######## fetch_ctrl ########
### config.mk
export PLATFORM = sky130hd
export DESIGN_NAME = fetch_ctrl
export DESIGN_NICKNAME = d
export VERILOG_FILES = /design/src/rtl/fetch_ctrl.sv
export SDC_FILE = /design/constraint.sdc
export NUM_CORES = 1
export LEC_CHECK = 0
export CORE_ASPECT_RATIO = 1.5
export CORE_MARGIN = 2
export CORE_UTILIZATION = 38
export CTS_CLUSTER_DIAMETER = 50
export DETAILED_ROUTE_END_ITERATION = 10
export PLACE_DENSITY = 0.88
export SYNTH_ARGS = -nofsm -noshare
export SYNTH_HDL_FRONTEND = slang
export SYNTH_SLANG_ARGS = --single-unit
### constraint.sdc
create_clock -name clk -period 2.2 [get_ports clk]
set_clock_uncertainty 0.15 [all_clocks]
set_input_delay 0.44 -clock clk [delete_from_list [all_inputs] [get_ports clk]]
set_output_delay 0.44 -clock clk [all_outputs]
set_load 0.05 [all_outputs]
### src/rtl/fetch_ctrl.sv
// fetch_ctrl: multi-cycle FETCH/DECODE/EXEC/MEM/WB sequencer for a simple
// load/store core. Holds the instruction register, latches the ALU zero flag
// for branches and issues the PC-advance strobe to the fetch unit.
// Optional feature macro: ACK_TIMEOUT_EN adds an 8-bit ack watchdog that
// aborts a stuck FETCH/MEM into WB and raises a sticky err flag.
module fetch_ctrl (
   input  logic        clk,
   input  logic        rst,
   input  logic        imem_ack,
   input  logic [31:0] instr,
   input  logic        alu_zero,
   input  logic        dmem_ack,
   input  logic        stall,
   output logic        imem_req,
   output logic        dmem_req,
   output logic [31:0] ir,
   output logic        pc_en,
   output logic        branch,
   output logic        zero_q,
   output logic        rf_we,
   output logic [2:0]  state,
   output logic        err
);

   typedef enum logic [2:0] {
      S_FETCH  = 3'd0,
      S_DECODE = 3'd1,
      S_EXEC   = 3'd2,
      S_MEM    = 3'd3,
      S_WB     = 3'd4
   } state_t;

   localparam logic [5:0] OP_BEQ = 6'h04;
   localparam logic [5:0] OP_LW  = 6'h23;
   localparam logic [5:0] OP_SW  = 6'h2b;

   state_t      r_state;
   logic [31:0] r_ir;
   logic        r_zero_q;

   logic [5:0]  w_opcode;
   logic        w_is_beq;
   logic        w_is_sw;
   logic        w_is_mem;
   logic        w_abort;

   assign w_opcode = r_ir[31:26];
   assign w_is_beq = (w_opcode == OP_BEQ);
   assign w_is_sw  = (w_opcode == OP_SW);
   assign w_is_mem = (w_opcode == OP_LW) || w_is_sw;

   assign ir     = r_ir;
   assign zero_q = r_zero_q;
   assign state  = r_state;

`ifdef ACK_TIMEOUT_EN
   logic [7:0] r_wait_cnt;
   logic       r_err;
   logic       r_abort;
   logic       w_waiting;
   logic       w_timeout;

   // A cycle counts as waiting only in FETCH/MEM with the matching ack low.
   assign w_waiting = ((r_state == S_FETCH) && !imem_ack) ||
                      ((r_state == S_MEM)   && !dmem_ack);
   assign w_timeout = w_waiting && (r_wait_cnt == 8'd255);
   assign w_abort   = r_abort;
   assign err       = r_err;

   // Wait counter: increments while waiting, cleared whenever the state moves.
   always_ff @(posedge clk) begin
      if (rst) begin
         r_wait_cnt <= 8'd0;
      end else if (w_waiting && !w_timeout) begin
         r_wait_cnt <= r_wait_cnt + 8'd1;
      end else begin
         r_wait_cnt <= 8'd0;
      end
   end
`else
   assign w_abort = 1'b0;
   assign err     = 1'b0;
`endif

   // Sequencer: state transitions, instruction register and zero-flag latch.
   always_ff @(posedge clk) begin
      if (rst) begin
         r_state  <= S_FETCH;
         r_ir     <= 32'd0;
         r_zero_q <= 1'b0;
`ifdef ACK_TIMEOUT_EN
         r_err    <= 1'b0;
         r_abort  <= 1'b0;
`endif
      end else begin
         case (r_state)
            S_FETCH: begin
               if (imem_ack) begin
                  r_ir    <= instr;
                  r_state <= S_DECODE;
               end
`ifdef ACK_TIMEOUT_EN
               else if (w_timeout) begin
                  r_err   <= 1'b1;
                  r_abort <= 1'b1;
                  r_state <= S_WB;
               end
`endif
            end
            S_DECODE: r_state <= S_EXEC;
            S_EXEC: begin
               if (w_is_beq) begin
                  r_zero_q <= alu_zero;
               end
               r_state <= w_is_mem ? S_MEM : S_WB;
            end
            S_MEM: begin
               if (dmem_ack) begin
                  r_state <= S_WB;
               end
`ifdef ACK_TIMEOUT_EN
               else if (w_timeout) begin
                  r_err   <= 1'b1;
                  r_abort <= 1'b1;
                  r_state <= S_WB;
               end
`endif
            end
            S_WB: begin
               if (!stall) begin
`ifdef ACK_TIMEOUT_EN
                  r_abort <= 1'b0;
`endif
                  r_state <= S_FETCH;
               end
            end
            default: r_state <= S_FETCH;
         endcase
      end
   end

   // Output decode from state, ir and stall; everything held low during reset.
   always_comb begin
      imem_req = 1'b0;
      dmem_req = 1'b0;
      pc_en    = 1'b0;
      branch   = 1'b0;
      rf_we    = 1'b0;
      if (!rst) begin
         case (r_state)
            S_FETCH: imem_req = 1'b1;
            S_MEM:   dmem_req = 1'b1;
            S_WB: begin
               if (!stall) begin
                  pc_en  = 1'b1;
                  branch = w_is_beq && !w_abort;
                  rf_we  = !w_is_beq && !w_is_sw && !w_abort;
               end
            end
            default: ;
         endcase
      end
   end

endmodule

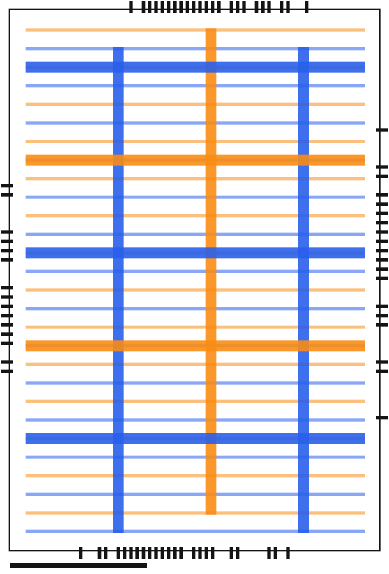
Figure 1: fetch_ctrl, power grid.
Scale bar: 20 um. Pins as bars on the die edge.
legend:
  VDD:
    colour: orange
  VSS:
    colour: blue
met4 straps: 3
met1 rails: 28
met5 straps: 5
rows: 27

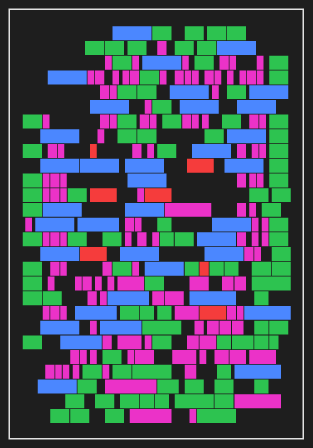
Figure 2: fetch_ctrl, placement by cell class.
legend:
  clock drivers and dummy loads:
    colour: red
    cells: 7
    share_of_their_area: 3.2%
  other buffers and delay cells:
    colour: green
    cells: 94
    share_of_their_area: 39%
  flops:
    colour: blue
    cells: 36
    share_of_their_area: 30%
  combinational and other logic:
    colour: magenta
    cells: 126
    share_of_their_area: 28%
flop share of the area: 29.4%
core area: 0.00365 mm^2

-- repair_timing --
item / in CTS / in global routing
buffers inserted: 2 / 7
pin swaps: 3 / 4
gates cloned: 0 / 0
endpoints found under the setup margin: 5 / 3
resized: 5 / 4
-- cell type report --
class	instances	area, um^2
Inverter	1	3.75
Timing Repair Buffer	94	951
Clock inverter	1	5.00
Sequential cell	36	738
Multi-Input combinational cell	125	691
Tap cell	43	53.8
Clock buffer	6	72.6
Fill cell	289	1130
-- state kept, by name, indices dropped and copies added, names as in the netlist --
| signal | count |
|---|---|
| state | 3 |
| ir | 32 |
| zero_q | 1 |
==> Changelog: implementation <==
### Implementation results

- Total global routing overflow: 0
- Status: complete, but fails checks
- Area Overhead vs Synth: 76.0%
- And+or+nand+nor area frac: 28.0%
- Synth Warn #: 0
- Root buf cell: clkbuf_8
- Failing checks: setup timing
- Synth top area cells: dfxtp_1, nand2_1, a21oi_1
- Ant. Diodes: 0
- Log Warnings: 28
- Yosys top cell by area: dfxtp_1
- Total track usage: a little under a fifth
- Final nets: 301
- Post-route setup slack: -57.2 ps
- Worst reg2reg path depth: 5
- Max frequency: 443 MHz
- Fin Hold WS: 302 ps
- Mux frac, synth: less than 1%
- Site Rows: 27
- Yosys chip area: 0.00143 mm^2
- Placed cells: 290
- Leak Pwr: 0.000965 uW
- RR Startpoint: state[1]$_SDFFE_PP0P_
- Final setup fails: 1
- Group drawing the most power: registers
- Delay-heaviest family, CP: simple AND/OR/NAND/NOR gates
- Worst EP arrival: approximately 1700 ps

######## lockout_timer_flat ########
Figure 3. Wiring by layer (lockout_timer_flat).
Scale bar: 20 um.
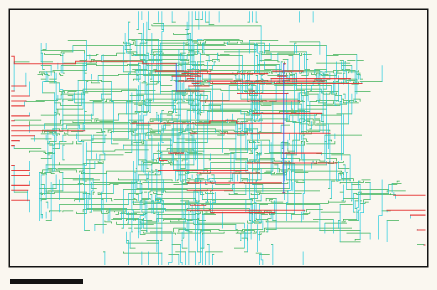
Figure 4. Clock network drawn from the DEF (lockout_timer_flat).
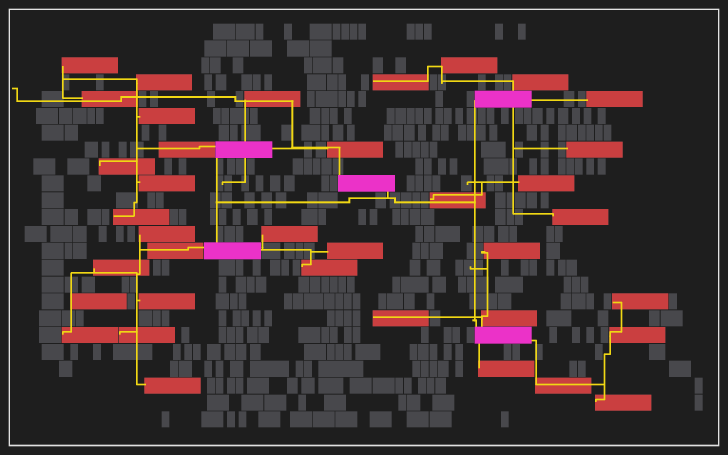
File: src/rtl/lockout_timer_pkg.sv
// lockout_timer_pkg: register offsets, CTRL/STATUS bit indices and FSM states shared by lockout_timer.
package lockout_timer_pkg;
    localparam logic [7:0] ADDR_CTRL    = 8'h00;
    localparam logic [7:0] ADDR_LOAD    = 8'h04;
    localparam logic [7:0] ADDR_REMAIN  = 8'h08;
    localparam logic [7:0] ADDR_STATUS  = 8'h0C;
    localparam logic [7:0] ADDR_FAILCNT = 8'h10;
    localparam logic [7:0] ADDR_LAST    = ADDR_FAILCNT;
    localparam int CTRL_START   = 0;
    localparam int CTRL_ABORT   = 1;
    localparam int CTRL_FAIL    = 3;
    localparam int CTRL_FAILCLR = 4;
    localparam int STAT_BUSY    = 0;
    localparam int STAT_DONE    = 1;
    typedef enum logic [1:0] {ST_IDLE, ST_COUNTING, ST_EXPIRED} state_t;
endpackage

File: src/rtl/lockout_timer_if.sv
// lockout_timer_if: APB3 slave bus bundle for lockout_timer.
interface lockout_timer_if;
    logic        PSEL;
    logic        PENABLE;
    logic        PWRITE;
    logic [7:0]  PADDR;
    logic [31:0] PWDATA;
    logic [31:0] PRDATA;
    logic        PREADY;
    logic        PSLVERR;
    modport master (output PSEL, PENABLE, PWRITE, PADDR, PWDATA, input PRDATA, PREADY, PSLVERR);
    modport slave  (input PSEL, PENABLE, PWRITE, PADDR, PWDATA, output PRDATA, PREADY, PSLVERR);
endinterface

File: src/rtl/lockout_apb_regs.sv
// lockout_apb_regs: APB decode, LOAD/DONE registers, read mux and PSLVERR for lockout_timer.
module lockout_apb_regs
    import lockout_timer_pkg::*;
#(
    parameter int CNT_W = 16
) (
    input  logic             PCLK,
    input  logic             PRESETn,
    lockout_timer_if.slave   apb,
    input  logic [CNT_W-1:0] remain_i,
    input  logic             busy_i,
    input  logic             expire_i,
    input  logic [3:0]       failcnt_i,
    output logic [CNT_W-1:0] load_o,
    output logic             start_o,
    output logic             abort_o,
    output logic             fail_o,
    output logic             failclr_o
);
    logic [7:0]       addr;
    logic             access;
    logic             err;
    logic             wr;
    logic             rd;
    logic             wr_ctrl;
    logic             done_q;
    logic             done_d;
    logic [CNT_W-1:0] load_q;
    logic [CNT_W-1:0] load_d;
    logic             unused_ok;

    assign addr      = {apb.PADDR[7:2], 2'b00};
    assign access    = apb.PSEL & apb.PENABLE;
    assign err       = access & (addr > ADDR_LAST);
    assign wr        = access & apb.PWRITE & ~err;
    assign rd        = access & ~apb.PWRITE & ~err;
    assign wr_ctrl   = wr & (addr == ADDR_CTRL);
    assign unused_ok = ^{apb.PADDR[1:0], apb.PWDATA};

    assign apb.PREADY  = 1'b1;
    assign apb.PSLVERR = err;

    assign start_o   = wr_ctrl & apb.PWDATA[CTRL_START];
    assign abort_o   = wr_ctrl & apb.PWDATA[CTRL_ABORT];
    assign fail_o    = wr_ctrl & apb.PWDATA[CTRL_FAIL];
    assign failclr_o = wr_ctrl & apb.PWDATA[CTRL_FAILCLR];
    assign load_o    = load_q;

    assign load_d = (wr && addr == ADDR_LOAD) ? apb.PWDATA[CNT_W-1:0] : load_q;
    // expiry sets DONE even when a write-1-clear lands in the same cycle
    assign done_d = expire_i | (done_q & ~(wr && addr == ADDR_STATUS && apb.PWDATA[STAT_DONE]));

    assign apb.PRDATA = !rd                    ? '0 :
                        addr == ADDR_LOAD      ? 32'(load_q) :
                        addr == ADDR_REMAIN    ? 32'(remain_i) :
                        addr == ADDR_STATUS    ? 32'({done_q, busy_i}) :
                        addr == ADDR_FAILCNT   ? 32'(failcnt_i) : '0;

    always_ff @(posedge PCLK or negedge PRESETn) begin
        if (!PRESETn) begin
            load_q <= '0;
            done_q <= 1'b0;
        end else begin
            load_q <= load_d;
            done_q <= done_d;
        end
    end
endmodule

File: src/rtl/lockout_timer.sv
// lockout_timer: APB3 lockout countdown with TICK-driven REMAIN, LOCKED output and FABINT expiry pulse.
// Define LOCKOUT_TIMER_FAIL_CNT_EN to add the failed-attempt counter that auto-starts a lockout.
module lockout_timer
    import lockout_timer_pkg::*;
#(
    parameter int CNT_W     = 16,
    parameter int MAX_FAILS = 3
) (
    input  logic           PCLK,
    input  logic           PRESETn,
    lockout_timer_if.slave apb,
    input  logic           TICK,
    output logic           LOCKED,
    output logic           FABINT
);
    state_t           state_q;
    logic [CNT_W-1:0] remain_q;
    logic [CNT_W-1:0] load;
    logic [3:0]       failcnt;
    logic             start_w;
    logic             abort;
    logic             fail;
    logic             failclr;
    logic             auto_start;
    logic             start;
    logic             zero_load;
    logic             tick_cnt;
    logic             expire;

    lockout_apb_regs #(.CNT_W(CNT_W)) u_regs (
        .PCLK      (PCLK),
        .PRESETn   (PRESETn),
        .apb       (apb),
        .remain_i  (remain_q),
        .busy_i    (LOCKED),
        .expire_i  (expire),
        .failcnt_i (failcnt),
        .load_o    (load),
        .start_o   (start_w),
        .abort_o   (abort),
        .fail_o    (fail),
        .failclr_o (failclr)
    );

`ifdef LOCKOUT_TIMER_FAIL_CNT_EN
    logic [3:0] failcnt_q;
    logic [3:0] fail_inc;
    logic       fail_ok;

    assign fail_ok    = fail & ~failclr & (state_q != ST_COUNTING);
    assign fail_inc   = (failcnt_q == 4'hF) ? 4'hF : failcnt_q + 4'd1;
    assign auto_start = fail_ok & (fail_inc == 4'(MAX_FAILS));
    assign failcnt    = failcnt_q;

    always_ff @(posedge PCLK or negedge PRESETn) begin
        if (!PRESETn) failcnt_q <= '0;
        else failcnt_q <= (failclr | auto_start) ? 4'd0 : fail_ok ? fail_inc : failcnt_q;
    end
`else
    logic unused_fail;

    assign unused_fail = fail ^ failclr ^ (MAX_FAILS != 0);
    assign auto_start  = 1'b0;
    assign failcnt     = 4'd0;
`endif

    // START beats a same-cycle TICK; ABORT beats both
    assign start     = start_w | auto_start;
    assign zero_load = (load == '0);
    assign tick_cnt  = (state_q == ST_COUNTING) & TICK;
    assign expire    = ~abort & (start ? zero_load : tick_cnt & (remain_q == CNT_W'(1)));

    always_ff @(posedge PCLK or negedge PRESETn) begin
        if (!PRESETn) begin
            state_q  <= ST_IDLE;
            remain_q <= '0;
            LOCKED   <= 1'b0;
            FABINT   <= 1'b0;
        end else begin
            FABINT <= expire;
            if (abort) begin
                state_q <= ST_IDLE;
                LOCKED  <= 1'b0;
            end else if (start) begin
                state_q  <= zero_load ? ST_EXPIRED : ST_COUNTING;
                remain_q <= load;
                LOCKED   <= ~zero_load;
            end else if (tick_cnt) begin
                state_q  <= expire ? ST_EXPIRED : ST_COUNTING;
                remain_q <= remain_q - CNT_W'(1);
                LOCKED   <= ~expire;
            end else if (state_q == ST_EXPIRED) begin
                state_q <= ST_IDLE;
            end
        end
    end
endmodule

File: src/flat_wrapper.sv
// flat-port wrapper written by rule: the top's interface ports become plain ports
module lockout_timer_flat import lockout_timer_pkg::*;
#(
    parameter int CNT_W     = 16,
    parameter int MAX_FAILS = 3
)
  (PCLK, PRESETn, TICK, LOCKED, FABINT, apb_PSEL, apb_PENABLE, apb_PWRITE, apb_PADDR, apb_PWDATA, apb_PRDATA, apb_PREADY, apb_PSLVERR);
  lockout_timer_if apb_i ();
  input  logic PCLK;
  input  logic PRESETn;
  input  logic TICK;
  output logic LOCKED;
  output logic FABINT;
  input wire logic [$bits(apb_i.PSEL)-1:0] apb_PSEL;
  input wire logic [$bits(apb_i.PENABLE)-1:0] apb_PENABLE;
  input wire logic [$bits(apb_i.PWRITE)-1:0] apb_PWRITE;
  input wire logic [$bits(apb_i.PADDR)-1:0] apb_PADDR;
  input wire logic [$bits(apb_i.PWDATA)-1:0] apb_PWDATA;
  output wire logic [$bits(apb_i.PRDATA)-1:0] apb_PRDATA;
  output wire logic [$bits(apb_i.PREADY)-1:0] apb_PREADY;
  output wire logic [$bits(apb_i.PSLVERR)-1:0] apb_PSLVERR;
  assign apb_i.PSEL = apb_PSEL;
  assign apb_i.PENABLE = apb_PENABLE;
  assign apb_i.PWRITE = apb_PWRITE;
  assign apb_i.PADDR = apb_PADDR;
  assign apb_i.PWDATA = apb_PWDATA;
  assign apb_PRDATA = apb_i.PRDATA;
  assign apb_PREADY = apb_i.PREADY;
  assign apb_PSLVERR = apb_i.PSLVERR;
  lockout_timer #(.CNT_W(CNT_W), .MAX_FAILS(MAX_FAILS)) u_core (.PCLK(PCLK), .PRESETn(PRESETn), .apb(apb_i), .TICK(TICK), .LOCKED(LOCKED), .FABINT(FABINT));
endmodule
File: config.mk
export PLATFORM = sky130hd
export DESIGN_NAME = lockout_timer_flat
export DESIGN_NICKNAME = d
export VERILOG_FILES = /design/src/rtl/lockout_timer_pkg.sv /design/src/rtl/lockout_timer_if.sv /design/src/rtl/lockout_apb_regs.sv /design/src/rtl/lockout_timer.sv /design/src/flat_wrapper.sv
export SDC_FILE = /design/constraint.sdc
export NUM_CORES = 1
export LEC_CHECK = 0
export ABC_AREA = 1
export CORE_ASPECT_RATIO = 0.6
export CORE_MARGIN = 2
export CORE_UTILIZATION = 40
export CTS_CLUSTER_SIZE = 24
export DETAILED_ROUTE_END_ITERATION = 16
export PLACE_DENSITY_LB_ADDON = 0.25
export SLEW_MARGIN = 30
export SYNTH_ARGS = -nofsm -noshare
export SYNTH_HDL_FRONTEND = slang
export SYNTH_HIERARCHICAL = 1
export SYNTH_SLANG_ARGS = --single-unit
File: constraint.sdc
create_clock -name PCLK -period 4.1 [get_ports PCLK]
set_input_delay 0.41 -clock PCLK [delete_from_list [all_inputs] [get_ports PCLK]]
set_output_delay 0.41 -clock PCLK [all_outputs]
set_load 0.02 [all_outputs]
==> Changelog: implementation <==
### Implementation results

- CTS Buffer Depth: 2
- Critical path type: input port to output pin
- Total global routing overflow: 0
- Slowest stage delay, CP: 640 ps
- Flop2flop setup slack: around 2600 ps
- Ports: 82
- Site Rows: 24
- Worst clock skew: 2.57 ps
- Status: finished, final reports clean
- Final setup fails: 0
- Die Size: 0.00801 mm^2
- Worst-path cell chain: clkdlybuf4s50_1 > nor2_1 > nand3_2 > nand3_4 > nand2_2 > a21oi_1 > clkdlybuf4s50_1
- Delay-heaviest family, CP: buffers and inverters
- H-tree depth: 2
- Power Density: 363 mW/mm^2
- MI comb area: about 0.0016 mm^2
- Synth Warn #: 6
## Picture notes: Figure 3
legend:
  metal 4:
    colour: blue
    wire_length: 42.8 um
  metal 2:
    colour: cyan
    wire_length: 2970 um
  metal 3:
    colour: red
    wire_length: 641 um
  metal 1:
    colour: green
    wire_length: 3910 um

## Picture notes: Figure 4
legend:
  clock wires:
    colour: yellow
    length: 544 um
  clock drivers:
    colour: magenta
    count: 5
  flip-flops:
    colour: red
    count: 37
flops lie: widely spread
routed clock nets: 6

[state kept, by name (all words and copies together), names as in the netlist]
name,count
u_core/u_regs/done_q,1
u_core/state_q,2
u_core/FABINT,1
u_core/u_regs/load_o,16
u_core/remain_q,16
u_core/LOCKED,1
[report_power, final]
part	total, uW	internal [uW]	switching, uW
registers	503	422	80.6
clock network	371	223	148
logic	381	138	243
total	1250	783	471
[per-layer routing]
metal	GRT usage [%]	share of wire, %	vias to the layer above
li1	-	-	1440
met1	32.8	52	1300
met2	26.1	39	100
met3	3.99	8.5	5
met4	4.07	0.56	0
met5	0	0	-

######## conv_seq_ctrl ########
$ cat src/rtl/conv_pkg.sv
// Shared state encoding and geometry constants for the convolution sequencer.
// Optional zero-border streaming is enabled with CONV_SEQ_PAD_EN.
package conv_pkg;

    localparam int KW_DEF = 3;
    localparam int ADDR_W = 16;
    localparam int RC_W   = 8;
    localparam int WA_W   = 4;

    typedef logic [2:0] state_t;

    localparam state_t S_IDLE   = 3'd0;
    localparam state_t S_WLOAD  = 3'd1;
    localparam state_t S_STREAM = 3'd2;
    localparam state_t S_FLUSH  = 3'd3;
    localparam state_t S_DONE   = 3'd4;

endpackage

$ cat src/rtl/conv_raster_cnt.sv
// Row/column raster counter: column runs fastest, both wrap to 0 after the
// last position. Holds while en_i is low. Feature macro: CONV_SEQ_PAD_EN.
module conv_raster_cnt
    import conv_pkg::*;
(
    input  logic            clk_i,
    input  logic            rst_i,
    input  logic            clr_i,
    input  logic            en_i,
    input  logic [RC_W-1:0] max_i,
    output logic [RC_W-1:0] row_o,
    output logic [RC_W-1:0] col_o,
    output logic            last_o
);

    logic [RC_W-1:0] row_q, row_d;
    logic [RC_W-1:0] col_q, col_d;

    assign last_o = (row_q == max_i) && (col_q == max_i);
    assign row_o  = row_q;
    assign col_o  = col_q;

    always_comb begin
        row_d = row_q;
        col_d = col_q;
        if (clr_i) begin
            row_d = '0;
            col_d = '0;
        end else if (en_i) begin
            if (col_q == max_i) begin
                col_d = '0;
                row_d = last_o ? '0 : row_q + 1'b1;
            end else begin
                col_d = col_q + 1'b1;
            end
        end
    end

    always_ff @(posedge clk_i) begin
        if (rst_i) begin
            row_q <= '0;
            col_q <= '0;
        end else begin
            row_q <= row_d;
            col_q <= col_d;
        end
    end

endmodule

$ cat src/rtl/conv_seq_ctrl.sv
// Convolution pass sequencer: weight load, raster image stream, window tracking.
// Define CONV_SEQ_PAD_EN to stream a one-pixel zero border (adds pad_zero).
module conv_seq_ctrl
    import conv_pkg::*;
#(
    parameter int SIZE = 14,
    parameter int KW   = KW_DEF
) (
    input  logic              clk,
    input  logic              rst_n,
    input  logic              start,
    input  logic              stall,
    output logic              busy,
    output logic              done,
    output logic              w_rd,
    output logic [WA_W-1:0]   w_addr,
    output logic              i_rd,
    output logic [ADDR_W-1:0] i_addr,
    output logic              lb_load,
`ifdef CONV_SEQ_PAD_EN
    output logic              pad_zero,
`endif
    output logic              out_valid,
    output logic [RC_W-1:0]   out_row,
    output logic [RC_W-1:0]   out_col
);

`ifdef CONV_SEQ_PAD_EN
    localparam int SPAN = SIZE + 2;
`else
    localparam int SPAN = SIZE;
`endif
    localparam logic [RC_W-1:0] LAST_RC = RC_W'(SPAN - 1);
    localparam logic [RC_W-1:0] WIN_OFS = RC_W'(KW - 1);
    localparam logic [WA_W-1:0] W_LAST  = WA_W'(KW * KW - 1);

    state_t          state_q, state_d;
    logic [WA_W-1:0] w_cnt_q, w_cnt_d;
    logic            lb_q, valid_q;
    logic [RC_W-1:0] orow_q, ocol_q;
    logic [RC_W-1:0] row, col;
    logic            last, step, win, border;

    assign step = (state_q == S_STREAM) && !stall;
    assign win  = (row >= WIN_OFS) && (col >= WIN_OFS);

    conv_raster_cnt u_raster (
        .clk_i  (clk),
        .rst_i  (rst_n),
        .clr_i  (state_q == S_IDLE),
        .en_i   (step),
        .max_i  (LAST_RC),
        .row_o  (row),
        .col_o  (col),
        .last_o (last)
    );

`ifdef CONV_SEQ_PAD_EN
    logic pad_q;

    // Border positions carry no memory read; image is offset by one pixel.
    assign border = (row == '0) || (col == '0) ||
                    (row == LAST_RC) || (col == LAST_RC);
    assign i_addr = border ? '0 :
                    {row - RC_W'(1), col - RC_W'(1)};
    assign pad_zero = pad_q;

    always_ff @(posedge clk) begin
        if (rst_n) pad_q <= 1'b0;
        else       pad_q <= step && border;
    end
`else
    assign border = 1'b0;
    assign i_addr = {row, col};
`endif

    always_comb begin
        state_d = state_q;
        w_cnt_d = w_cnt_q;
        unique case (state_q)
            S_IDLE: begin
                if (start) begin
                    state_d = S_WLOAD;
                    w_cnt_d = '0;
                end
            end
            S_WLOAD: begin
                if (!stall) begin
                    if (w_cnt_q == W_LAST) begin
                        state_d = S_STREAM;
                        w_cnt_d = '0;
                    end else begin
                        w_cnt_d = w_cnt_q + 1'b1;
                    end
                end
            end
            S_STREAM: if (!stall && last) state_d = S_FLUSH;
            S_FLUSH:  if (!stall) state_d = S_DONE;
            S_DONE:   if (!stall) state_d = S_IDLE;
            default:  state_d = S_IDLE;
        endcase
    end

    // Read data arrives one cycle after the address, so strobes are delayed.
    always_ff @(posedge clk) begin
        if (rst_n) begin
            state_q <= S_IDLE;
            w_cnt_q <= '0;
            lb_q    <= 1'b0;
            valid_q <= 1'b0;
            orow_q  <= '0;
            ocol_q  <= '0;
        end else begin
            state_q <= state_d;
            w_cnt_q <= w_cnt_d;
            lb_q    <= step;
            valid_q <= step && win;
            if (step && win) begin
                orow_q <= row - WIN_OFS;
                ocol_q <= col - WIN_OFS;
            end
        end
    end

    assign busy      = (state_q != S_IDLE);
    assign done      = (state_q == S_DONE) && !stall;
    assign w_rd      = (state_q == S_WLOAD) && !stall;
    assign w_addr    = w_cnt_q;
    assign i_rd      = step && !border;
    assign lb_load   = lb_q;
    assign out_valid = valid_q;
    assign out_row   = orow_q;
    assign out_col   = ocol_q;

endmodule

$ cat config.mk
export PLATFORM = sky130hd
export DESIGN_NAME = conv_seq_ctrl
export DESIGN_NICKNAME = d
export VERILOG_FILES = /design/src/rtl/conv_pkg.sv /design/src/rtl/conv_raster_cnt.sv /design/src/rtl/conv_seq_ctrl.sv
export SDC_FILE = /design/constraint.sdc
export NUM_CORES = 1
export LEC_CHECK = 0
export CAP_MARGIN = 20
export CORE_MARGIN = 2
export CORE_UTILIZATION = 35
export DETAILED_ROUTE_END_ITERATION = 8
export SETUP_SLACK_MARGIN = 0.2
export SLEW_MARGIN = 20
export SYNTH_ARGS = -nofsm -noshare
export SYNTH_HDL_FRONTEND = slang
export SYNTH_SLANG_ARGS = --single-unit
export TNS_END_PERCENT = 100
$ cat constraint.sdc
create_clock -name clk -period 3.04 [get_ports clk]
set_input_delay 0.608 -clock clk [delete_from_list [all_inputs] [get_ports clk]]
set_output_delay 0.608 -clock clk [all_outputs]
set_load 0.005 [all_outputs]
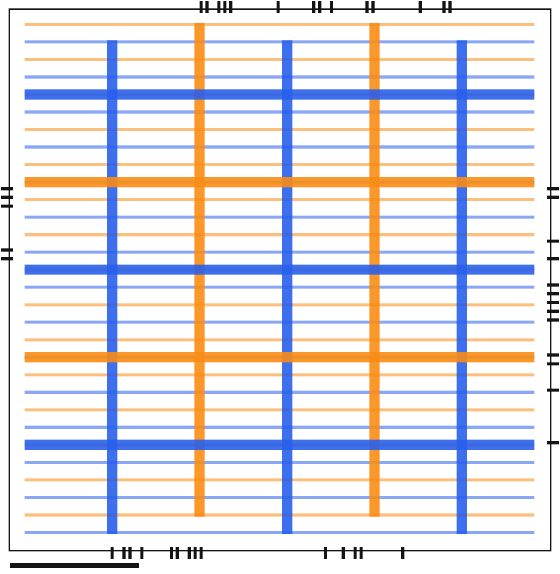
Figure 5: conv_seq_ctrl, power grid.
Scale bar: 20 um. Pins as bars on the die edge.
legend:
  VSS:
    colour: blue
  VDD:
    colour: orange
rows: 29
met5 straps: 5
core area: 0.00624 mm^2
worst vdd ir: 0.179 mV
DIE HEIGHT: 83.8 um
Die X: 83.8 um

==> Changelog: implementation <==
### Implementation results

- Placed cells: 367
- Comb. pwr: between 60 and 70 uW
- Post-synthesis cell count: roughly 260
- Grt met1 use: between 20% and 30%
- Final Hold Violating Endpoints: 0
- Root buf cell: clkbuf_8
- CTS tree: built
- Ports: 46
- Slew headroom: a little over half
- Slowest stage delay, CP: approximately 520 ps
- Met3 routed wirelength: approximately 200 um
- CTS Buf Count: 5
- Status: finished, final reports clean
- Hold Crit Class: flip-flop to flip-flop
- # DRC: 0
- Synth top area cells: dfxtp_1, ha_1, xnor2_1
- Worst Hold End: out_col[1]$_SDFFE_PP0P_
- Group drawing the most power: registers
- Fin Hold WS: 485 ps
- Final setup fails: 0
- Sequential share of the synthesized area: a little under two fifths
-- state kept, by name, summed over array words and instances (netlist names) --
register and flops:
out_valid 1, w_addr 4, u_raster.col_o 8, out_row 8, lb_load 1, state_q 3, out_col 8, u_raster.row_o 8
-- layout make-up --
| cell class | count | area (um^2) |
|---|---|---|
| clock inverters | 3 | 17.5 |
| inverters | 12 | 45.0 |
| fillers | 638 | 3430 |
| multi-input cells | 184 | 1250 |
| repair buffers | 53 | 510 |
| flip-flops and latches | 41 | 821 |
| clock buffers | 5 | 68.8 |
| well taps | 77 | 96.3 |

######## jericalla_multiciclo ########
File: src/rtl/jericalla_pkg.sv
// Shared enums for the multi-cycle Jericalla datapath: command kinds, ALU ops, FSM states.
package jericalla_pkg;

    typedef enum logic [1:0] {
        KIND_ALU   = 2'd0,
        KIND_LOAD  = 2'd1,
        KIND_STORE = 2'd2,
        KIND_NOP   = 2'd3
    } cmd_kind_e;

    typedef enum logic [2:0] {
        ALU_ADD = 3'd0,
        ALU_SUB = 3'd1,
        ALU_AND = 3'd2,
        ALU_OR  = 3'd3,
        ALU_XOR = 3'd4,
        ALU_SLT = 3'd5,
        ALU_SLL = 3'd6,
        ALU_SRL = 3'd7
    } alu_op_e;

    typedef enum logic [2:0] {
        ST_IDLE = 3'd0,
        ST_READ = 3'd1,
        ST_EXEC = 3'd2,
        ST_MEM  = 3'd3,
        ST_WB   = 3'd4
    } state_e;

endpackage

File: src/rtl/jericalla_alu_p.sv
// Combinational W-bit ALU with signed-overflow indication for ADD/SUB.
module jericalla_alu_p
    import jericalla_pkg::*;
#(
    parameter int unsigned W = 32
) (
    input  alu_op_e        op,
    input  logic [W-1:0]   a,
    input  logic [W-1:0]   b,
    output logic [W-1:0]   y,
    output logic           ovf
);

    localparam int unsigned SHW = $clog2(W);

    // Operation select; overflow only meaningful for ADD/SUB
    always_comb begin
        y   = '0;
        ovf = 1'b0;
        unique case (op)
            ALU_ADD: begin
                y   = a + b;
                ovf = (a[W-1] == b[W-1]) && (y[W-1] != a[W-1]);
            end
            ALU_SUB: begin
                y   = a - b;
                ovf = (a[W-1] != b[W-1]) && (y[W-1] != a[W-1]);
            end
            ALU_AND: y = a & b;
            ALU_OR:  y = a | b;
            ALU_XOR: y = a ^ b;
            ALU_SLT: y = W'($signed(a) < $signed(b));
            ALU_SLL: y = a << b[SHW-1:0];
            ALU_SRL: y = a >> b[SHW-1:0];
            default: y = '0;
        endcase
    end

endmodule

File: src/rtl/jericalla_multiciclo.sv
// Multi-cycle Jericalla: IDLE->READ->EXEC->MEM->WB sequencer around regfile, ALU,
// data memory and per-channel result demux. Optional flags: define JERICALLA_FLAGS_EN.
module jericalla_multiciclo
    import jericalla_pkg::*;
#(
    parameter  int unsigned W      = 32,
    parameter  int unsigned NREG   = 32,
    parameter  int unsigned MDEPTH = 32,
    parameter  int unsigned NCH    = 4,
    localparam int unsigned RAW    = $clog2(NREG),
    localparam int unsigned MAW    = $clog2(MDEPTH),
    localparam int unsigned CW     = $clog2(NCH)
) (
    input  logic              clk,
    input  logic              rst_n,
    input  logic              cmd_valid,
    output logic              cmd_ready,
    input  logic [1:0]        cmd_kind,
    input  logic [2:0]        cmd_alu,
    input  logic [RAW-1:0]    cmd_rs1,
    input  logic [RAW-1:0]    cmd_rs2,
    input  logic [RAW-1:0]    cmd_rd,
    input  logic              cmd_imm_en,
    input  logic [W-1:0]      cmd_imm,
    input  logic [CW-1:0]     cmd_ch,
    output logic              busy,
    output logic [NCH*W-1:0]  ch_data,
    output logic [NCH-1:0]    ch_valid,
    output logic              flag_z,
    output logic              flag_v
);

    state_e          state_q, state_d;
    cmd_kind_e       kind_q;
    alu_op_e         op_q;
    logic [RAW-1:0]  rs1_q, rs2_q, rd_q;
    logic            imm_en_q;
    logic [W-1:0]    imm_q;
    logic [CW-1:0]   ch_q;
    logic [W-1:0]    a_q, b_q, s_q, alu_res_q, result_q;
    logic [W-1:0]    rf  [NREG];
    logic [W-1:0]    mem [MDEPTH];
    logic [W-1:0]    rd_a, rd_b, alu_y, result_c;
    logic [MAW-1:0]  addr;
    logic            alu_ovf;
    alu_op_e         alu_op;

    // State register plus registered handshake/status outputs
    always_ff @(posedge clk or negedge rst_n) begin
        if (!rst_n) begin
            state_q   <= ST_IDLE;
            cmd_ready <= 1'b1;
            busy      <= 1'b0;
        end else begin
            state_q   <= state_d;
            cmd_ready <= (state_d == ST_IDLE);
            busy      <= (state_d != ST_IDLE);
        end
    end

    // Next-state: fixed five-step sequence
    always_comb begin
        state_d = state_q;
        unique case (state_q)
            ST_IDLE: if (cmd_valid) state_d = ST_READ;
            ST_READ: state_d = ST_EXEC;
            ST_EXEC: state_d = ST_MEM;
            ST_MEM:  state_d = ST_WB;
            ST_WB:   state_d = ST_IDLE;
            default: state_d = ST_IDLE;
        endcase
    end

    // Command capture on accept
    always_ff @(posedge clk or negedge rst_n) begin
        if (!rst_n) begin
            kind_q   <= KIND_ALU;
            op_q     <= ALU_ADD;
            rs1_q    <= '0;
            rs2_q    <= '0;
            rd_q     <= '0;
            imm_en_q <= 1'b0;
            imm_q    <= '0;
            ch_q     <= '0;
        end else if (state_q == ST_IDLE && cmd_valid) begin
            kind_q   <= cmd_kind_e'(cmd_kind);
            op_q     <= alu_op_e'(cmd_alu);
            rs1_q    <= cmd_rs1;
            rs2_q    <= cmd_rs2;
            rd_q     <= cmd_rd;
            imm_en_q <= cmd_imm_en;
            imm_q    <= cmd_imm;
            ch_q     <= cmd_ch;
        end
    end

    assign rd_a   = (rs1_q == '0) ? '0 : rf[rs1_q];
    assign rd_b   = (rs2_q == '0) ? '0 : rf[rs2_q];
    assign alu_op = (kind_q == KIND_ALU) ? op_q : ALU_ADD;
    assign addr   = alu_res_q[MAW-1:0];

    jericalla_alu_p #(.W(W)) u_alu (
        .op  (alu_op),
        .a   (a_q),
        .b   (b_q),
        .y   (alu_y),
        .ovf (alu_ovf)
    );

    // Result selection during MEM (load data read straight from memory)
    always_comb begin
        result_c = '0;
        unique case (kind_q)
            KIND_ALU:   result_c = alu_res_q;
            KIND_LOAD:  result_c = mem[addr];
            KIND_STORE: result_c = s_q;
            default:    result_c = '0;
        endcase
    end

    // Datapath registers, regfile write-back and channel demux
    always_ff @(posedge clk or negedge rst_n) begin
        if (!rst_n) begin
            a_q       <= '0;
            b_q       <= '0;
            s_q       <= '0;
            alu_res_q <= '0;
            result_q  <= '0;
            ch_data   <= '0;
            ch_valid  <= '0;
            for (int i = 0; i < int'(NREG); i++) rf[i] <= '0;
        end else begin
            ch_valid <= '0;
            unique case (state_q)
                ST_READ: begin
                    a_q <= rd_a;
                    b_q <= imm_en_q ? imm_q : rd_b;
                    s_q <= rd_b;
                end
                ST_EXEC: alu_res_q <= alu_y;
                ST_MEM: begin
                    result_q <= result_c;
                    ch_valid <= NCH'(1) << ch_q;
                    for (int i = 0; i < int'(NCH); i++) begin
                        if (ch_q == CW'(i)) ch_data[i*W +: W] <= result_c;
                    end
                end
                ST_WB: begin
                    if ((kind_q == KIND_ALU || kind_q == KIND_LOAD) && rd_q != '0)
                        rf[rd_q] <= result_q;
                end
                default: ;
            endcase
        end
    end

    // Data memory: unreset storage, written at the MEM-exit edge of a STORE
    always_ff @(posedge clk) begin
        if (state_q == ST_MEM && kind_q == KIND_STORE) mem[addr] <= s_q;
    end

`ifdef JERICALLA_FLAGS_EN
    // Status flags captured from the ALU result of ALU commands only
    always_ff @(posedge clk or negedge rst_n) begin
        if (!rst_n) begin
            flag_z <= 1'b0;
            flag_v <= 1'b0;
        end else if (state_q == ST_EXEC && kind_q == KIND_ALU) begin
            flag_z <= (alu_y == '0);
            flag_v <= alu_ovf;
        end
    end
`else
    logic unused_ovf;
    assign unused_ovf = alu_ovf;
    assign flag_z     = 1'b0;
    assign flag_v     = 1'b0;
`endif

endmodule

File: config.mk
export PLATFORM = sky130hd
export DESIGN_NAME = jericalla_multiciclo
export DESIGN_NICKNAME = d
export VERILOG_FILES = /design/src/rtl/jericalla_pkg.sv /design/src/rtl/jericalla_alu_p.sv /design/src/rtl/jericalla_multiciclo.sv
export SDC_FILE = /design/constraint.sdc
export NUM_CORES = 2
export LEC_CHECK = 0
export CAP_MARGIN = 10
export CORE_MARGIN = 1
export CORE_UTILIZATION = 50
export DETAILED_ROUTE_END_ITERATION = 8
export GPL_ROUTABILITY_DRIVEN = 0
export GPL_TIMING_DRIVEN = 0
export PLACE_DENSITY = 0.63
export SYNTH_ARGS = -nofsm -noshare
export SYNTH_HDL_FRONTEND = slang
export SYNTH_SLANG_ARGS = --single-unit
File: constraint.sdc
create_clock -name clk -period 4.8 [get_ports clk]
set_input_delay 0.96 -clock clk [delete_from_list [all_inputs] [get_ports clk]]
set_output_delay 0.96 -clock clk [all_outputs]
set_load 0.005 [all_outputs]
==> Changelog: implementation <==
### Implementation results

- Share of power burned in registers: 33.9%
- Fraction of area in multi-input gates: 35.4%
- Fin Hold WS: -42.2 ps
- # DRC: 103
- Final setup fails: 9
- Crit path max-delay cell type: clkbuf_1
- Final nets: 8228
- Clk_buf instances: 390
- Power Density: 577 mW/mm^2
- Clk pwr share: between 20% and 30%
- Fillcell total: 17500
- Synth top cell by count: dfrtp_1
- Most frequent CP cell: clkbuf_1
- Post-route setup slack: -26.4 ps
- Biggest regs: mem x1024, rf x1024, ch_data x128
- Final Hold Violating Endpoints: 10
- Slew headroom: -0.0963%
- Failing checks: DRC, hold timing, capacitance limit, slew limit, setup timing
- Status: complete, but fails checks
- Worst EP arrival: ~5400 ps
- Top-area cell share: a little under a third
- Crit path DRT: 5420 ps
- Final Max Slew Viols: 1
- Max Cap Viol: 1
[logic make-up (layout without fill, tap and decap cells)]
family | after synthesis | in the layout | share of synthesized area [%]
AOI/OAI and AO/OA | 1105 | 1105 | 6.33
xor gates and xnor gates | 17 | 17 | 0.130
adders and majority gates | 99 | 99 | 1.10
buffers and inverters | 774 | 1537 | 2.74
DFF | 2400 | 2400 | 57.0
muxes | 2258 | 2258 | 29.5
other | 1 | 11 | 0.00328
and+or+nand+nor | 846 | 846 | 3.28
[critical path, delay by kind of cell, from the launching register on]
kind / cells / cell delay (ps)
flops: 1 / 370
simple gates: 3 / 1370
buf+inv: 6 / 2720
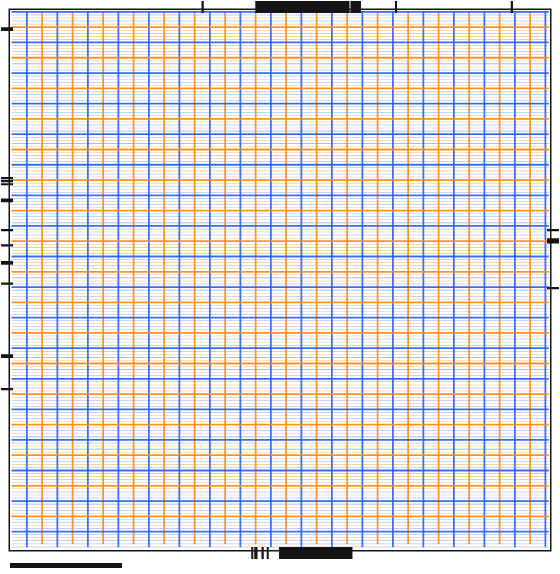
Figure 6: jericalla_multiciclo, power grid.
Scale bar: 100 um. Pins as bars on the die edge.
legend:
  VDD:
    colour: orange
  VSS:
    colour: blue
met4 straps: 35
met1 rails: 176
rows: 175
met5 straps: 35


######## afifo_rd_drain_flat ########
$ cat src/rtl/afifo_rd_drain_if.sv
// Purpose: groups the FIFO read port and the downstream SM handshake of the read-side drain.
// Latency: none. This file only bundles wires.
// Backpressure: sm_full from the SM holds sm_d. fifo_empty from the FIFO gates fifo_rd.
interface afifo_rd_drain_if #(
    parameter int DW = 32
);
    logic          fifo_empty;
    logic          fifo_rd;
    logic [DW-1:0] fifo_d;
    logic [DW-1:0] sm_d;
    logic          sm_vld;
    logic          sm_full;

    // Drain side: drives FIFO read requests and the SM data/valid
    modport master (
        input  fifo_empty,
        input  fifo_d,
        input  sm_full,
        output fifo_rd,
        output sm_d,
        output sm_vld
    );

    // Environment side: FIFO model plus SM sink
    modport slave (
        output fifo_empty,
        output fifo_d,
        output sm_full,
        input  fifo_rd,
        input  sm_d,
        input  sm_vld
    );
endinterface

$ cat src/rtl/afifo_rd_drain.sv
// Purpose: read-clock-domain consumer. It requests FIFO words, absorbs the SRAM read latency, and prefetches into a small buffer for the SM.
// Latency: fifo_rd in cycle N gives sm_vld in cycle N+RD_LAT+1.
// Backpressure: sm_full holds the head word. Requests stop once buffered plus in-flight words reach DEPTH.
module afifo_rd_drain #(
    parameter int DW     = 32,
    parameter int DEPTH  = 4,
    parameter int RD_LAT = 1,
    parameter int CNT_W  = 16
) (
    input  logic               clk,
    input  logic               rst,
    afifo_rd_drain_if.master   bus,
    input  logic               flush,
    input  logic               en,
    output logic               busy,
    output logic               ovf_err,
    output logic [CNT_W-1:0]   rx_cnt
);
    localparam int AW = $clog2(DEPTH);
    localparam int PW = AW + 1;
    localparam logic [PW-1:0] FULL = PW'(DEPTH);

    typedef enum logic [1:0] {
        IDLE  = 2'd0,
        RUN   = 2'd1,
        FLUSH = 2'd2
    } state_t;

    state_t          state;
    state_t          state_nxt;
    logic [PW-1:0]   wptr;
    logic [PW-1:0]   rptr;
    logic [PW-1:0]   count;
    logic [RD_LAT-1:0] infl;
    logic [PW:0]     infl_cnt;
    logic [PW:0]     occ;
    logic [DW-1:0]   mem [DEPTH];
    logic            rd_req;
    logic            fifo_rd_i;
    logic            sm_vld_i;
    logic            cap;
    logic            discard;
    logic            pop;
    logic            store;
    logic            ovf_set;

    // Occupancy bookkeeping: buffered words plus words still coming back from the SRAM
    always_comb begin
        infl_cnt = '0;
        for (int i = 0; i < RD_LAT; i++) begin
            infl_cnt = infl_cnt + {{PW{1'b0}}, infl[i]};
        end
        count    = wptr - rptr;
        occ      = {1'b0, count} + infl_cnt;
        sm_vld_i = (count != '0);
        cap      = infl[RD_LAT-1];
        // During a flush, and in FLUSH, returning words are dropped silently
        discard  = flush || (state == FLUSH);
        // A flush empties the buffer outright, so it must not also count a pop
        pop      = sm_vld_i && !bus.sm_full && !flush;
        // A full buffer can still take a word when the head leaves in the same cycle
        store    = cap && !discard && ((count != FULL) || pop);
        ovf_set  = cap && !discard && (count == FULL) && !pop;
    end

    // Next-state and read-issue decode
    always_comb begin
        state_nxt = state;
        rd_req    = 1'b0;
        case (state)
            IDLE: begin
                if (flush) begin
                    state_nxt = FLUSH;
                end else if (en) begin
                    state_nxt = RUN;
                end
            end
            RUN: begin
                rd_req = en && !bus.fifo_empty && !flush && (occ < {1'b0, FULL});
                if (flush) begin
                    state_nxt = FLUSH;
                end else if (!en) begin
                    state_nxt = IDLE;
                end
            end
            FLUSH: begin
                if ((infl == '0) && !flush) begin
                    state_nxt = IDLE;
                end
            end
            default: state_nxt = IDLE;
        endcase
    end

    // A word requested during the reset cycle would be lost, so no request is issued then
    assign fifo_rd_i   = rd_req && !rst;
    assign bus.fifo_rd = fifo_rd_i;
    assign bus.sm_vld  = sm_vld_i;
    assign bus.sm_d    = sm_vld_i ? mem[rptr[AW-1:0]] : '0;
    assign busy        = (state != IDLE) || sm_vld_i;

    // FSM state register
    always_ff @(posedge clk) begin
        if (rst) begin
            state <= IDLE;
        end else begin
            state <= state_nxt;
        end
    end

    // In-flight shift register: bit RD_LAT-1 marks the cycle fifo_d carries our word
    always_ff @(posedge clk) begin
        if (rst) begin
            infl <= '0;
        end else begin
            infl[0] <= fifo_rd_i;
            for (int i = 1; i < RD_LAT; i++) begin
                infl[i] <= infl[i-1];
            end
        end
    end

    // Buffer pointers. A flush snaps rptr onto wptr, which empties the buffer in one cycle.
    always_ff @(posedge clk) begin
        if (rst) begin
            wptr <= '0;
            rptr <= '0;
        end else if (flush) begin
            rptr <= wptr;
        end else begin
            if (store) begin
                wptr <= wptr + PW'(1);
            end
            if (pop) begin
                rptr <= rptr + PW'(1);
            end
        end
    end

    // Buffer storage needs no reset: sm_d is masked while the buffer is empty
    always_ff @(posedge clk) begin
        if (store) begin
            mem[wptr[AW-1:0]] <= bus.fifo_d;
        end
    end

    // Delivered-word counter and sticky overflow flag
    always_ff @(posedge clk) begin
        if (rst) begin
            rx_cnt  <= '0;
            ovf_err <= 1'b0;
        end else begin
            if (pop) begin
                rx_cnt <= rx_cnt + CNT_W'(1);
            end
            if (ovf_set) begin
                ovf_err <= 1'b1;
            end
        end
    end
endmodule

$ cat src/flat_wrapper.sv
// flat-port wrapper written by rule: the top's interface ports become plain ports
module afifo_rd_drain_flat 
#(
    parameter int DW     = 32,
    parameter int DEPTH  = 4,
    parameter int RD_LAT = 1,
    parameter int CNT_W  = 16
)
  (clk, rst, flush, en, busy, ovf_err, rx_cnt, bus_fifo_empty, bus_fifo_d, bus_sm_full, bus_fifo_rd, bus_sm_d, bus_sm_vld);
  afifo_rd_drain_if #(.DW(DW)) bus_i ();
  input  logic clk;
  input  logic rst;
  input  logic flush;
  input  logic en;
  output logic busy;
  output logic ovf_err;
  output logic [CNT_W-1:0] rx_cnt;
  input wire logic [$bits(bus_i.fifo_empty)-1:0] bus_fifo_empty;
  input wire logic [$bits(bus_i.fifo_d)-1:0] bus_fifo_d;
  input wire logic [$bits(bus_i.sm_full)-1:0] bus_sm_full;
  output wire logic [$bits(bus_i.fifo_rd)-1:0] bus_fifo_rd;
  output wire logic [$bits(bus_i.sm_d)-1:0] bus_sm_d;
  output wire logic [$bits(bus_i.sm_vld)-1:0] bus_sm_vld;
  assign bus_i.fifo_empty = bus_fifo_empty;
  assign bus_i.fifo_d = bus_fifo_d;
  assign bus_i.sm_full = bus_sm_full;
  assign bus_fifo_rd = bus_i.fifo_rd;
  assign bus_sm_d = bus_i.sm_d;
  assign bus_sm_vld = bus_i.sm_vld;
  afifo_rd_drain #(.DW(DW), .DEPTH(DEPTH), .RD_LAT(RD_LAT), .CNT_W(CNT_W)) u_core (.clk(clk), .rst(rst), .bus(bus_i), .flush(flush), .en(en), .busy(busy), .ovf_err(ovf_err), .rx_cnt(rx_cnt));
endmodule
$ cat config.mk
export PLATFORM = sky130hd
export DESIGN_NAME = afifo_rd_drain_flat
export DESIGN_NICKNAME = d
export VERILOG_FILES = /design/src/rtl/afifo_rd_drain_if.sv /design/src/rtl/afifo_rd_drain.sv /design/src/flat_wrapper.sv
export SDC_FILE = /design/constraint.sdc
export NUM_CORES = 1
export LEC_CHECK = 0
export CAP_MARGIN = 20
export CELL_PAD_IN_SITES_DETAIL_PLACEMENT = 1
export CELL_PAD_IN_SITES_GLOBAL_PLACEMENT = 2
export CORE_UTILIZATION = 40
export DETAILED_ROUTE_END_ITERATION = 7
export PLACE_DENSITY_LB_ADDON = 0.1
export SKIP_CTS_REPAIR_TIMING = 1
export SYNTH_ARGS = -nofsm -noshare
export SYNTH_HDL_FRONTEND = slang
export SYNTH_SLANG_ARGS = --single-unit
$ cat constraint.sdc
create_clock -name clk -period 4.3 [get_ports clk]
set_input_delay 0.86 -clock clk [delete_from_list [all_inputs] [get_ports clk]]
set_output_delay 0.86 -clock clk [all_outputs]
set_load 0.005 [all_outputs]
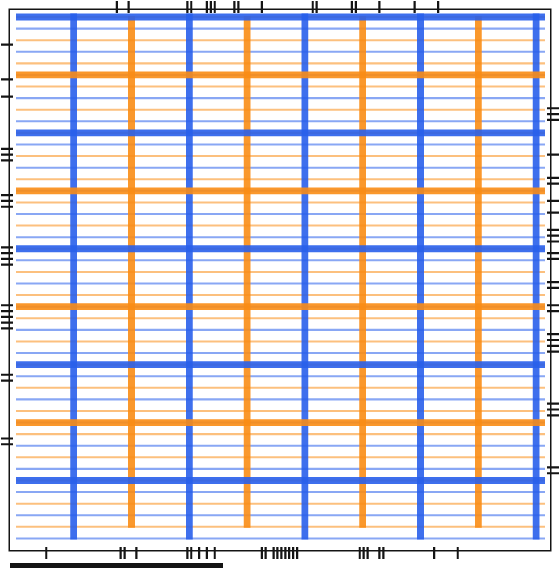
Figure 7: afifo_rd_drain_flat, power grid.
Scale bar: 50 um. Pins as bars on the die edge.
legend:
  VSS:
    colour: blue
  VDD:
    colour: orange
rows: 45
signal pins: 90
met1 rails: 46
met5 straps: 9
met4 straps: 9

==> Changelog: implementation <==
### Implementation results

- Met1 WL: 5830 um
- Mux frac, synth: 11.9%
- RR Startpoint: u_core.wptr[0]$_SDFFE_PP0P_
- Crit end category: output pin
- Grt met1 use: 21.9%
- DRT Wirelength: between 10000 and 15000 um
- Max frequency: around 250 MHz
- Ys flop type: edfxtp_1
- Clk pwr share: 43.1%
- Top-area cell share: between 60% and 70%
- Placer congestion estimate: 0.701
- Number of enable flip-flop cells: around 130
- Final ANT Viol Nets: 0
- Yosys top cell by area: edfxtp_1
- Combinational power share: under 10%
- Status: finished, final reports clean
- Die Size: ~0.016 mm^2
- Initial antenna violation count: 0
- CTS sink count: approximately 160
- Ant. Diodes: 0
- Worst vdd ir: 0.277 mV
- Synth Warn #: 0
- Seq. pwr: about 1700 uW
- Worst clock skew: 7.27 ps
- Flop2flop setup slack: 1320 ps
-- cells in the final DEF, fill, tap and decap left out, types with 4 or more instances in the layout --
cell and instances:
edfxtp_1 128, clkdlybuf4s50_1 89, and2_1 33, mux4_2 32
dfxtp_1 26, clkbuf_16 17, nor2_1 15, a21oi_1 11
o21ai_0 10, or3_1 9, buf_4 9, inv_1 8
xor2_1 8, ha_1 7, nand2_1 5, o211ai_1 5
nand3_1 4, clkinv_2 4
-- layout make-up --
class	instances	area, um^2
timing repair buffer	98	958
fill	1425	7250
tap	188	235
sequential	156	4410
clock buffer	18	429
inverter	9	36.3
clock inverter	12	148
multi-input combinational	180	1740

######## simplebus_req_sequencer ########
Figure 8. Power grid (simplebus_req_sequencer).
Scale bar: 50 um. Pins as bars on the die edge.
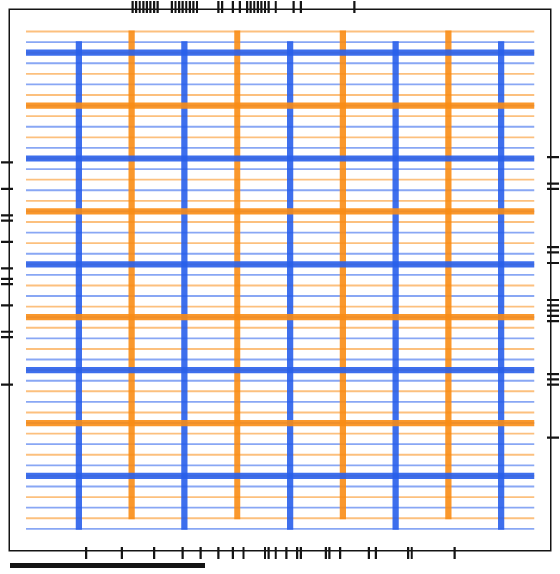
Figure 9. Placement by cell class (simplebus_req_sequencer).
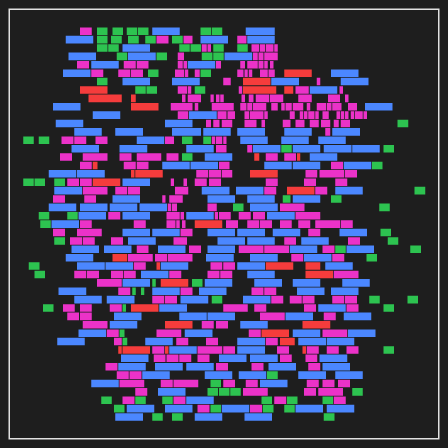
==> config.mk <==
export PLATFORM = sky130hd
export DESIGN_NAME = simplebus_req_sequencer
export DESIGN_NICKNAME = d
export VERILOG_FILES = /design/src/rtl/simplebus_req_sequencer.sv
export SDC_FILE = /design/constraint.sdc
export NUM_CORES = 1
export LEC_CHECK = 0
export CORE_MARGIN = 4
export CORE_UTILIZATION = 40
export DETAILED_ROUTE_END_ITERATION = 12
export GPL_TIMING_DRIVEN = 1
export PLACE_DENSITY = 0.72
export RECOVER_POWER = 100
export SETUP_SLACK_MARGIN = 0.2
export SYNTH_ARGS = -nofsm -noshare
export SYNTH_HDL_FRONTEND = slang
export SYNTH_SLANG_ARGS = --single-unit
==> constraint.sdc <==
create_clock -name clock -period 5 [get_ports clock]
set_clock_uncertainty 0.1 [all_clocks]
set_input_delay 1 -clock clock [delete_from_list [all_inputs] [get_ports clock]]
set_output_delay 1 -clock clock [all_outputs]
set_load 0.02 [all_outputs]
==> src/rtl/simplebus_req_sequencer.sv <==
// Command sequencer for the simplebus leader: buffers read/write commands, issues them
// one at a time with an enforced idle gap, returns read data and flags stuck transactions.
module simplebus_req_sequencer #(
  parameter int DEPTH   = 4,
  parameter int GAP     = 2,
  parameter int TIMEOUT = 64
) (
  input  logic                     clock,
  input  logic                     reset,
  input  logic                     cmd_valid,
  output logic                     cmd_ready,
  input  logic                     cmd_read,
  input  logic [15:0]              cmd_addr,
  input  logic [7:0]               cmd_wdata,
  output logic                     ld_access,
  output logic                     ld_do_read,
  output logic [15:0]              ld_addr,
  output logic [7:0]               ld_wdata,
  output logic                     ld_wdata_rdy,
  input  logic                     ld_idle,
  input  logic                     ld_rdata_valid,
  input  logic [7:0]               ld_rdata,
  output logic                     rsp_valid,
  input  logic                     rsp_ready,
  output logic [7:0]               rsp_data,
  output logic [$clog2(DEPTH):0]   fifo_count,
  output logic                     err_timeout
);

  localparam int AW = $clog2(DEPTH);
  localparam int CW = AW + 1;
  localparam int TW = $clog2(TIMEOUT + 1);

  typedef enum logic [1:0] {
    S_IDLE,
    S_ISSUE,
    S_WAIT_LEAVE,
    S_WAIT_DONE
  } state_t;

  state_t          state;
  logic            mem_read  [DEPTH];
  logic [15:0]     mem_addr  [DEPTH];
  logic [7:0]      mem_wdata [DEPTH];
  logic [AW-1:0]   wr_ptr;
  logic [AW-1:0]   rd_ptr;
  logic [3:0]      gap_cnt;
  logic [TW-1:0]   to_cnt;

  logic            push;
  logic            pop;
  logic            head_read;
  logic [15:0]     head_addr;
  logic [7:0]      head_wdata;
  logic            can_issue;

  // Full blocks pushes regardless of a same-cycle pop, so the FIFO never overruns.
  assign cmd_ready  = (fifo_count != CW'(DEPTH));
  assign push       = cmd_valid & cmd_ready;
  assign head_read  = mem_read[rd_ptr];
  assign head_addr  = mem_addr[rd_ptr];
  assign head_wdata = mem_wdata[rd_ptr];

  // A pending response blocks only reads, so read data can never be overwritten.
  assign can_issue = (state == S_IDLE) && (fifo_count != '0) && (gap_cnt == 4'd0) &&
                     ld_idle && (!head_read || !rsp_valid);
  assign pop       = can_issue;

  always_ff @(posedge clock or posedge reset) begin
    if (reset) begin
      wr_ptr     <= '0;
      rd_ptr     <= '0;
      fifo_count <= '0;
      for (int i = 0; i < DEPTH; i++) begin
        mem_read[i]  <= 1'b0;
        mem_addr[i]  <= 16'h0000;
        mem_wdata[i] <= 8'h00;
      end
    end else begin
      if (push) begin
        mem_read[wr_ptr]  <= cmd_read;
        mem_addr[wr_ptr]  <= cmd_addr;
        mem_wdata[wr_ptr] <= cmd_wdata;
        wr_ptr            <= wr_ptr + 1'b1;
      end
      if (pop) begin
        rd_ptr <= rd_ptr + 1'b1;
      end
      case ({push, pop})
        2'b10:   fifo_count <= fifo_count + 1'b1;
        2'b01:   fifo_count <= fifo_count - 1'b1;
        default: fifo_count <= fifo_count;
      endcase
    end
  end

  always_ff @(posedge clock or posedge reset) begin
    if (reset) begin
      state        <= S_IDLE;
      ld_access    <= 1'b0;
      ld_do_read   <= 1'b0;
      ld_addr      <= 16'h0000;
      ld_wdata     <= 8'h00;
      ld_wdata_rdy <= 1'b0;
      rsp_valid    <= 1'b0;
      rsp_data     <= 8'h00;
      err_timeout  <= 1'b0;
      gap_cnt      <= 4'(GAP);
      to_cnt       <= '0;
    end else begin
      ld_access <= 1'b0;
      if (rsp_valid && rsp_ready) begin
        rsp_valid <= 1'b0;
      end
      // to_cnt holds cycles elapsed since the ISSUE cycle; it saturates at TIMEOUT.
      if (state == S_WAIT_LEAVE || state == S_WAIT_DONE) begin
        if (to_cnt == TW'(TIMEOUT - 1)) begin
          err_timeout <= 1'b1;
        end
        if (to_cnt != TW'(TIMEOUT)) begin
          to_cnt <= to_cnt + 1'b1;
        end
      end
      case (state)
        S_IDLE: begin
          if (ld_idle && gap_cnt != 4'd0) begin
            gap_cnt <= gap_cnt - 4'd1;
          end
          if (can_issue) begin
            state        <= S_ISSUE;
            ld_access    <= 1'b1;
            ld_do_read   <= head_read;
            ld_addr      <= head_addr;
            ld_wdata     <= head_wdata;
            ld_wdata_rdy <= ~head_read;
            to_cnt       <= '0;
          end
        end
        S_ISSUE: begin
          state  <= S_WAIT_LEAVE;
          to_cnt <= TW'(1);
        end
        S_WAIT_LEAVE: begin
          if (!ld_idle) begin
            state <= S_WAIT_DONE;
          end
        end
        S_WAIT_DONE: begin
          if (ld_rdata_valid && ld_do_read) begin
            rsp_data  <= ld_rdata;
            rsp_valid <= 1'b1;
          end
          if (ld_idle) begin
            state        <= S_IDLE;
            gap_cnt      <= 4'(GAP);
            ld_wdata_rdy <= 1'b0;
          end
        end
        default: state <= S_IDLE;
      endcase
    end
  end

endmodule
==> Changelog: implementation <==
### Implementation results

- Final Max Slew Viols: roughly 160
- Yosys top cell by area: dfrtp_1
- Post-Layout Cell Count: 769
- Flop2flop setup slack: 1950 ps
- Ant. Diodes: 1
- Initial antenna violation count: 1
- Yosys chip area: 0.00685 mm^2
- Failing checks: capacitance limit, slew limit
- Seq. cell area: 0.00393 mm^2
- Vias: ~3900
- Max Cap Viol: 2
- Mapped Nets: 500
- Fin Setup TNS: 0 ps
- Worst-path cell chain: clkdlybuf4s50_1 > clkinvlp_4 > clkbuf_2
- Final clock-cell share: ~7%
- MI comb area: 0.00275 mm^2
- Placer congestion estimate: approximately 0.75
- Status: complete, but fails checks
About Figure 8:
legend:
  VSS:
    colour: blue
  VDD:
    colour: orange
met4 straps: 9
met1 rails: 48
signal pins: 80
rows: 47

About Figure 9:
legend:
  other buffers and delay cells:
    colour: green
    cells: 87
    share_of_their_area: 10%
  clock drivers and dummy loads:
    colour: red
    cells: 32
    share_of_their_area: 7.0%
  combinational and other logic:
    colour: magenta
    cells: 272
    share_of_their_area: 35%
  flops:
    colour: blue
    cells: 157
    share_of_their_area: 48%
core area: 0.0167 mm^2
fin area: 0.00843 mm^2
flop share of the area: 46.7%

[where the power goes]
group          total (uW)  leakage, uW  switching (uW)  internal [uW]
sequential           2160      0.00192             312           1850
combinational        1890      0.00153             814           1080
clock                1250     0.000282             474            773
[cell families after synthesis]
family	Yosys count
xor gates and xnor gates	12
buffers and inverters	36
muxes	164
AOI/OAI and AO/OA	18
adders and majority gates	13
DFF	157
and+or+nand+nor	48
[worst reg2reg max path, stage by stage, from the launching register on]
cell      delay (ps)
dfrtp_1          430
inv_1            130
nand3_1           90
and2_0           310
nand2_1          410
clkbuf_1        1030
mux2_2           440

######## timer_periph ########
[src/rtl/config_pkg.sv]
// config_pkg: shared CSR op encoding and timer register layout
package config_pkg;
  localparam logic [11:0] TimerAddr = 12'h400;
  localparam int TimerWidth = 16;
  localparam int TimerPreWith = 4;
  localparam int TimerTWidth = TimerWidth + TimerPreWith;
  typedef logic [TimerWidth-1:0] TimerWidthT;
  typedef logic [TimerPreWith-1:0] TimerPresWidthT;
  typedef struct packed {
    TimerWidthT counter_top;
    TimerPresWidthT prescaler;
  } TimerT;
  typedef enum logic [1:0] {NONE = 2'b00, RW = 2'b01, RS = 2'b10, RC = 2'b11} CsrOpT;
endpackage

[src/rtl/timer_prescaler.sv]
// timer_prescaler: divides the clock by 2^prescaler, one tick per period
module timer_prescaler #(
  parameter int PresWidth = 4,
  parameter int PresCntWidth = (1 << PresWidth) - 1
) (
  input  logic                 clk,
  input  logic                 reset,
  input  logic                 clear,
  input  logic [PresWidth-1:0] prescaler,
  output logic                 tick
);
  logic [PresCntWidth-1:0] pc;
  logic [PresCntWidth-1:0] lim;
  // low 'prescaler' bits set; a shift of the full width leaves all ones
  assign lim = ~({PresCntWidth{1'b1}} << prescaler);
  assign tick = pc == lim;
  always_ff @(posedge clk or posedge reset)
    if (reset) pc <= '0;
    else pc <= (clear || tick) ? '0 : pc + 1'b1;
endmodule

[src/rtl/timer_periph.sv]
// timer_periph: CSR-configured interval timer raising a one-cycle irq per period
module timer_periph
  import config_pkg::*;
#(
  parameter logic [11:0] Addr = TimerAddr
) (
  input  logic        clk,
  input  logic        reset,
  input  logic        csr_enable,
  input  logic [11:0] csr_addr,
  input  logic [1:0]  csr_op,
  input  logic [31:0] csr_wdata,
  output logic [31:0] csr_rdata,
  output logic        timer_irq
);
  TimerT reg_q;
  TimerWidthT cnt;
  logic [TimerTWidth-1:0] wd, nxt;
  logic hit, wr, en, tick, wrap;
  assign hit = csr_enable && csr_addr == Addr;
  assign wd = csr_wdata[TimerTWidth-1:0];
  assign wr = hit && (csr_op == RW || (csr_op != NONE && |csr_wdata));
  assign nxt = csr_op == RW ? wd : csr_op == RS ? reg_q | wd : reg_q & ~wd;
  assign csr_rdata = hit ? {{(32-TimerTWidth){1'b0}}, reg_q} : '0;
  assign en = reg_q.counter_top != '0;
  assign wrap = cnt == reg_q.counter_top;
  timer_prescaler #(.PresWidth(TimerPreWith)) u_pre (
    .clk(clk),
    .reset(reset),
    .clear(wr || !en),
    .prescaler(reg_q.prescaler),
    .tick(tick)
  );
  // a write restarts the period and suppresses a coincident wrap
  always_ff @(posedge clk or posedge reset)
    if (reset) begin
      reg_q <= '0;
      cnt <= '0;
      timer_irq <= 1'b0;
    end else begin
      if (wr) reg_q <= nxt;
      cnt <= (wr || !en) ? '0 : !tick ? cnt : wrap ? '0 : cnt + 1'b1;
      timer_irq <= tick && wrap && en && !wr;
    end
endmodule
[config.mk]
export PLATFORM = sky130hd
export DESIGN_NAME = timer_periph
export DESIGN_NICKNAME = d
export VERILOG_FILES = /design/src/rtl/config_pkg.sv /design/src/rtl/timer_prescaler.sv /design/src/rtl/timer_periph.sv
export SDC_FILE = /design/constraint.sdc
export NUM_CORES = 1
export LEC_CHECK = 0
export CAP_MARGIN = 25
export CORE_UTILIZATION = 40
export DETAILED_ROUTE_END_ITERATION = 16
export GPL_ROUTABILITY_DRIVEN = 0
export HOLD_SLACK_MARGIN = 0.15
export PLACE_DENSITY_LB_ADDON = 0.2
export REMOVE_ABC_BUFFERS = 1
export SLEW_MARGIN = 10
export SYNTH_ARGS = -nofsm -noshare
export SYNTH_HDL_FRONTEND = slang
export SYNTH_SLANG_ARGS = --single-unit
[constraint.sdc]
create_clock -name clk -period 2.6 [get_ports clk]
set_input_delay 0.78 -clock clk [delete_from_list [all_inputs] [get_ports clk]]
set_output_delay 0.78 -clock clk [all_outputs]
set_load 0.02 [all_outputs]
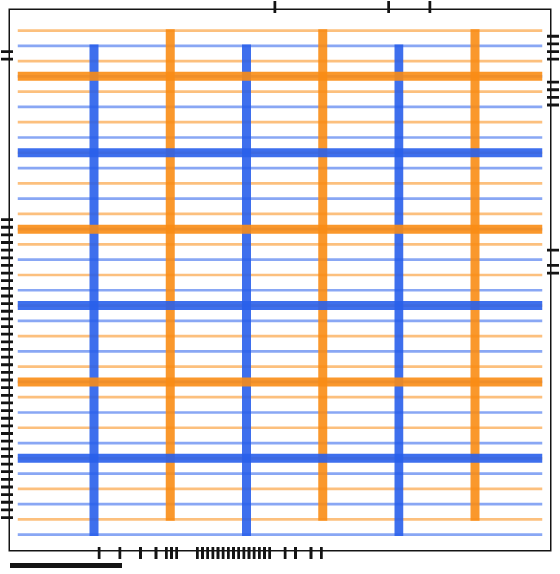
Figure 10: timer_periph, power grid.
Scale bar: 20 um. Pins as bars on the die edge.
legend:
  VSS:
    colour: blue
  VDD:
    colour: orange
rows: 33
met5 straps: 6
core area: 0.00838 mm^2
Die X: 96.1 um

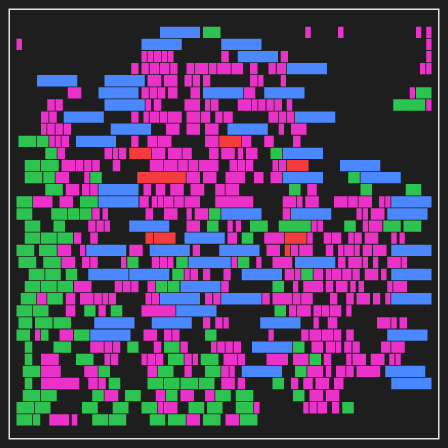
Figure 11: timer_periph, placement by cell class.
legend:
  flops:
    colour: blue
    cells: 52
    share_of_their_area: 28%
  clock drivers and dummy loads:
    colour: red
    cells: 8
    share_of_their_area: 2.3%
  combinational and other logic:
    colour: magenta
    cells: 358
    share_of_their_area: 47%
  other buffers and delay cells:
    colour: green
    cells: 115
    share_of_their_area: 23%

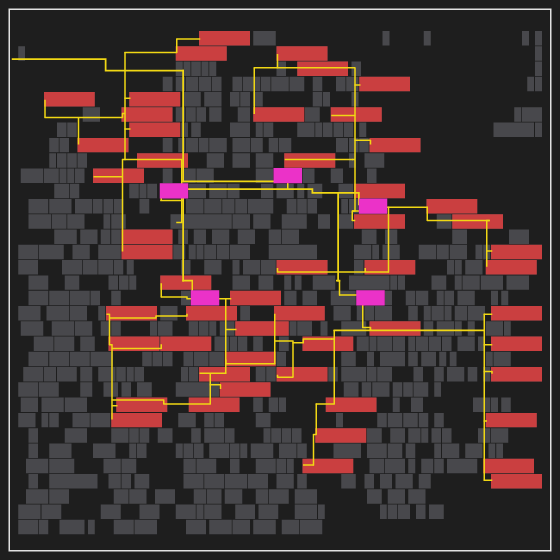
Figure 12: timer_periph, clock network drawn from the DEF.
legend:
  flip-flops:
    colour: red
    count: 52
  clock wires:
    colour: yellow
    length: 661 um
  clock drivers:
    colour: magenta
    count: 5
routed clock nets: 6

==> Changelog: implementation <==
### Implementation results

- Status: complete, but fails checks
- Failing checks: setup timing
- CTS sink count: about 52
- Fin area: 0.00482 mm^2
- Inverters: 7
- Initial antenna violation count: 0
- Synth Area in Compound Gates: 18.7%
- Number of enable flip-flop cells: 0
- Sequential share of the synthesized area: 36.7%
- Hold Crit Class: flip-flop to flip-flop
- Combinational power share: 14.8%
- H-tree depth: 2
- Total track usage: 22.4%
- Final setup fails: 14
- Cycle use final: 101%
- Post-Layout Cell Count: 638
- Root buf cell: clkbuf_8
- XOR/XNOR share of the synthesized area: roughly 7.4%
- Crit-path max FO: 6
- Post-route setup slack: -24.5 ps
- MI comb area: 0.00217 mm^2
- DR vias/cell: roughly 5.5
- Overall Power: roughly 1600 uW
- Fin Hold WS: 542 ps
- M2 GR Usage: 39.7%
- Wire length on met2: 4870 um
- Group drawing the most power: registers
- Share of post-route cells with drive strength above 1: about a quarter
- Synth top cells by count: a21oi_1, dfrtp_1, o21ai_0
==> path summary, 6_finish.rpt <==
kind                                          to  slack, ps  cells past startpoint             startpoint
setup / recovery                   csr_rdata[10]        -20                      6            csr_addr[7]
hold / removal             u_pre.pc[0]$_DFF_PP0_        540                      1  u_pre.pc[0]$_DFF_PP0_
setup reg to reg              cnt[5]$_DFFE_PP0N_        100                      8              flip-flop
hold reg to reg            u_pre.pc[0]$_DFF_PP0_        540                      1  u_pre.pc[0]$_DFF_PP0_
max in group asynchronous              async pin       1520                      3                  reset
min in group asynchronous  u_pre.pc[6]$_DFF_PP0_        830                      3                  reset

######## int_request_ctrl_flat ########
`src/rtl/int_request_ctrl_if.sv`:
```
// Signal bundle between the interrupt request front end, its request sources and the
// interrupt sequencer. The controller connects through the slave modport.
interface int_request_ctrl_if;
    logic        ext_int_req;
    logic [7:0]  ext_int_vec;
    logic        int_enable;
    logic [31:0] commit_eip;
    logic        exc_pf;
    logic        exc_gp;
    logic [31:0] exc_eip;
    logic        dec_start_int;
    logic        int_clear;
    logic        addrp1;
    logic        int_pending;
    logic [7:0]  int_vector;
    logic [31:0] int_eip;
    logic        int_ack;
    logic [31:0] idt_addr;

    modport master (
        output ext_int_req, ext_int_vec, int_enable, commit_eip,
        output exc_pf, exc_gp, exc_eip,
        output dec_start_int, int_clear, addrp1,
        input  int_pending, int_vector, int_eip, int_ack, idt_addr
    );

    modport slave (
        input  ext_int_req, ext_int_vec, int_enable, commit_eip,
        input  exc_pf, exc_gp, exc_eip,
        input  dec_start_int, int_clear, addrp1,
        output int_pending, int_vector, int_eip, int_ack, idt_addr
    );
endinterface

```
`src/rtl/int_request_ctrl.sv`:
```
// Interrupt/exception request front end: latches page-fault and general-protection pulses,
// arbitrates them against the external interrupt and hands one request to the sequencer.
module int_request_ctrl #(
    parameter logic [31:0] IDT_BASE = 32'h0000_0000,
    parameter logic [7:0]  VEC_GP   = 8'd13,
    parameter logic [7:0]  VEC_PF   = 8'd14
) (
    input  logic             clk,
    input  logic             reset,
    int_request_ctrl_if.slave bus
);

    typedef enum logic [1:0] {
        ST_IDLE,
        ST_PEND,
        ST_SERVICE
    } state_t;

    typedef enum logic [1:0] {
        SRC_NONE,
        SRC_EXT,
        SRC_PF,
        SRC_GP
    } src_t;

    state_t      state;
    state_t      state_next;
    src_t        src_q;
    src_t        win_src;

    logic        gp_sticky;
    logic        pf_sticky;
    logic [31:0] gp_eip;
    logic [31:0] pf_eip;

    logic        gp_live;
    logic        pf_live;
    logic        ext_live;
    logic [31:0] gp_eip_live;
    logic [31:0] pf_eip_live;

    logic [7:0]  win_vector;
    logic [31:0] win_eip;
    logic        retire;

    logic        pending_q;
    logic        ack_q;
    logic [7:0]  vector_q;
    logic [31:0] eip_q;

    // A pulse arriving this cycle counts as already latched so it can win immediately.
    always_comb begin
        gp_live     = gp_sticky | bus.exc_gp;
        pf_live     = pf_sticky | bus.exc_pf;
        ext_live    = bus.ext_int_req & bus.int_enable;
        gp_eip_live = bus.exc_gp ? bus.exc_eip : gp_eip;
        pf_eip_live = bus.exc_pf ? bus.exc_eip : pf_eip;
    end

    // NOTE: sequential state uses non-blocking assignments so every flop samples pre-edge values.
    always_ff @(posedge clk or negedge reset) begin
        if (!reset) begin
            state <= ST_IDLE;
        end else begin
            state <= state_next;
        end
    end

    // NOTE: every always_comb output gets a default first so no path can infer a latch.
    always_comb begin
        state_next = state;
        win_src    = SRC_NONE;
        win_vector = vector_q;
        win_eip    = eip_q;
        retire     = 1'b0;

        case (state)
            ST_IDLE: begin
                if (gp_live) begin
                    win_src    = SRC_GP;
                    win_vector = VEC_GP;
                    win_eip    = gp_eip_live;
                    state_next = ST_PEND;
                end else if (pf_live) begin
                    win_src    = SRC_PF;
                    win_vector = VEC_PF;
                    win_eip    = pf_eip_live;
                    state_next = ST_PEND;
                end else if (ext_live) begin
                    win_src    = SRC_EXT;
                    win_vector = bus.ext_int_vec;
                    win_eip    = bus.commit_eip;
                    state_next = ST_PEND;
                end
            end
            ST_PEND: begin
                if (bus.dec_start_int) begin
                    state_next = ST_SERVICE;
                end
            end
            ST_SERVICE: begin
                if (bus.int_clear) begin
                    retire     = 1'b1;
                    state_next = ST_IDLE;
                end
            end
            default: begin
                state_next = ST_IDLE;
            end
        endcase
    end

    // A new pulse in the retire cycle takes priority over the clear, keeping the bit set.
    always_ff @(posedge clk or negedge reset) begin
        if (!reset) begin
            gp_sticky <= 1'b0;
            gp_eip    <= '0;
            pf_sticky <= 1'b0;
            pf_eip    <= '0;
        end else begin
            if (bus.exc_gp) begin
                gp_sticky <= 1'b1;
                gp_eip    <= bus.exc_eip;
            end else if (retire && (src_q == SRC_GP)) begin
                gp_sticky <= 1'b0;
            end

            if (bus.exc_pf) begin
                pf_sticky <= 1'b1;
                pf_eip    <= bus.exc_eip;
            end else if (retire && (src_q == SRC_PF)) begin
                pf_sticky <= 1'b0;
            end
        end
    end

    // Request registers only change on a win, so they hold through busy states and idle.
    always_ff @(posedge clk or negedge reset) begin
        if (!reset) begin
            src_q     <= SRC_NONE;
            vector_q  <= '0;
            eip_q     <= '0;
            ack_q     <= 1'b0;
            pending_q <= 1'b0;
        end else begin
            if (win_src != SRC_NONE) begin
                src_q    <= win_src;
                vector_q <= win_vector;
                eip_q    <= win_eip;
            end
            ack_q     <= (win_src == SRC_EXT);
            pending_q <= (state_next != ST_IDLE);
        end
    end

    assign bus.int_pending = pending_q;
    assign bus.int_ack     = ack_q;
    assign bus.int_vector  = vector_q;
    assign bus.int_eip     = eip_q;
    assign bus.idt_addr    = IDT_BASE + {21'd0, vector_q, 3'b000} + {29'd0, bus.addrp1, 2'b00};

endmodule

```
`src/flat_wrapper.sv`:
```
// flat-port wrapper written by rule: the top's interface ports become plain ports
module int_request_ctrl_flat 
#(
    parameter logic [31:0] IDT_BASE = 32'h0000_0000,
    parameter logic [7:0]  VEC_GP   = 8'd13,
    parameter logic [7:0]  VEC_PF   = 8'd14
)
  (clk, reset, bus_ext_int_req, bus_ext_int_vec, bus_int_enable, bus_commit_eip, bus_exc_pf, bus_exc_gp, bus_exc_eip, bus_dec_start_int, bus_int_clear, bus_addrp1, bus_int_pending, bus_int_vector, bus_int_eip, bus_int_ack, bus_idt_addr);
  int_request_ctrl_if bus_i ();
  input  logic clk;
  input  logic reset;
  input wire logic [$bits(bus_i.ext_int_req)-1:0] bus_ext_int_req;
  input wire logic [$bits(bus_i.ext_int_vec)-1:0] bus_ext_int_vec;
  input wire logic [$bits(bus_i.int_enable)-1:0] bus_int_enable;
  input wire logic [$bits(bus_i.commit_eip)-1:0] bus_commit_eip;
  input wire logic [$bits(bus_i.exc_pf)-1:0] bus_exc_pf;
  input wire logic [$bits(bus_i.exc_gp)-1:0] bus_exc_gp;
  input wire logic [$bits(bus_i.exc_eip)-1:0] bus_exc_eip;
  input wire logic [$bits(bus_i.dec_start_int)-1:0] bus_dec_start_int;
  input wire logic [$bits(bus_i.int_clear)-1:0] bus_int_clear;
  input wire logic [$bits(bus_i.addrp1)-1:0] bus_addrp1;
  output wire logic [$bits(bus_i.int_pending)-1:0] bus_int_pending;
  output wire logic [$bits(bus_i.int_vector)-1:0] bus_int_vector;
  output wire logic [$bits(bus_i.int_eip)-1:0] bus_int_eip;
  output wire logic [$bits(bus_i.int_ack)-1:0] bus_int_ack;
  output wire logic [$bits(bus_i.idt_addr)-1:0] bus_idt_addr;
  assign bus_i.ext_int_req = bus_ext_int_req;
  assign bus_i.ext_int_vec = bus_ext_int_vec;
  assign bus_i.int_enable = bus_int_enable;
  assign bus_i.commit_eip = bus_commit_eip;
  assign bus_i.exc_pf = bus_exc_pf;
  assign bus_i.exc_gp = bus_exc_gp;
  assign bus_i.exc_eip = bus_exc_eip;
  assign bus_i.dec_start_int = bus_dec_start_int;
  assign bus_i.int_clear = bus_int_clear;
  assign bus_i.addrp1 = bus_addrp1;
  assign bus_int_pending = bus_i.int_pending;
  assign bus_int_vector = bus_i.int_vector;
  assign bus_int_eip = bus_i.int_eip;
  assign bus_int_ack = bus_i.int_ack;
  assign bus_idt_addr = bus_i.idt_addr;
  int_request_ctrl #(.IDT_BASE(IDT_BASE), .VEC_GP(VEC_GP), .VEC_PF(VEC_PF)) u_core (.clk(clk), .reset(reset), .bus(bus_i));
endmodule
```
`config.mk`:
```
export PLATFORM = sky130hd
export DESIGN_NAME = int_request_ctrl_flat
export DESIGN_NICKNAME = d
export VERILOG_FILES = /design/src/rtl/int_request_ctrl_if.sv /design/src/rtl/int_request_ctrl.sv /design/src/flat_wrapper.sv
export SDC_FILE = /design/constraint.sdc
export NUM_CORES = 1
export LEC_CHECK = 0
export CAP_MARGIN = 30
export CELL_PAD_IN_SITES_DETAIL_PLACEMENT = 1
export CELL_PAD_IN_SITES_GLOBAL_PLACEMENT = 2
export CORE_MARGIN = 4
export CORE_UTILIZATION = 28
export CTS_BUF_LIST = sky130_fd_sc_hd__clkbuf_16
export CTS_CLUSTER_SIZE = 24
export DETAILED_ROUTE_END_ITERATION = 8
export GPL_TIMING_DRIVEN = 0
export PLACE_DENSITY_LB_ADDON = 0.1
export RECOVER_POWER = 100
export REMOVE_ABC_BUFFERS = 1
export SYNTH_ARGS = -nofsm -noshare
export SYNTH_HDL_FRONTEND = slang
export SYNTH_SLANG_ARGS = --single-unit
```
`constraint.sdc`:
```
create_clock -name clk -period 2 [get_ports clk]
set_clock_uncertainty 0.15 [all_clocks]
set_input_delay 0.2 -clock clk [delete_from_list [all_inputs] [get_ports clk]]
set_output_delay 0.2 -clock clk [all_outputs]
set_load 0.01 [all_outputs]
```
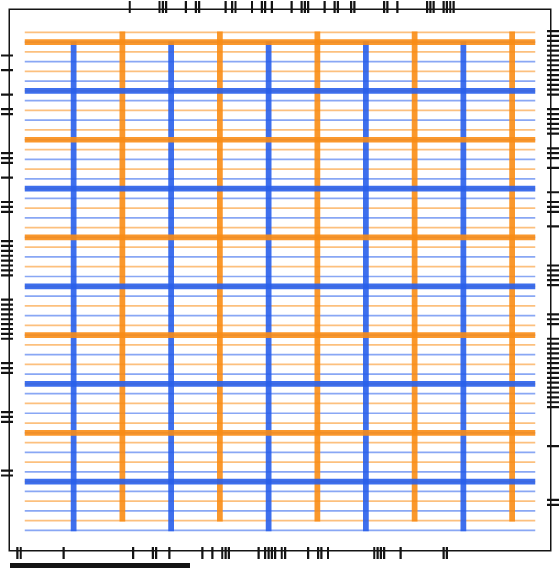
Figure 13: int_request_ctrl_flat, power grid.
Scale bar: 50 um. Pins as bars on the die edge.
legend:
  VSS:
    colour: blue
  VDD:
    colour: orange
signal pins: 155
met1 rails: 52
met4 straps: 10
rows: 51

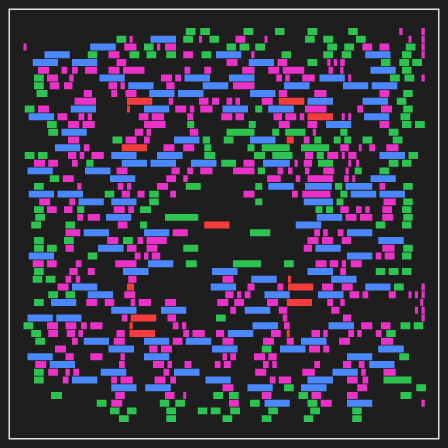
Figure 14: int_request_ctrl_flat, placement by cell class.
legend:
  flops:
    colour: blue
    cells: 112
    share_of_their_area: 36%
  combinational and other logic:
    colour: magenta
    cells: 324
    share_of_their_area: 37%
  clock drivers and dummy loads:
    colour: red
    cells: 15
    share_of_their_area: 3.3%
  other buffers and delay cells:
    colour: green
    cells: 171
    share_of_their_area: 24%

-- placed cells by master (no fill, tap or decap), types with 5 or more instances in the layout --
master | synthesis | final
a211oi_2 | 0 | 23
conb_1 | 1 | 23
a211oi_1 | 33 | 9
nand2_1 | 11 | 10
a222oi_1 | 32 | 32
and2_1 | 32 | 32
clkdlybuf4s50_1 | 0 | 126
buf_4 | 32 | 24
and3b_1 | 32 | 32
a31oi_4 | 0 | 7
clkbuf_16 | 0 | 9
buf_6 | 4 | 7
buf_16 | 0 | 5
mux2_2 | 64 | 64
dfrtp_1 | 112 | 108
o21ai_0 | 34 | 34
a31oi_1 | 33 | 25
==> Changelog: implementation <==
### Implementation results

- Status: complete, but fails checks
- Failing checks: setup timing
- Post-layout util: 40.8%
- Mux frac, synth: 13.0%
- Grt met3 use: slightly above 4%
- Die X: 150 um
- RR Startpoint: u_core.gp_sticky$_DFFE_PN0P_
- RSZ-0062 raised after global routing: true
- Mean routed wirelength per cell: 21.1 um
- Slew headroom: 54.4%
- Synth top cells by count: dfrtp_1, mux2_2, clkbuf_1
- Final setup fails: 6
- Critical Path Sink: u_core.bus.int_vector[1]$_DFFE_PN0P_
- Site Rows: 51
- Worst-path cell chain: or4_4 > buf_12 > a21o_4 > buf_16 > mux2_4
- Post-route setup slack: -56.6 ps
- Group drawing the most power: combinational cells
- Top logic family: AND-OR/OR-AND gates
- Sw Ratio: 34.3%

######## imp_arbitru ########
Figure 15. Power grid (imp_arbitru).
Scale bar: 20 um. Pins as bars on the die edge.
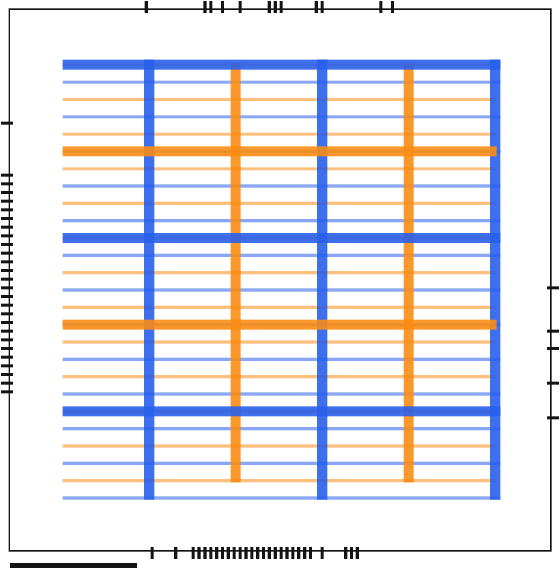
Figure 16. Placement by cell class (imp_arbitru).
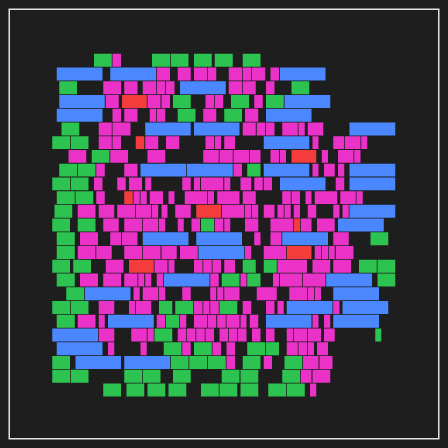
File: config.mk
export PLATFORM = sky130hd
export DESIGN_NAME = imp_arbitru
export DESIGN_NICKNAME = d
export VERILOG_FILES = /design/src/rtl/imp_arbitru.sv
export SDC_FILE = /design/constraint.sdc
export NUM_CORES = 1
export LEC_CHECK = 0
export ABC_CLOCK_PERIOD_IN_PS = 3570
export CAP_MARGIN = 20
export CORE_MARGIN = 8
export CORE_UTILIZATION = 52
export DETAILED_ROUTE_END_ITERATION = 8
export PLACE_DENSITY = 0.86
export RECOVER_POWER = 25
export SYNTH_ARGS = -nofsm -noshare
export SYNTH_HDL_FRONTEND = slang
export SYNTH_SLANG_ARGS = --single-unit
File: constraint.sdc
create_clock -name clk -period 3.57 [get_ports clk]
set_input_delay 0.714 -clock clk [delete_from_list [all_inputs] [get_ports clk]]
set_output_delay 0.714 -clock clk [all_outputs]
set_load 0.02 [all_outputs]
File: src/rtl/imp_arbitru.sv
// Round-robin front end that shares one sequential divider among NREQ requesters.
// Divide-by-zero is answered locally; a watchdog bounds the wait for the divider.
module imp_arbitru #(
  parameter int WIDTH   = 4,
  parameter int NREQ    = 4,
  parameter int TIMEOUT = 64
) (
  input  logic                  clk,
  input  logic                  rst_n,
  input  logic [NREQ-1:0]       req,
  input  logic [NREQ*WIDTH-1:0] a_in,
  input  logic [NREQ*WIDTH-1:0] b_in,
  output logic [NREQ-1:0]       ack,
  output logic [WIDTH-1:0]      q_out,
  output logic [WIDTH-1:0]      r_out,
  output logic                  dbz_out,
  output logic                  tmo_out,
  output logic                  busy,
  output logic                  div_start,
  output logic [WIDTH-1:0]      div_a,
  output logic [WIDTH-1:0]      div_b,
  input  logic                  div_done,
  input  logic [WIDTH-1:0]      div_q,
  input  logic [WIDTH-1:0]      div_r
);

  localparam int IW = $clog2(NREQ);
  localparam int WW = $clog2(TIMEOUT) + 1;
  localparam logic [WW-1:0] WD_LAST = WW'(TIMEOUT - 1);

  typedef enum logic [1:0] {
    S_IDLE   = 2'd0,
    S_LAUNCH = 2'd1,
    S_WAIT   = 2'd2,
    S_RESP   = 2'd3
  } state_e;

  state_e            state_q, state_d;
  logic [IW-1:0]     ptr_q, ptr_d;
  logic [IW-1:0]     gnt_q, gnt_d;
  logic [NREQ-1:0]   ack_q, ack_d;
  logic [WIDTH-1:0]  q_q, q_d;
  logic [WIDTH-1:0]  r_q, r_d;
  logic              dbz_q, dbz_d;
  logic              tmo_q, tmo_d;
  logic              busy_q, busy_d;
  logic              start_q, start_d;
  logic [WIDTH-1:0]  diva_q, diva_d;
  logic [WIDTH-1:0]  divb_q, divb_d;
  logic [WW-1:0]     wdog_q, wdog_d;

  logic [IW:0]       pick_s;
  logic [IW-1:0]     pick_idx_s;
  logic              pick_hit_s;
  logic [WIDTH-1:0]  a_sel_s;
  logic [WIDTH-1:0]  b_sel_s;

  // First requester at or after the pointer, wrapping modulo NREQ; MSB flags a hit.
  function automatic logic [IW:0] rr_pick(input logic [NREQ-1:0] r, input logic [IW-1:0] p);
    logic          found;
    logic          hit;
    logic [IW-1:0] idx;
    int            j;
    found = 1'b0;
    idx   = '0;
    for (int i = 0; i < NREQ; i++) begin
      j     = (int'(p) + i) % NREQ;
      hit   = !found && r[j];
      idx   = hit ? IW'(j) : idx;
      found = found | r[j];
    end
    return {found, idx};
  endfunction

  function automatic logic [NREQ-1:0] onehot(input logic [IW-1:0] idx);
    logic [NREQ-1:0] v;
    v      = '0;
    v[idx] = 1'b1;
    return v;
  endfunction

  function automatic logic [IW-1:0] ptr_after(input logic [IW-1:0] idx);
    return IW'((int'(idx) + 1) % NREQ);
  endfunction

  assign pick_s     = rr_pick(req, ptr_q);
  assign pick_hit_s = pick_s[IW];
  assign pick_idx_s = pick_s[IW-1:0];
  assign a_sel_s    = a_in[pick_idx_s*WIDTH +: WIDTH];
  assign b_sel_s    = b_in[pick_idx_s*WIDTH +: WIDTH];

  // Next-state and next-output computation for the sequencer.
  always_comb begin
    state_d = state_q;
    ptr_d   = ptr_q;
    gnt_d   = gnt_q;
    ack_d   = '0;
    q_d     = q_q;
    r_d     = r_q;
    dbz_d   = dbz_q;
    tmo_d   = tmo_q;
    busy_d  = busy_q;
    start_d = 1'b0;
    diva_d  = diva_q;
    divb_d  = divb_q;
    wdog_d  = wdog_q;
    case (state_q)
      S_IDLE: begin
        if (pick_hit_s) begin
          gnt_d  = pick_idx_s;
          ptr_d  = ptr_after(pick_idx_s);
          busy_d = 1'b1;
          if (b_sel_s == '0) begin
            state_d = S_RESP;
            q_d     = '1;
            r_d     = a_sel_s;
            dbz_d   = 1'b1;
            tmo_d   = 1'b0;
            ack_d   = onehot(pick_idx_s);
          end else begin
            state_d = S_LAUNCH;
            start_d = 1'b1;
            diva_d  = a_sel_s;
            divb_d  = b_sel_s;
          end
        end else begin
          state_d = S_IDLE;
        end
      end
      S_LAUNCH: begin
        state_d = S_WAIT;
        wdog_d  = '0;
      end
      S_WAIT: begin
        // done takes priority over an expiring watchdog in the same cycle
        if (div_done) begin
          state_d = S_RESP;
          q_d     = div_q;
          r_d     = div_r;
          dbz_d   = 1'b0;
          tmo_d   = 1'b0;
          ack_d   = onehot(gnt_q);
        end else if (wdog_q == WD_LAST) begin
          state_d = S_RESP;
          q_d     = '0;
          r_d     = '0;
          dbz_d   = 1'b0;
          tmo_d   = 1'b1;
          ack_d   = onehot(gnt_q);
        end else begin
          wdog_d = wdog_q + WW'(1);
        end
      end
      S_RESP: begin
        state_d = S_IDLE;
        busy_d  = 1'b0;
        wdog_d  = '0;
        diva_d  = '0;
        divb_d  = '0;
      end
      default: begin
        state_d = S_IDLE;
        busy_d  = 1'b0;
        wdog_d  = '0;
        diva_d  = '0;
        divb_d  = '0;
      end
    endcase
  end

  // State and registered outputs.
  always_ff @(posedge clk or negedge rst_n) begin
    if (!rst_n) begin
      state_q <= S_IDLE;
      ptr_q   <= '0;
      gnt_q   <= '0;
      ack_q   <= '0;
      q_q     <= '0;
      r_q     <= '0;
      dbz_q   <= 1'b0;
      tmo_q   <= 1'b0;
      busy_q  <= 1'b0;
      start_q <= 1'b0;
      diva_q  <= '0;
      divb_q  <= '0;
      wdog_q  <= '0;
    end else begin
      state_q <= state_d;
      ptr_q   <= ptr_d;
      gnt_q   <= gnt_d;
      ack_q   <= ack_d;
      q_q     <= q_d;
      r_q     <= r_d;
      dbz_q   <= dbz_d;
      tmo_q   <= tmo_d;
      busy_q  <= busy_d;
      start_q <= start_d;
      diva_q  <= diva_d;
      divb_q  <= divb_d;
      wdog_q  <= wdog_d;
    end
  end

  assign ack       = ack_q;
  assign q_out     = q_q;
  assign r_out     = r_q;
  assign dbz_out   = dbz_q;
  assign tmo_out   = tmo_q;
  assign busy      = busy_q;
  assign div_start = start_q;
  assign div_a     = diva_q;
  assign div_b     = divb_q;

endmodule

==> Changelog: implementation <==
### Implementation results

- Comb. pwr: 1660 uW
- Max frequency: 307 MHz
- Largest cell class by area: multi-input combinational cells
- Failing checks: capacitance limit, slew limit
- Post-synthesis instance area: ~0.0025 mm^2
- M2 GR Usage: 34.1%
- MI comb area: 0.00138 mm^2
- Final setup fails: 0
- Delay-heaviest family, CP: AND-OR/OR-AND gates
- Worst reg2reg path depth: 7
- Dominant logic cell types in the final layout: clkdlybuf4s50_1, dfrtp_1, nand3_1
- Synth Area in Compound Gates: 21.2%
- Clock-pin transition on the worst setup and hold timing paths: ~80 ps
- Fraction of area in multi-input gates: between 40% and 50%
- Synthesis-stage register bit count: 37
- Initial Util: a little over half
- Final nets: 404
- Critical path depth: 9
- Status: complete, but fails checks
- Fillcell total: 385
- Final Max Slew Viols: 38
- Bufs w/o clock: 78
- Max Cap Viol: 1
- Clock-net power: 285 uW
- Final ANT Viol Nets: 0
- Post-layout util: 70.6%
Notes on Figure 15 above:
legend:
  VSS:
    colour: blue
  VDD:
    colour: orange
signal pins: 71
met5 straps: 5
met1 rails: 26
Die X: 84.7 um
core area: 0.00463 mm^2
DIE HEIGHT: 84.7 um
worst vdd ir: 0.414 mV

Notes on Figure 16 above:
legend:
  other buffers and delay cells:
    colour: green
    cells: 78
    share_of_their_area: 24%
  flops:
    colour: blue
    cells: 37
    share_of_their_area: 29%
  clock drivers and dummy loads:
    colour: red
    cells: 8
    share_of_their_area: 2.6%
  combinational and other logic:
    colour: magenta
    cells: 226
    share_of_their_area: 45%

[worst reg2reg max path: cells and delay by family, from the launching register on]
kind / cells / cell delay (ps)
and+or+nand+nor: 4 / 770
AOI/OAI and AO/OA: 3 / 1480
DFF: 1 / 450
[per-stage QoR]
step | instance area [um^2] | total power, uW | instances | setup WS (ps)
floorplan | 2460 | 1840 | 279 | 1040
global placement | 3180 | 2320 | 395 | 118
detailed placement | 3180 | 2370 | 395 | 17.7
CTS | 3270 | 2670 | 403 | 326
global route | 3270 | 2880 | 403 | 70.3
finish | 3270 | 2670 | 403 | 315

######## rate_converter_32to8 ########
## src/rtl/rc_pkg.sv

```systemverilog
// Shared constants and FSM encoding for the 32-to-8 rate converter.
package rc_pkg;
  localparam int IN_W_DEF       = 32;
  localparam int OUT_W_DEF      = 8;
  localparam int BYTES_PER_WORD = 4;

  typedef enum logic {
    ST_IDLE = 1'b0,
    ST_SEND = 1'b1
  } rc_state_t;
endpackage

```

## src/rtl/edge_detect.sv

```systemverilog
// Rising-edge detector for a level sampled as data on clk_in.
// RESET_VAL sets the remembered level so a high input at reset release is not seen as a rise.
module edge_detect #(
  parameter logic RESET_VAL = 1'b1
) (
  input  logic clk_in,
  input  logic reset,
  input  logic sig_i,
  output logic rise_o
);
  logic sig_q;

  always_ff @(posedge clk_in) begin
    if (reset) sig_q <= RESET_VAL;
    else       sig_q <= sig_i;
  end

  assign rise_o = sig_i & ~sig_q;
endmodule

```

## src/rtl/rate_converter_32to8.sv

```systemverilog
// Word-to-byte serializer: 2-entry word FIFO filled at clk_f rises, drained MSB byte first at clk_4f rises.
// Optional even-parity output enabled by defining RC_PARITY_EN.
module rate_converter_32to8
  import rc_pkg::*;
#(
  parameter int IN_W  = IN_W_DEF,
  parameter int OUT_W = OUT_W_DEF
) (
  input  logic             clk_in,
  input  logic             reset,
  input  logic             clk_f,
  input  logic             clk_4f,
  input  logic [IN_W-1:0]  data_in,
  input  logic             valid_in,
  output logic [OUT_W-1:0] data_out,
  output logic             valid_out,
  output logic             overflow
`ifdef RC_PARITY_EN
  ,
  output logic             par_out
`endif
);
  localparam logic [1:0] LAST_IDX = 2'(BYTES_PER_WORD - 1);

  logic rf, r4;
  logic push, pop;

  rc_state_t        state_q, state_d;
  logic [1:0]       idx_q, idx_d;
  logic [IN_W-1:0]  sr_q, sr_d;
  logic [OUT_W-1:0] dout_q, dout_d;
  logic             vout_q, vout_d;
  logic             ovf_q, ovf_d;
  logic [IN_W-1:0]  fifo0_q, fifo0_d;
  logic [IN_W-1:0]  fifo1_q, fifo1_d;
  logic [1:0]       cnt_q, cnt_d;

  edge_detect #(.RESET_VAL(1'b1)) u_ed_f (
    .clk_in (clk_in),
    .reset  (reset),
    .sig_i  (clk_f),
    .rise_o (rf)
  );

  edge_detect #(.RESET_VAL(1'b1)) u_ed_4f (
    .clk_in (clk_in),
    .reset  (reset),
    .sig_i  (clk_4f),
    .rise_o (r4)
  );

  assign push = rf & valid_in;

  always_comb begin
    state_d = state_q;
    idx_d   = idx_q;
    sr_d    = sr_q;
    dout_d  = dout_q;
    vout_d  = vout_q;
    pop     = 1'b0;
    if (r4) begin
      case (state_q)
        ST_IDLE: begin
          // cnt_q is registered, so a word pushed this cycle cannot be popped yet
          if (cnt_q != 2'd0) begin
            pop     = 1'b1;
            dout_d  = fifo0_q[IN_W-1 -: OUT_W];
            sr_d    = fifo0_q << OUT_W;
            vout_d  = 1'b1;
            state_d = ST_SEND;
            idx_d   = 2'd1;
          end else begin
            vout_d  = 1'b0;
          end
        end
        ST_SEND: begin
          dout_d = sr_q[IN_W-1 -: OUT_W];
          sr_d   = sr_q << OUT_W;
          vout_d = 1'b1;
          if (idx_q == LAST_IDX) begin
            state_d = ST_IDLE;
            idx_d   = 2'd0;
          end else begin
            idx_d   = idx_q + 2'd1;
          end
        end
        default: ;
      endcase
    end
  end

  always_comb begin
    fifo0_d = fifo0_q;
    fifo1_d = fifo1_q;
    cnt_d   = cnt_q;
    ovf_d   = ovf_q;
    case ({push, pop})
      2'b01: begin
        fifo0_d = fifo1_q;
        cnt_d   = cnt_q - 2'd1;
      end
      2'b10: begin
        if (cnt_q == 2'd0) begin
          fifo0_d = data_in;
          cnt_d   = 2'd1;
        end else if (cnt_q == 2'd1) begin
          fifo1_d = data_in;
          cnt_d   = 2'd2;
        end else begin
          ovf_d   = 1'b1;
        end
      end
      2'b11: begin
        if (cnt_q == 2'd2) begin
          fifo0_d = fifo1_q;
          fifo1_d = data_in;
        end else begin
          fifo0_d = data_in;
        end
      end
      default: ;
    endcase
  end

  always_ff @(posedge clk_in) begin
    if (reset) begin
      state_q <= ST_IDLE;
      idx_q   <= 2'd0;
      sr_q    <= '0;
      dout_q  <= '0;
      vout_q  <= 1'b0;
      ovf_q   <= 1'b0;
      fifo0_q <= '0;
      fifo1_q <= '0;
      cnt_q   <= 2'd0;
    end else begin
      state_q <= state_d;
      idx_q   <= idx_d;
      sr_q    <= sr_d;
      dout_q  <= dout_d;
      vout_q  <= vout_d;
      ovf_q   <= ovf_d;
      fifo0_q <= fifo0_d;
      fifo1_q <= fifo1_d;
      cnt_q   <= cnt_d;
    end
  end

  assign data_out  = dout_q;
  assign valid_out = vout_q;
  assign overflow  = ovf_q;

`ifdef RC_PARITY_EN
  logic par_q;

  always_ff @(posedge clk_in) begin
    if (reset) par_q <= 1'b0;
    else       par_q <= ^dout_d;
  end

  assign par_out = par_q;
`endif
endmodule

```

## config.mk

```make
export PLATFORM = sky130hd
export DESIGN_NAME = rate_converter_32to8
export DESIGN_NICKNAME = d
export VERILOG_FILES = /design/src/rtl/rc_pkg.sv /design/src/rtl/edge_detect.sv /design/src/rtl/rate_converter_32to8.sv
export SDC_FILE = /design/constraint.sdc
export NUM_CORES = 1
export LEC_CHECK = 0
export CAP_MARGIN = 0
export CORE_MARGIN = 4
export CORE_UTILIZATION = 45
export CTS_CLUSTER_SIZE = 20
export DETAILED_ROUTE_END_ITERATION = 8
export PLACE_DENSITY = 0.66
export SLEW_MARGIN = 20
export SYNTH_ARGS = -nofsm -noshare
export SYNTH_HDL_FRONTEND = slang
export SYNTH_SLANG_ARGS = --single-unit
```

## constraint.sdc

```tcl
create_clock -name clk_in -period 2.5 [get_ports clk_in]
set_input_delay 0.75 -clock clk_in [delete_from_list [all_inputs] [get_ports clk_in]]
set_output_delay 0.75 -clock clk_in [all_outputs]
set_load 0.05 [all_outputs]
```

==> Changelog: implementation <==
### Implementation results

- Avg Inst Size Synth: approximately 9 um^2
- DR vias/cell: between 5 and 6
- Fin Hold WS: 469 ps
- Initial antenna violation count: 0
- Mean routed wirelength per cell: 13.5 um
- Mi-comb count: 355
- Die Size: 0.0119 mm^2
- M2 GR Usage: 25.7%
- Fraction of area in multi-input gates: 42.0%
- Seq. pwr: between 1500 and 2000 uW
- DP Worst Slack: -256 ps
- Leak Pwr: about 0.0016 uW
- Critical path type: input port to flip-flop
- Status: finished, final reports clean
- Log Warnings: 28
- Placer congestion estimate: 0.764
- CTS Buf Count: 9
-- critical path, delay by kind of cell --
| family | cells | cell delay, ps |
|---|---|---|
| multiplexers | 2 | 370 |
| AND/OR/NAND/NOR | 2 | 780 |
| buffers and inverters | 2 | 730 |
-- state kept, by name, summed over array words and instances (netlist names) --
register	count
cnt_q	2
data_out	8
fifo0_q	32
fifo1_q	32
idx_q	2
overflow	1
sr_q	24
state_q	1
u_ed_4f.sig_q	1
u_ed_f.sig_q	1
valid_out	1
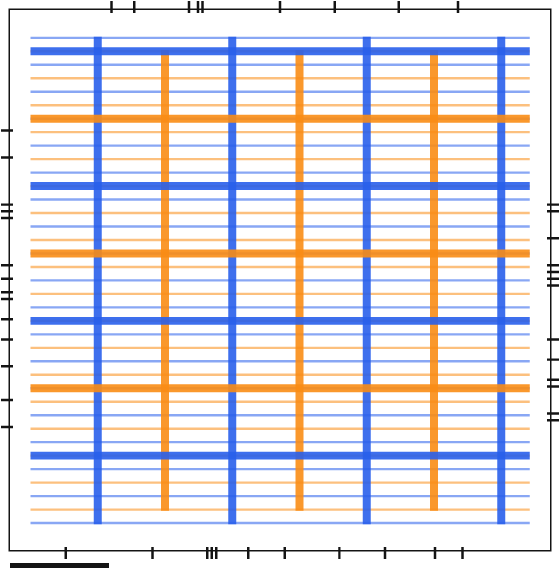
Figure 17: rate_converter_32to8, power grid.
Scale bar: 20 um. Pins as bars on the die edge.
legend:
  VDD:
    colour: orange
  VSS:
    colour: blue
met4 straps: 7
rows: 36
met1 rails: 37
signal pins: 47

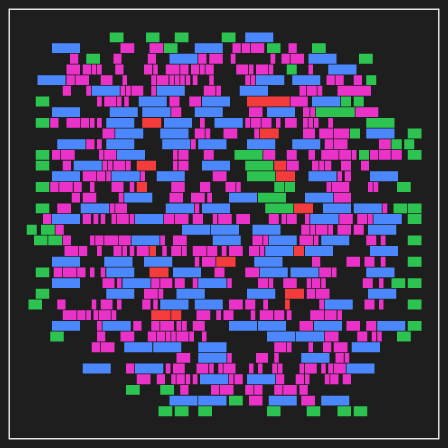
Figure 18: rate_converter_32to8, placement by cell class.
legend:
  clock drivers and dummy loads:
    colour: red
    cells: 16
    share_of_their_area: 3.7%
  combinational and other logic:
    colour: magenta
    cells: 358
    share_of_their_area: 44%
  flops:
    colour: blue
    cells: 105
    share_of_their_area: 40%
  other buffers and delay cells:
    colour: green
    cells: 63
    share_of_their_area: 13%
flop share of the area: 38.7%
post-layout util: 55.1%
fin area: 0.00544 mm^2

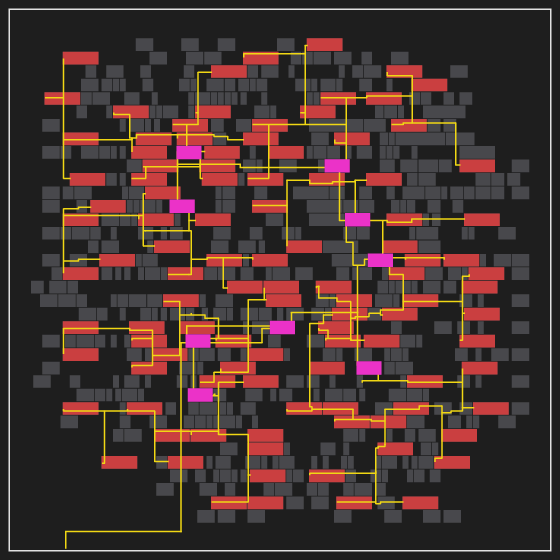
Figure 19: rate_converter_32to8, clock network drawn from the DEF.
legend:
  flip-flops:
    colour: red
    count: 105
  clock drivers:
    colour: magenta
    count: 9
  clock wires:
    colour: yellow
    length: 1160 um
flops lie: widely spread


######## truth_table_sweeper ########
`src/rtl/truth_table_sweeper.sv`:
```
// Truth-table sweeper: steps an N_IN-input combinational block through every input
// row, samples its output after a settle delay and builds the Cello hex code.
// Optional glitch detection is compiled in with `define TT_SWEEP_GLITCH_CHECK_EN.
module truth_table_sweeper #(
  parameter int N_IN          = 3,
  parameter int SETTLE_CYCLES = 4,
  localparam int W            = 2**N_IN
) (
  input  logic            clk,
  input  logic            rst,
  input  logic            start,
  input  logic [W-1:0]    expect_code,
  output logic [N_IN-1:0] drv_in,
  input  logic            dut_out,
  output logic            busy,
  output logic            done,
  output logic [W-1:0]    code,
  output logic            code_valid,
  output logic [1:0]      state_dbg,
  output logic            match
`ifdef TT_SWEEP_GLITCH_CHECK_EN
  ,
  output logic            glitch,
  output logic [N_IN-1:0] glitch_row
`endif
);

  // Handshake: start is a level request seen only in IDLE; the request is taken on
  // the edge where state==IDLE && start, and anything asserted at other times is dropped.
  typedef enum logic [1:0] {IDLE, SETTLE, SAMPLE, DONE} state_t;

  localparam int CW = (SETTLE_CYCLES > 1) ? $clog2(SETTLE_CYCLES) : 1;
  localparam logic [CW-1:0]   CNT_LAST = CW'(SETTLE_CYCLES - 1);
  localparam logic [N_IN-1:0] ROW_LAST = '1;

  state_t          state, state_nxt;
  logic [N_IN-1:0] row;
  logic [CW-1:0]   cnt;
  logic [W-1:0]    exp_q;
  logic            accept;

  assign accept    = (state == IDLE) && start;
  assign state_dbg = state;

  always_ff @(posedge clk or posedge rst) begin
    if (rst) state <= IDLE;
    else     state <= state_nxt;
  end

  always_comb begin
    state_nxt = state;
    busy      = 1'b0;
    done      = 1'b0;
    case (state)
      IDLE:   if (start) state_nxt = SETTLE;
      SETTLE: begin
        busy = 1'b1;
        if (cnt == CNT_LAST) state_nxt = SAMPLE;
      end
      SAMPLE: begin
        busy      = 1'b1;
        state_nxt = (row == ROW_LAST) ? DONE : SETTLE;
      end
      DONE: begin
        busy      = 1'b1;
        done      = 1'b1;
        state_nxt = IDLE;
      end
      default: state_nxt = IDLE;
    endcase
  end

  // Row r lands in bit W-1-r, which is simply the bitwise inverse of r.
  always_ff @(posedge clk or posedge rst) begin
    if (rst) begin
      drv_in     <= '0;
      code       <= '0;
      code_valid <= 1'b0;
      match      <= 1'b0;
      row        <= '0;
      cnt        <= '0;
      exp_q      <= '0;
    end else begin
      case (state)
        IDLE: if (start) begin
          exp_q      <= expect_code;
          row        <= '0;
          drv_in     <= '0;
          cnt        <= '0;
          code       <= '0;
          code_valid <= 1'b0;
        end
        SETTLE: cnt <= cnt + 1'b1;
        SAMPLE: begin
          code[~row] <= dut_out;
          if (row != ROW_LAST) begin
            row    <= row + 1'b1;
            drv_in <= row + 1'b1;
            cnt    <= '0;
          end
        end
        DONE: begin
          code_valid <= 1'b1;
          match      <= (code == exp_q);
        end
        default: ;
      endcase
    end
  end

`ifdef TT_SWEEP_GLITCH_CHECK_EN
  logic dut_q;

  // dut_q holds the output seen in the last SETTLE cycle when SAMPLE compares it.
  always_ff @(posedge clk or posedge rst) begin
    if (rst) begin
      dut_q      <= 1'b0;
      glitch     <= 1'b0;
      glitch_row <= '0;
    end else begin
      dut_q <= dut_out;
      if (accept) begin
        glitch     <= 1'b0;
        glitch_row <= '0;
      end else if (state == SAMPLE && dut_q != dut_out && !glitch) begin
        glitch     <= 1'b1;
        glitch_row <= row;
      end
    end
  end
`endif

endmodule
```
`config.mk`:
```
export PLATFORM = sky130hd
export DESIGN_NAME = truth_table_sweeper
export DESIGN_NICKNAME = d
export VERILOG_FILES = /design/src/rtl/truth_table_sweeper.sv
export SDC_FILE = /design/constraint.sdc
export NUM_CORES = 1
export LEC_CHECK = 0
export ABC_AREA = 1
export CORE_ASPECT_RATIO = 1.5
export CORE_MARGIN = 5
export CORE_UTILIZATION = 53
export DETAILED_ROUTE_END_ITERATION = 10
export PLACE_DENSITY = 0.83
export SLEW_MARGIN = 20
export SYNTH_ARGS = -nofsm -noshare
export SYNTH_HDL_FRONTEND = slang
export SYNTH_SLANG_ARGS = --single-unit
```
`constraint.sdc`:
```
create_clock -name clk -period 2.97 [get_ports clk]
set_input_delay 0.594 -clock clk [delete_from_list [all_inputs] [get_ports clk]]
set_output_delay 0.594 -clock clk [all_outputs]
set_load 0.05 [all_outputs]
```
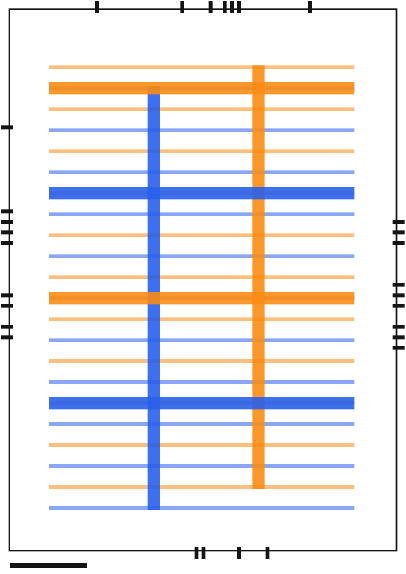
Figure 20: truth_table_sweeper, power grid.
Scale bar: 10 um. Pins as bars on the die edge.
legend:
  VDD:
    colour: orange
  VSS:
    colour: blue
met4 straps: 2
met5 straps: 4
DIE HEIGHT: 70.0 um
core area: 0.00226 mm^2
Die X: 50.0 um

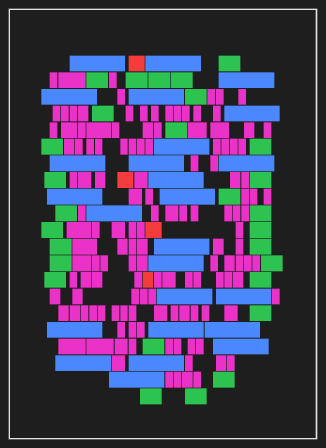
Figure 21: truth_table_sweeper, placement by cell class.
legend:
  clock drivers and dummy loads:
    colour: red
    cells: 4
    share_of_their_area: 1.8%
  flops:
    colour: blue
    cells: 25
    share_of_their_area: 40%
  other buffers and delay cells:
    colour: green
    cells: 28
    share_of_their_area: 18%
  combinational and other logic:
    colour: magenta
    cells: 135
    share_of_their_area: 40%
post-layout util: 70.3%
Site Rows: 21

==> Changelog: implementation <==
### Implementation results

- Post-synthesis instance area: 0.00127 mm^2
- Fin Setup TNS: 0 ps
- Yosys stat cell total: 162
- Status: finished, final reports clean
- DP Worst Slack: 901 ps
- Cycle use final: 82.8%
- Comb. pwr: 619 uW
- Flop share of the area: 39.4%
- Worst clock skew: 17.0 ps
- Placer congestion estimate: 0.787
- Total track usage: roughly 16%
- Fillcell total: 182
- Async S/R FF share, synth: 100%
- Total global routing overflow: 0
- Grt met3 use: 2.55%
- Synth top cell by count: nand2_1
- Initial Util: 56.2%
- Share of power burned in registers: 40.5%
- Post-route setup slack: between 500 and 600 ps
- Log Warnings: 26
- Fin Hold WS: 501 ps
- Yosys chip area: ~0.0013 mm^2
- CTS sink count: 25
- Met1 WL: about 1200 um
- Ant. Diodes: 0
- Crit end category: output pin
- Delay-heaviest family, CP: buffers and inverters
kinds of logic (layout without fill, tap and decap cells):
| kind of cell | after synthesis | count (layout) | share of synthesized area (%) |
|---|---|---|---|
| XOR/XNOR | 2 | 2 | 1.38 |
| buffers and inverters | 26 | 56 | 8.57 |
| flip-flops | 25 | 25 | 49.3 |
| adder cells (fa/ha/maj) | 3 | 3 | 2.96 |
| AND/OR/NAND/NOR | 84 | 84 | 28.3 |
| AND-OR/OR-AND | 22 | 22 | 9.56 |


==> gallery <==
Wiring by layer.
picture 1
Scale bar: 50 um.
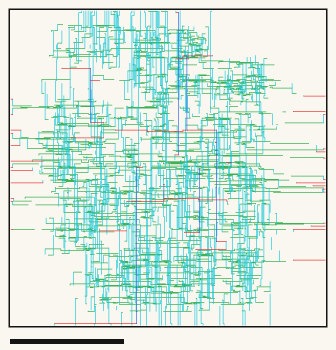
picture 2
Scale bar: 20 um.
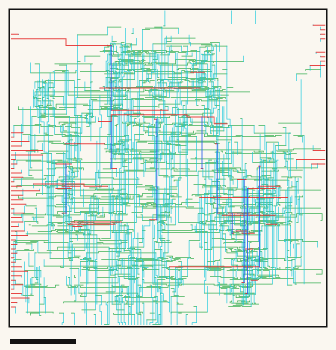
picture 3
Scale bar: 20 um.
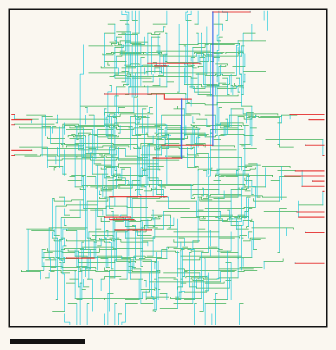
picture 4
Scale bar: 10 um.
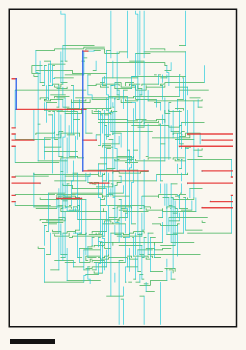
picture 5
Scale bar: 20 um.
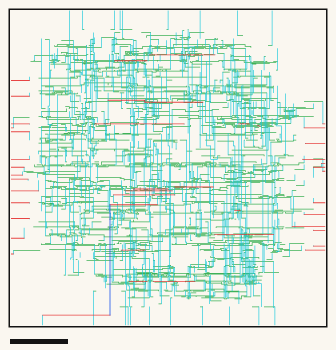
picture 6
Scale bar: 20 um.
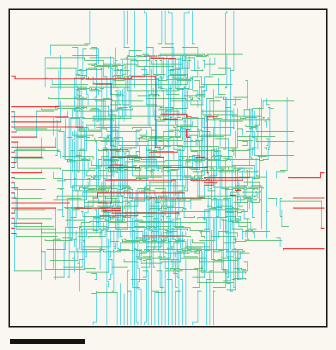
The one with the largest die is picture 1.
- imp_arbitru = picture 6
- rate_converter_32to8 = picture 5
- timer_periph = picture 2
- simplebus_req_sequencer = picture 1
- conv_seq_ctrl = picture 3
- truth_table_sweeper = picture 4

Key to picture 2:
legend:
  metal 2:
    colour: cyan
    wire_length: 4870 um
  metal 4:
    colour: blue
    wire_length: 216 um
  metal 3:
    colour: red
    wire_length: 482 um
  metal 1:
    colour: green
    wire_length: 4300 um


## Gallery

Clock network drawn from the DEF.
Plate I
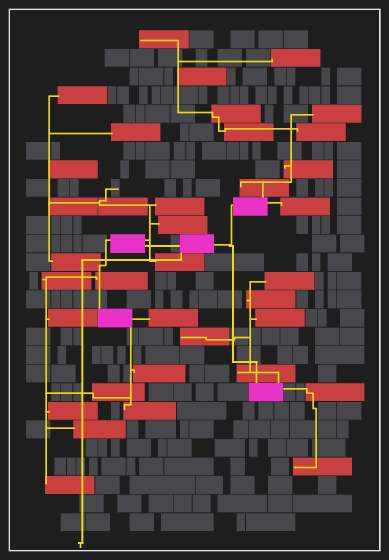
Plate II
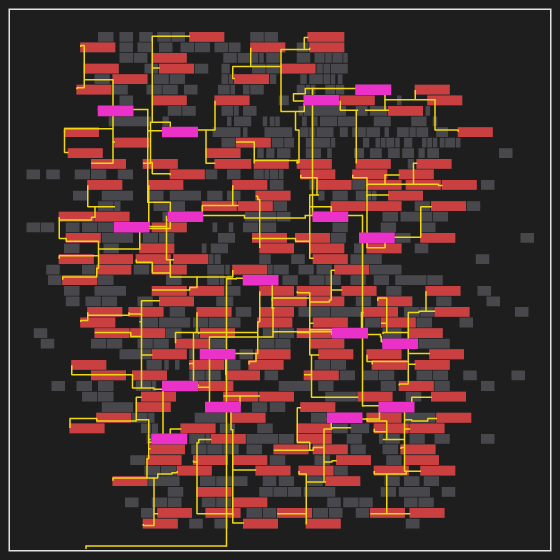
Plate III
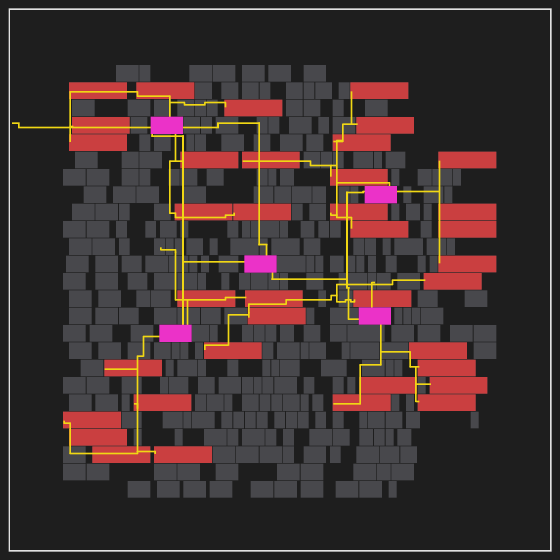
Plate IV
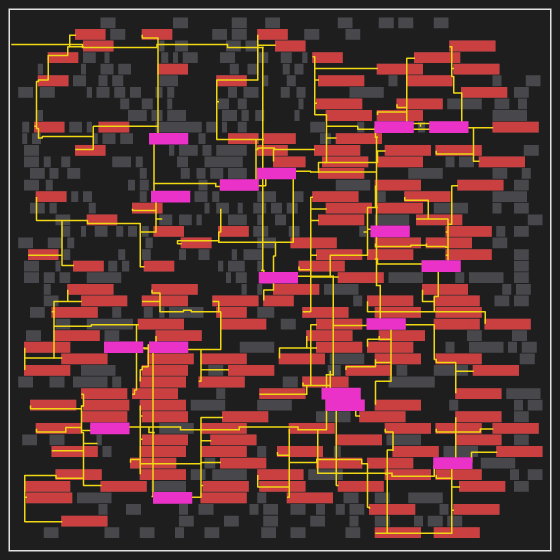
Plate V
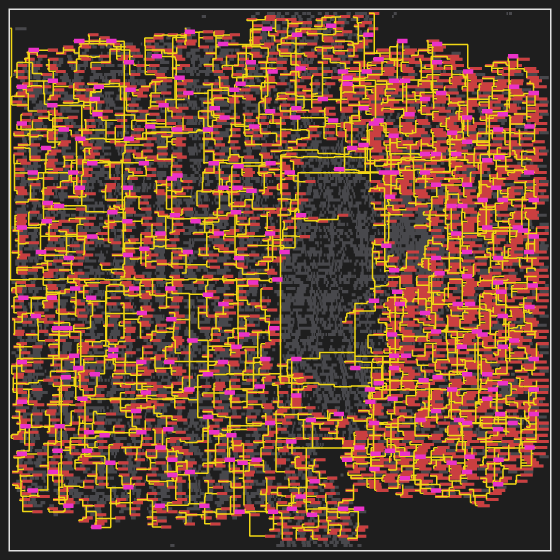
Plate VI
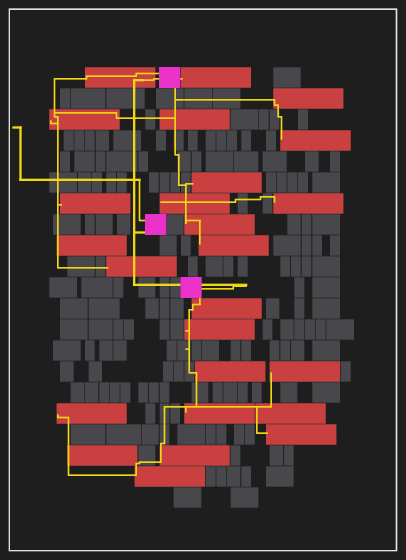
- simplebus_req_sequencer = Plate II
- fetch_ctrl = Plate I
- jericalla_multiciclo = Plate V
- imp_arbitru = Plate III
- afifo_rd_drain_flat = Plate IV
- truth_table_sweeper = Plate VI

Power is estimated from default activity; no workload was simulated.
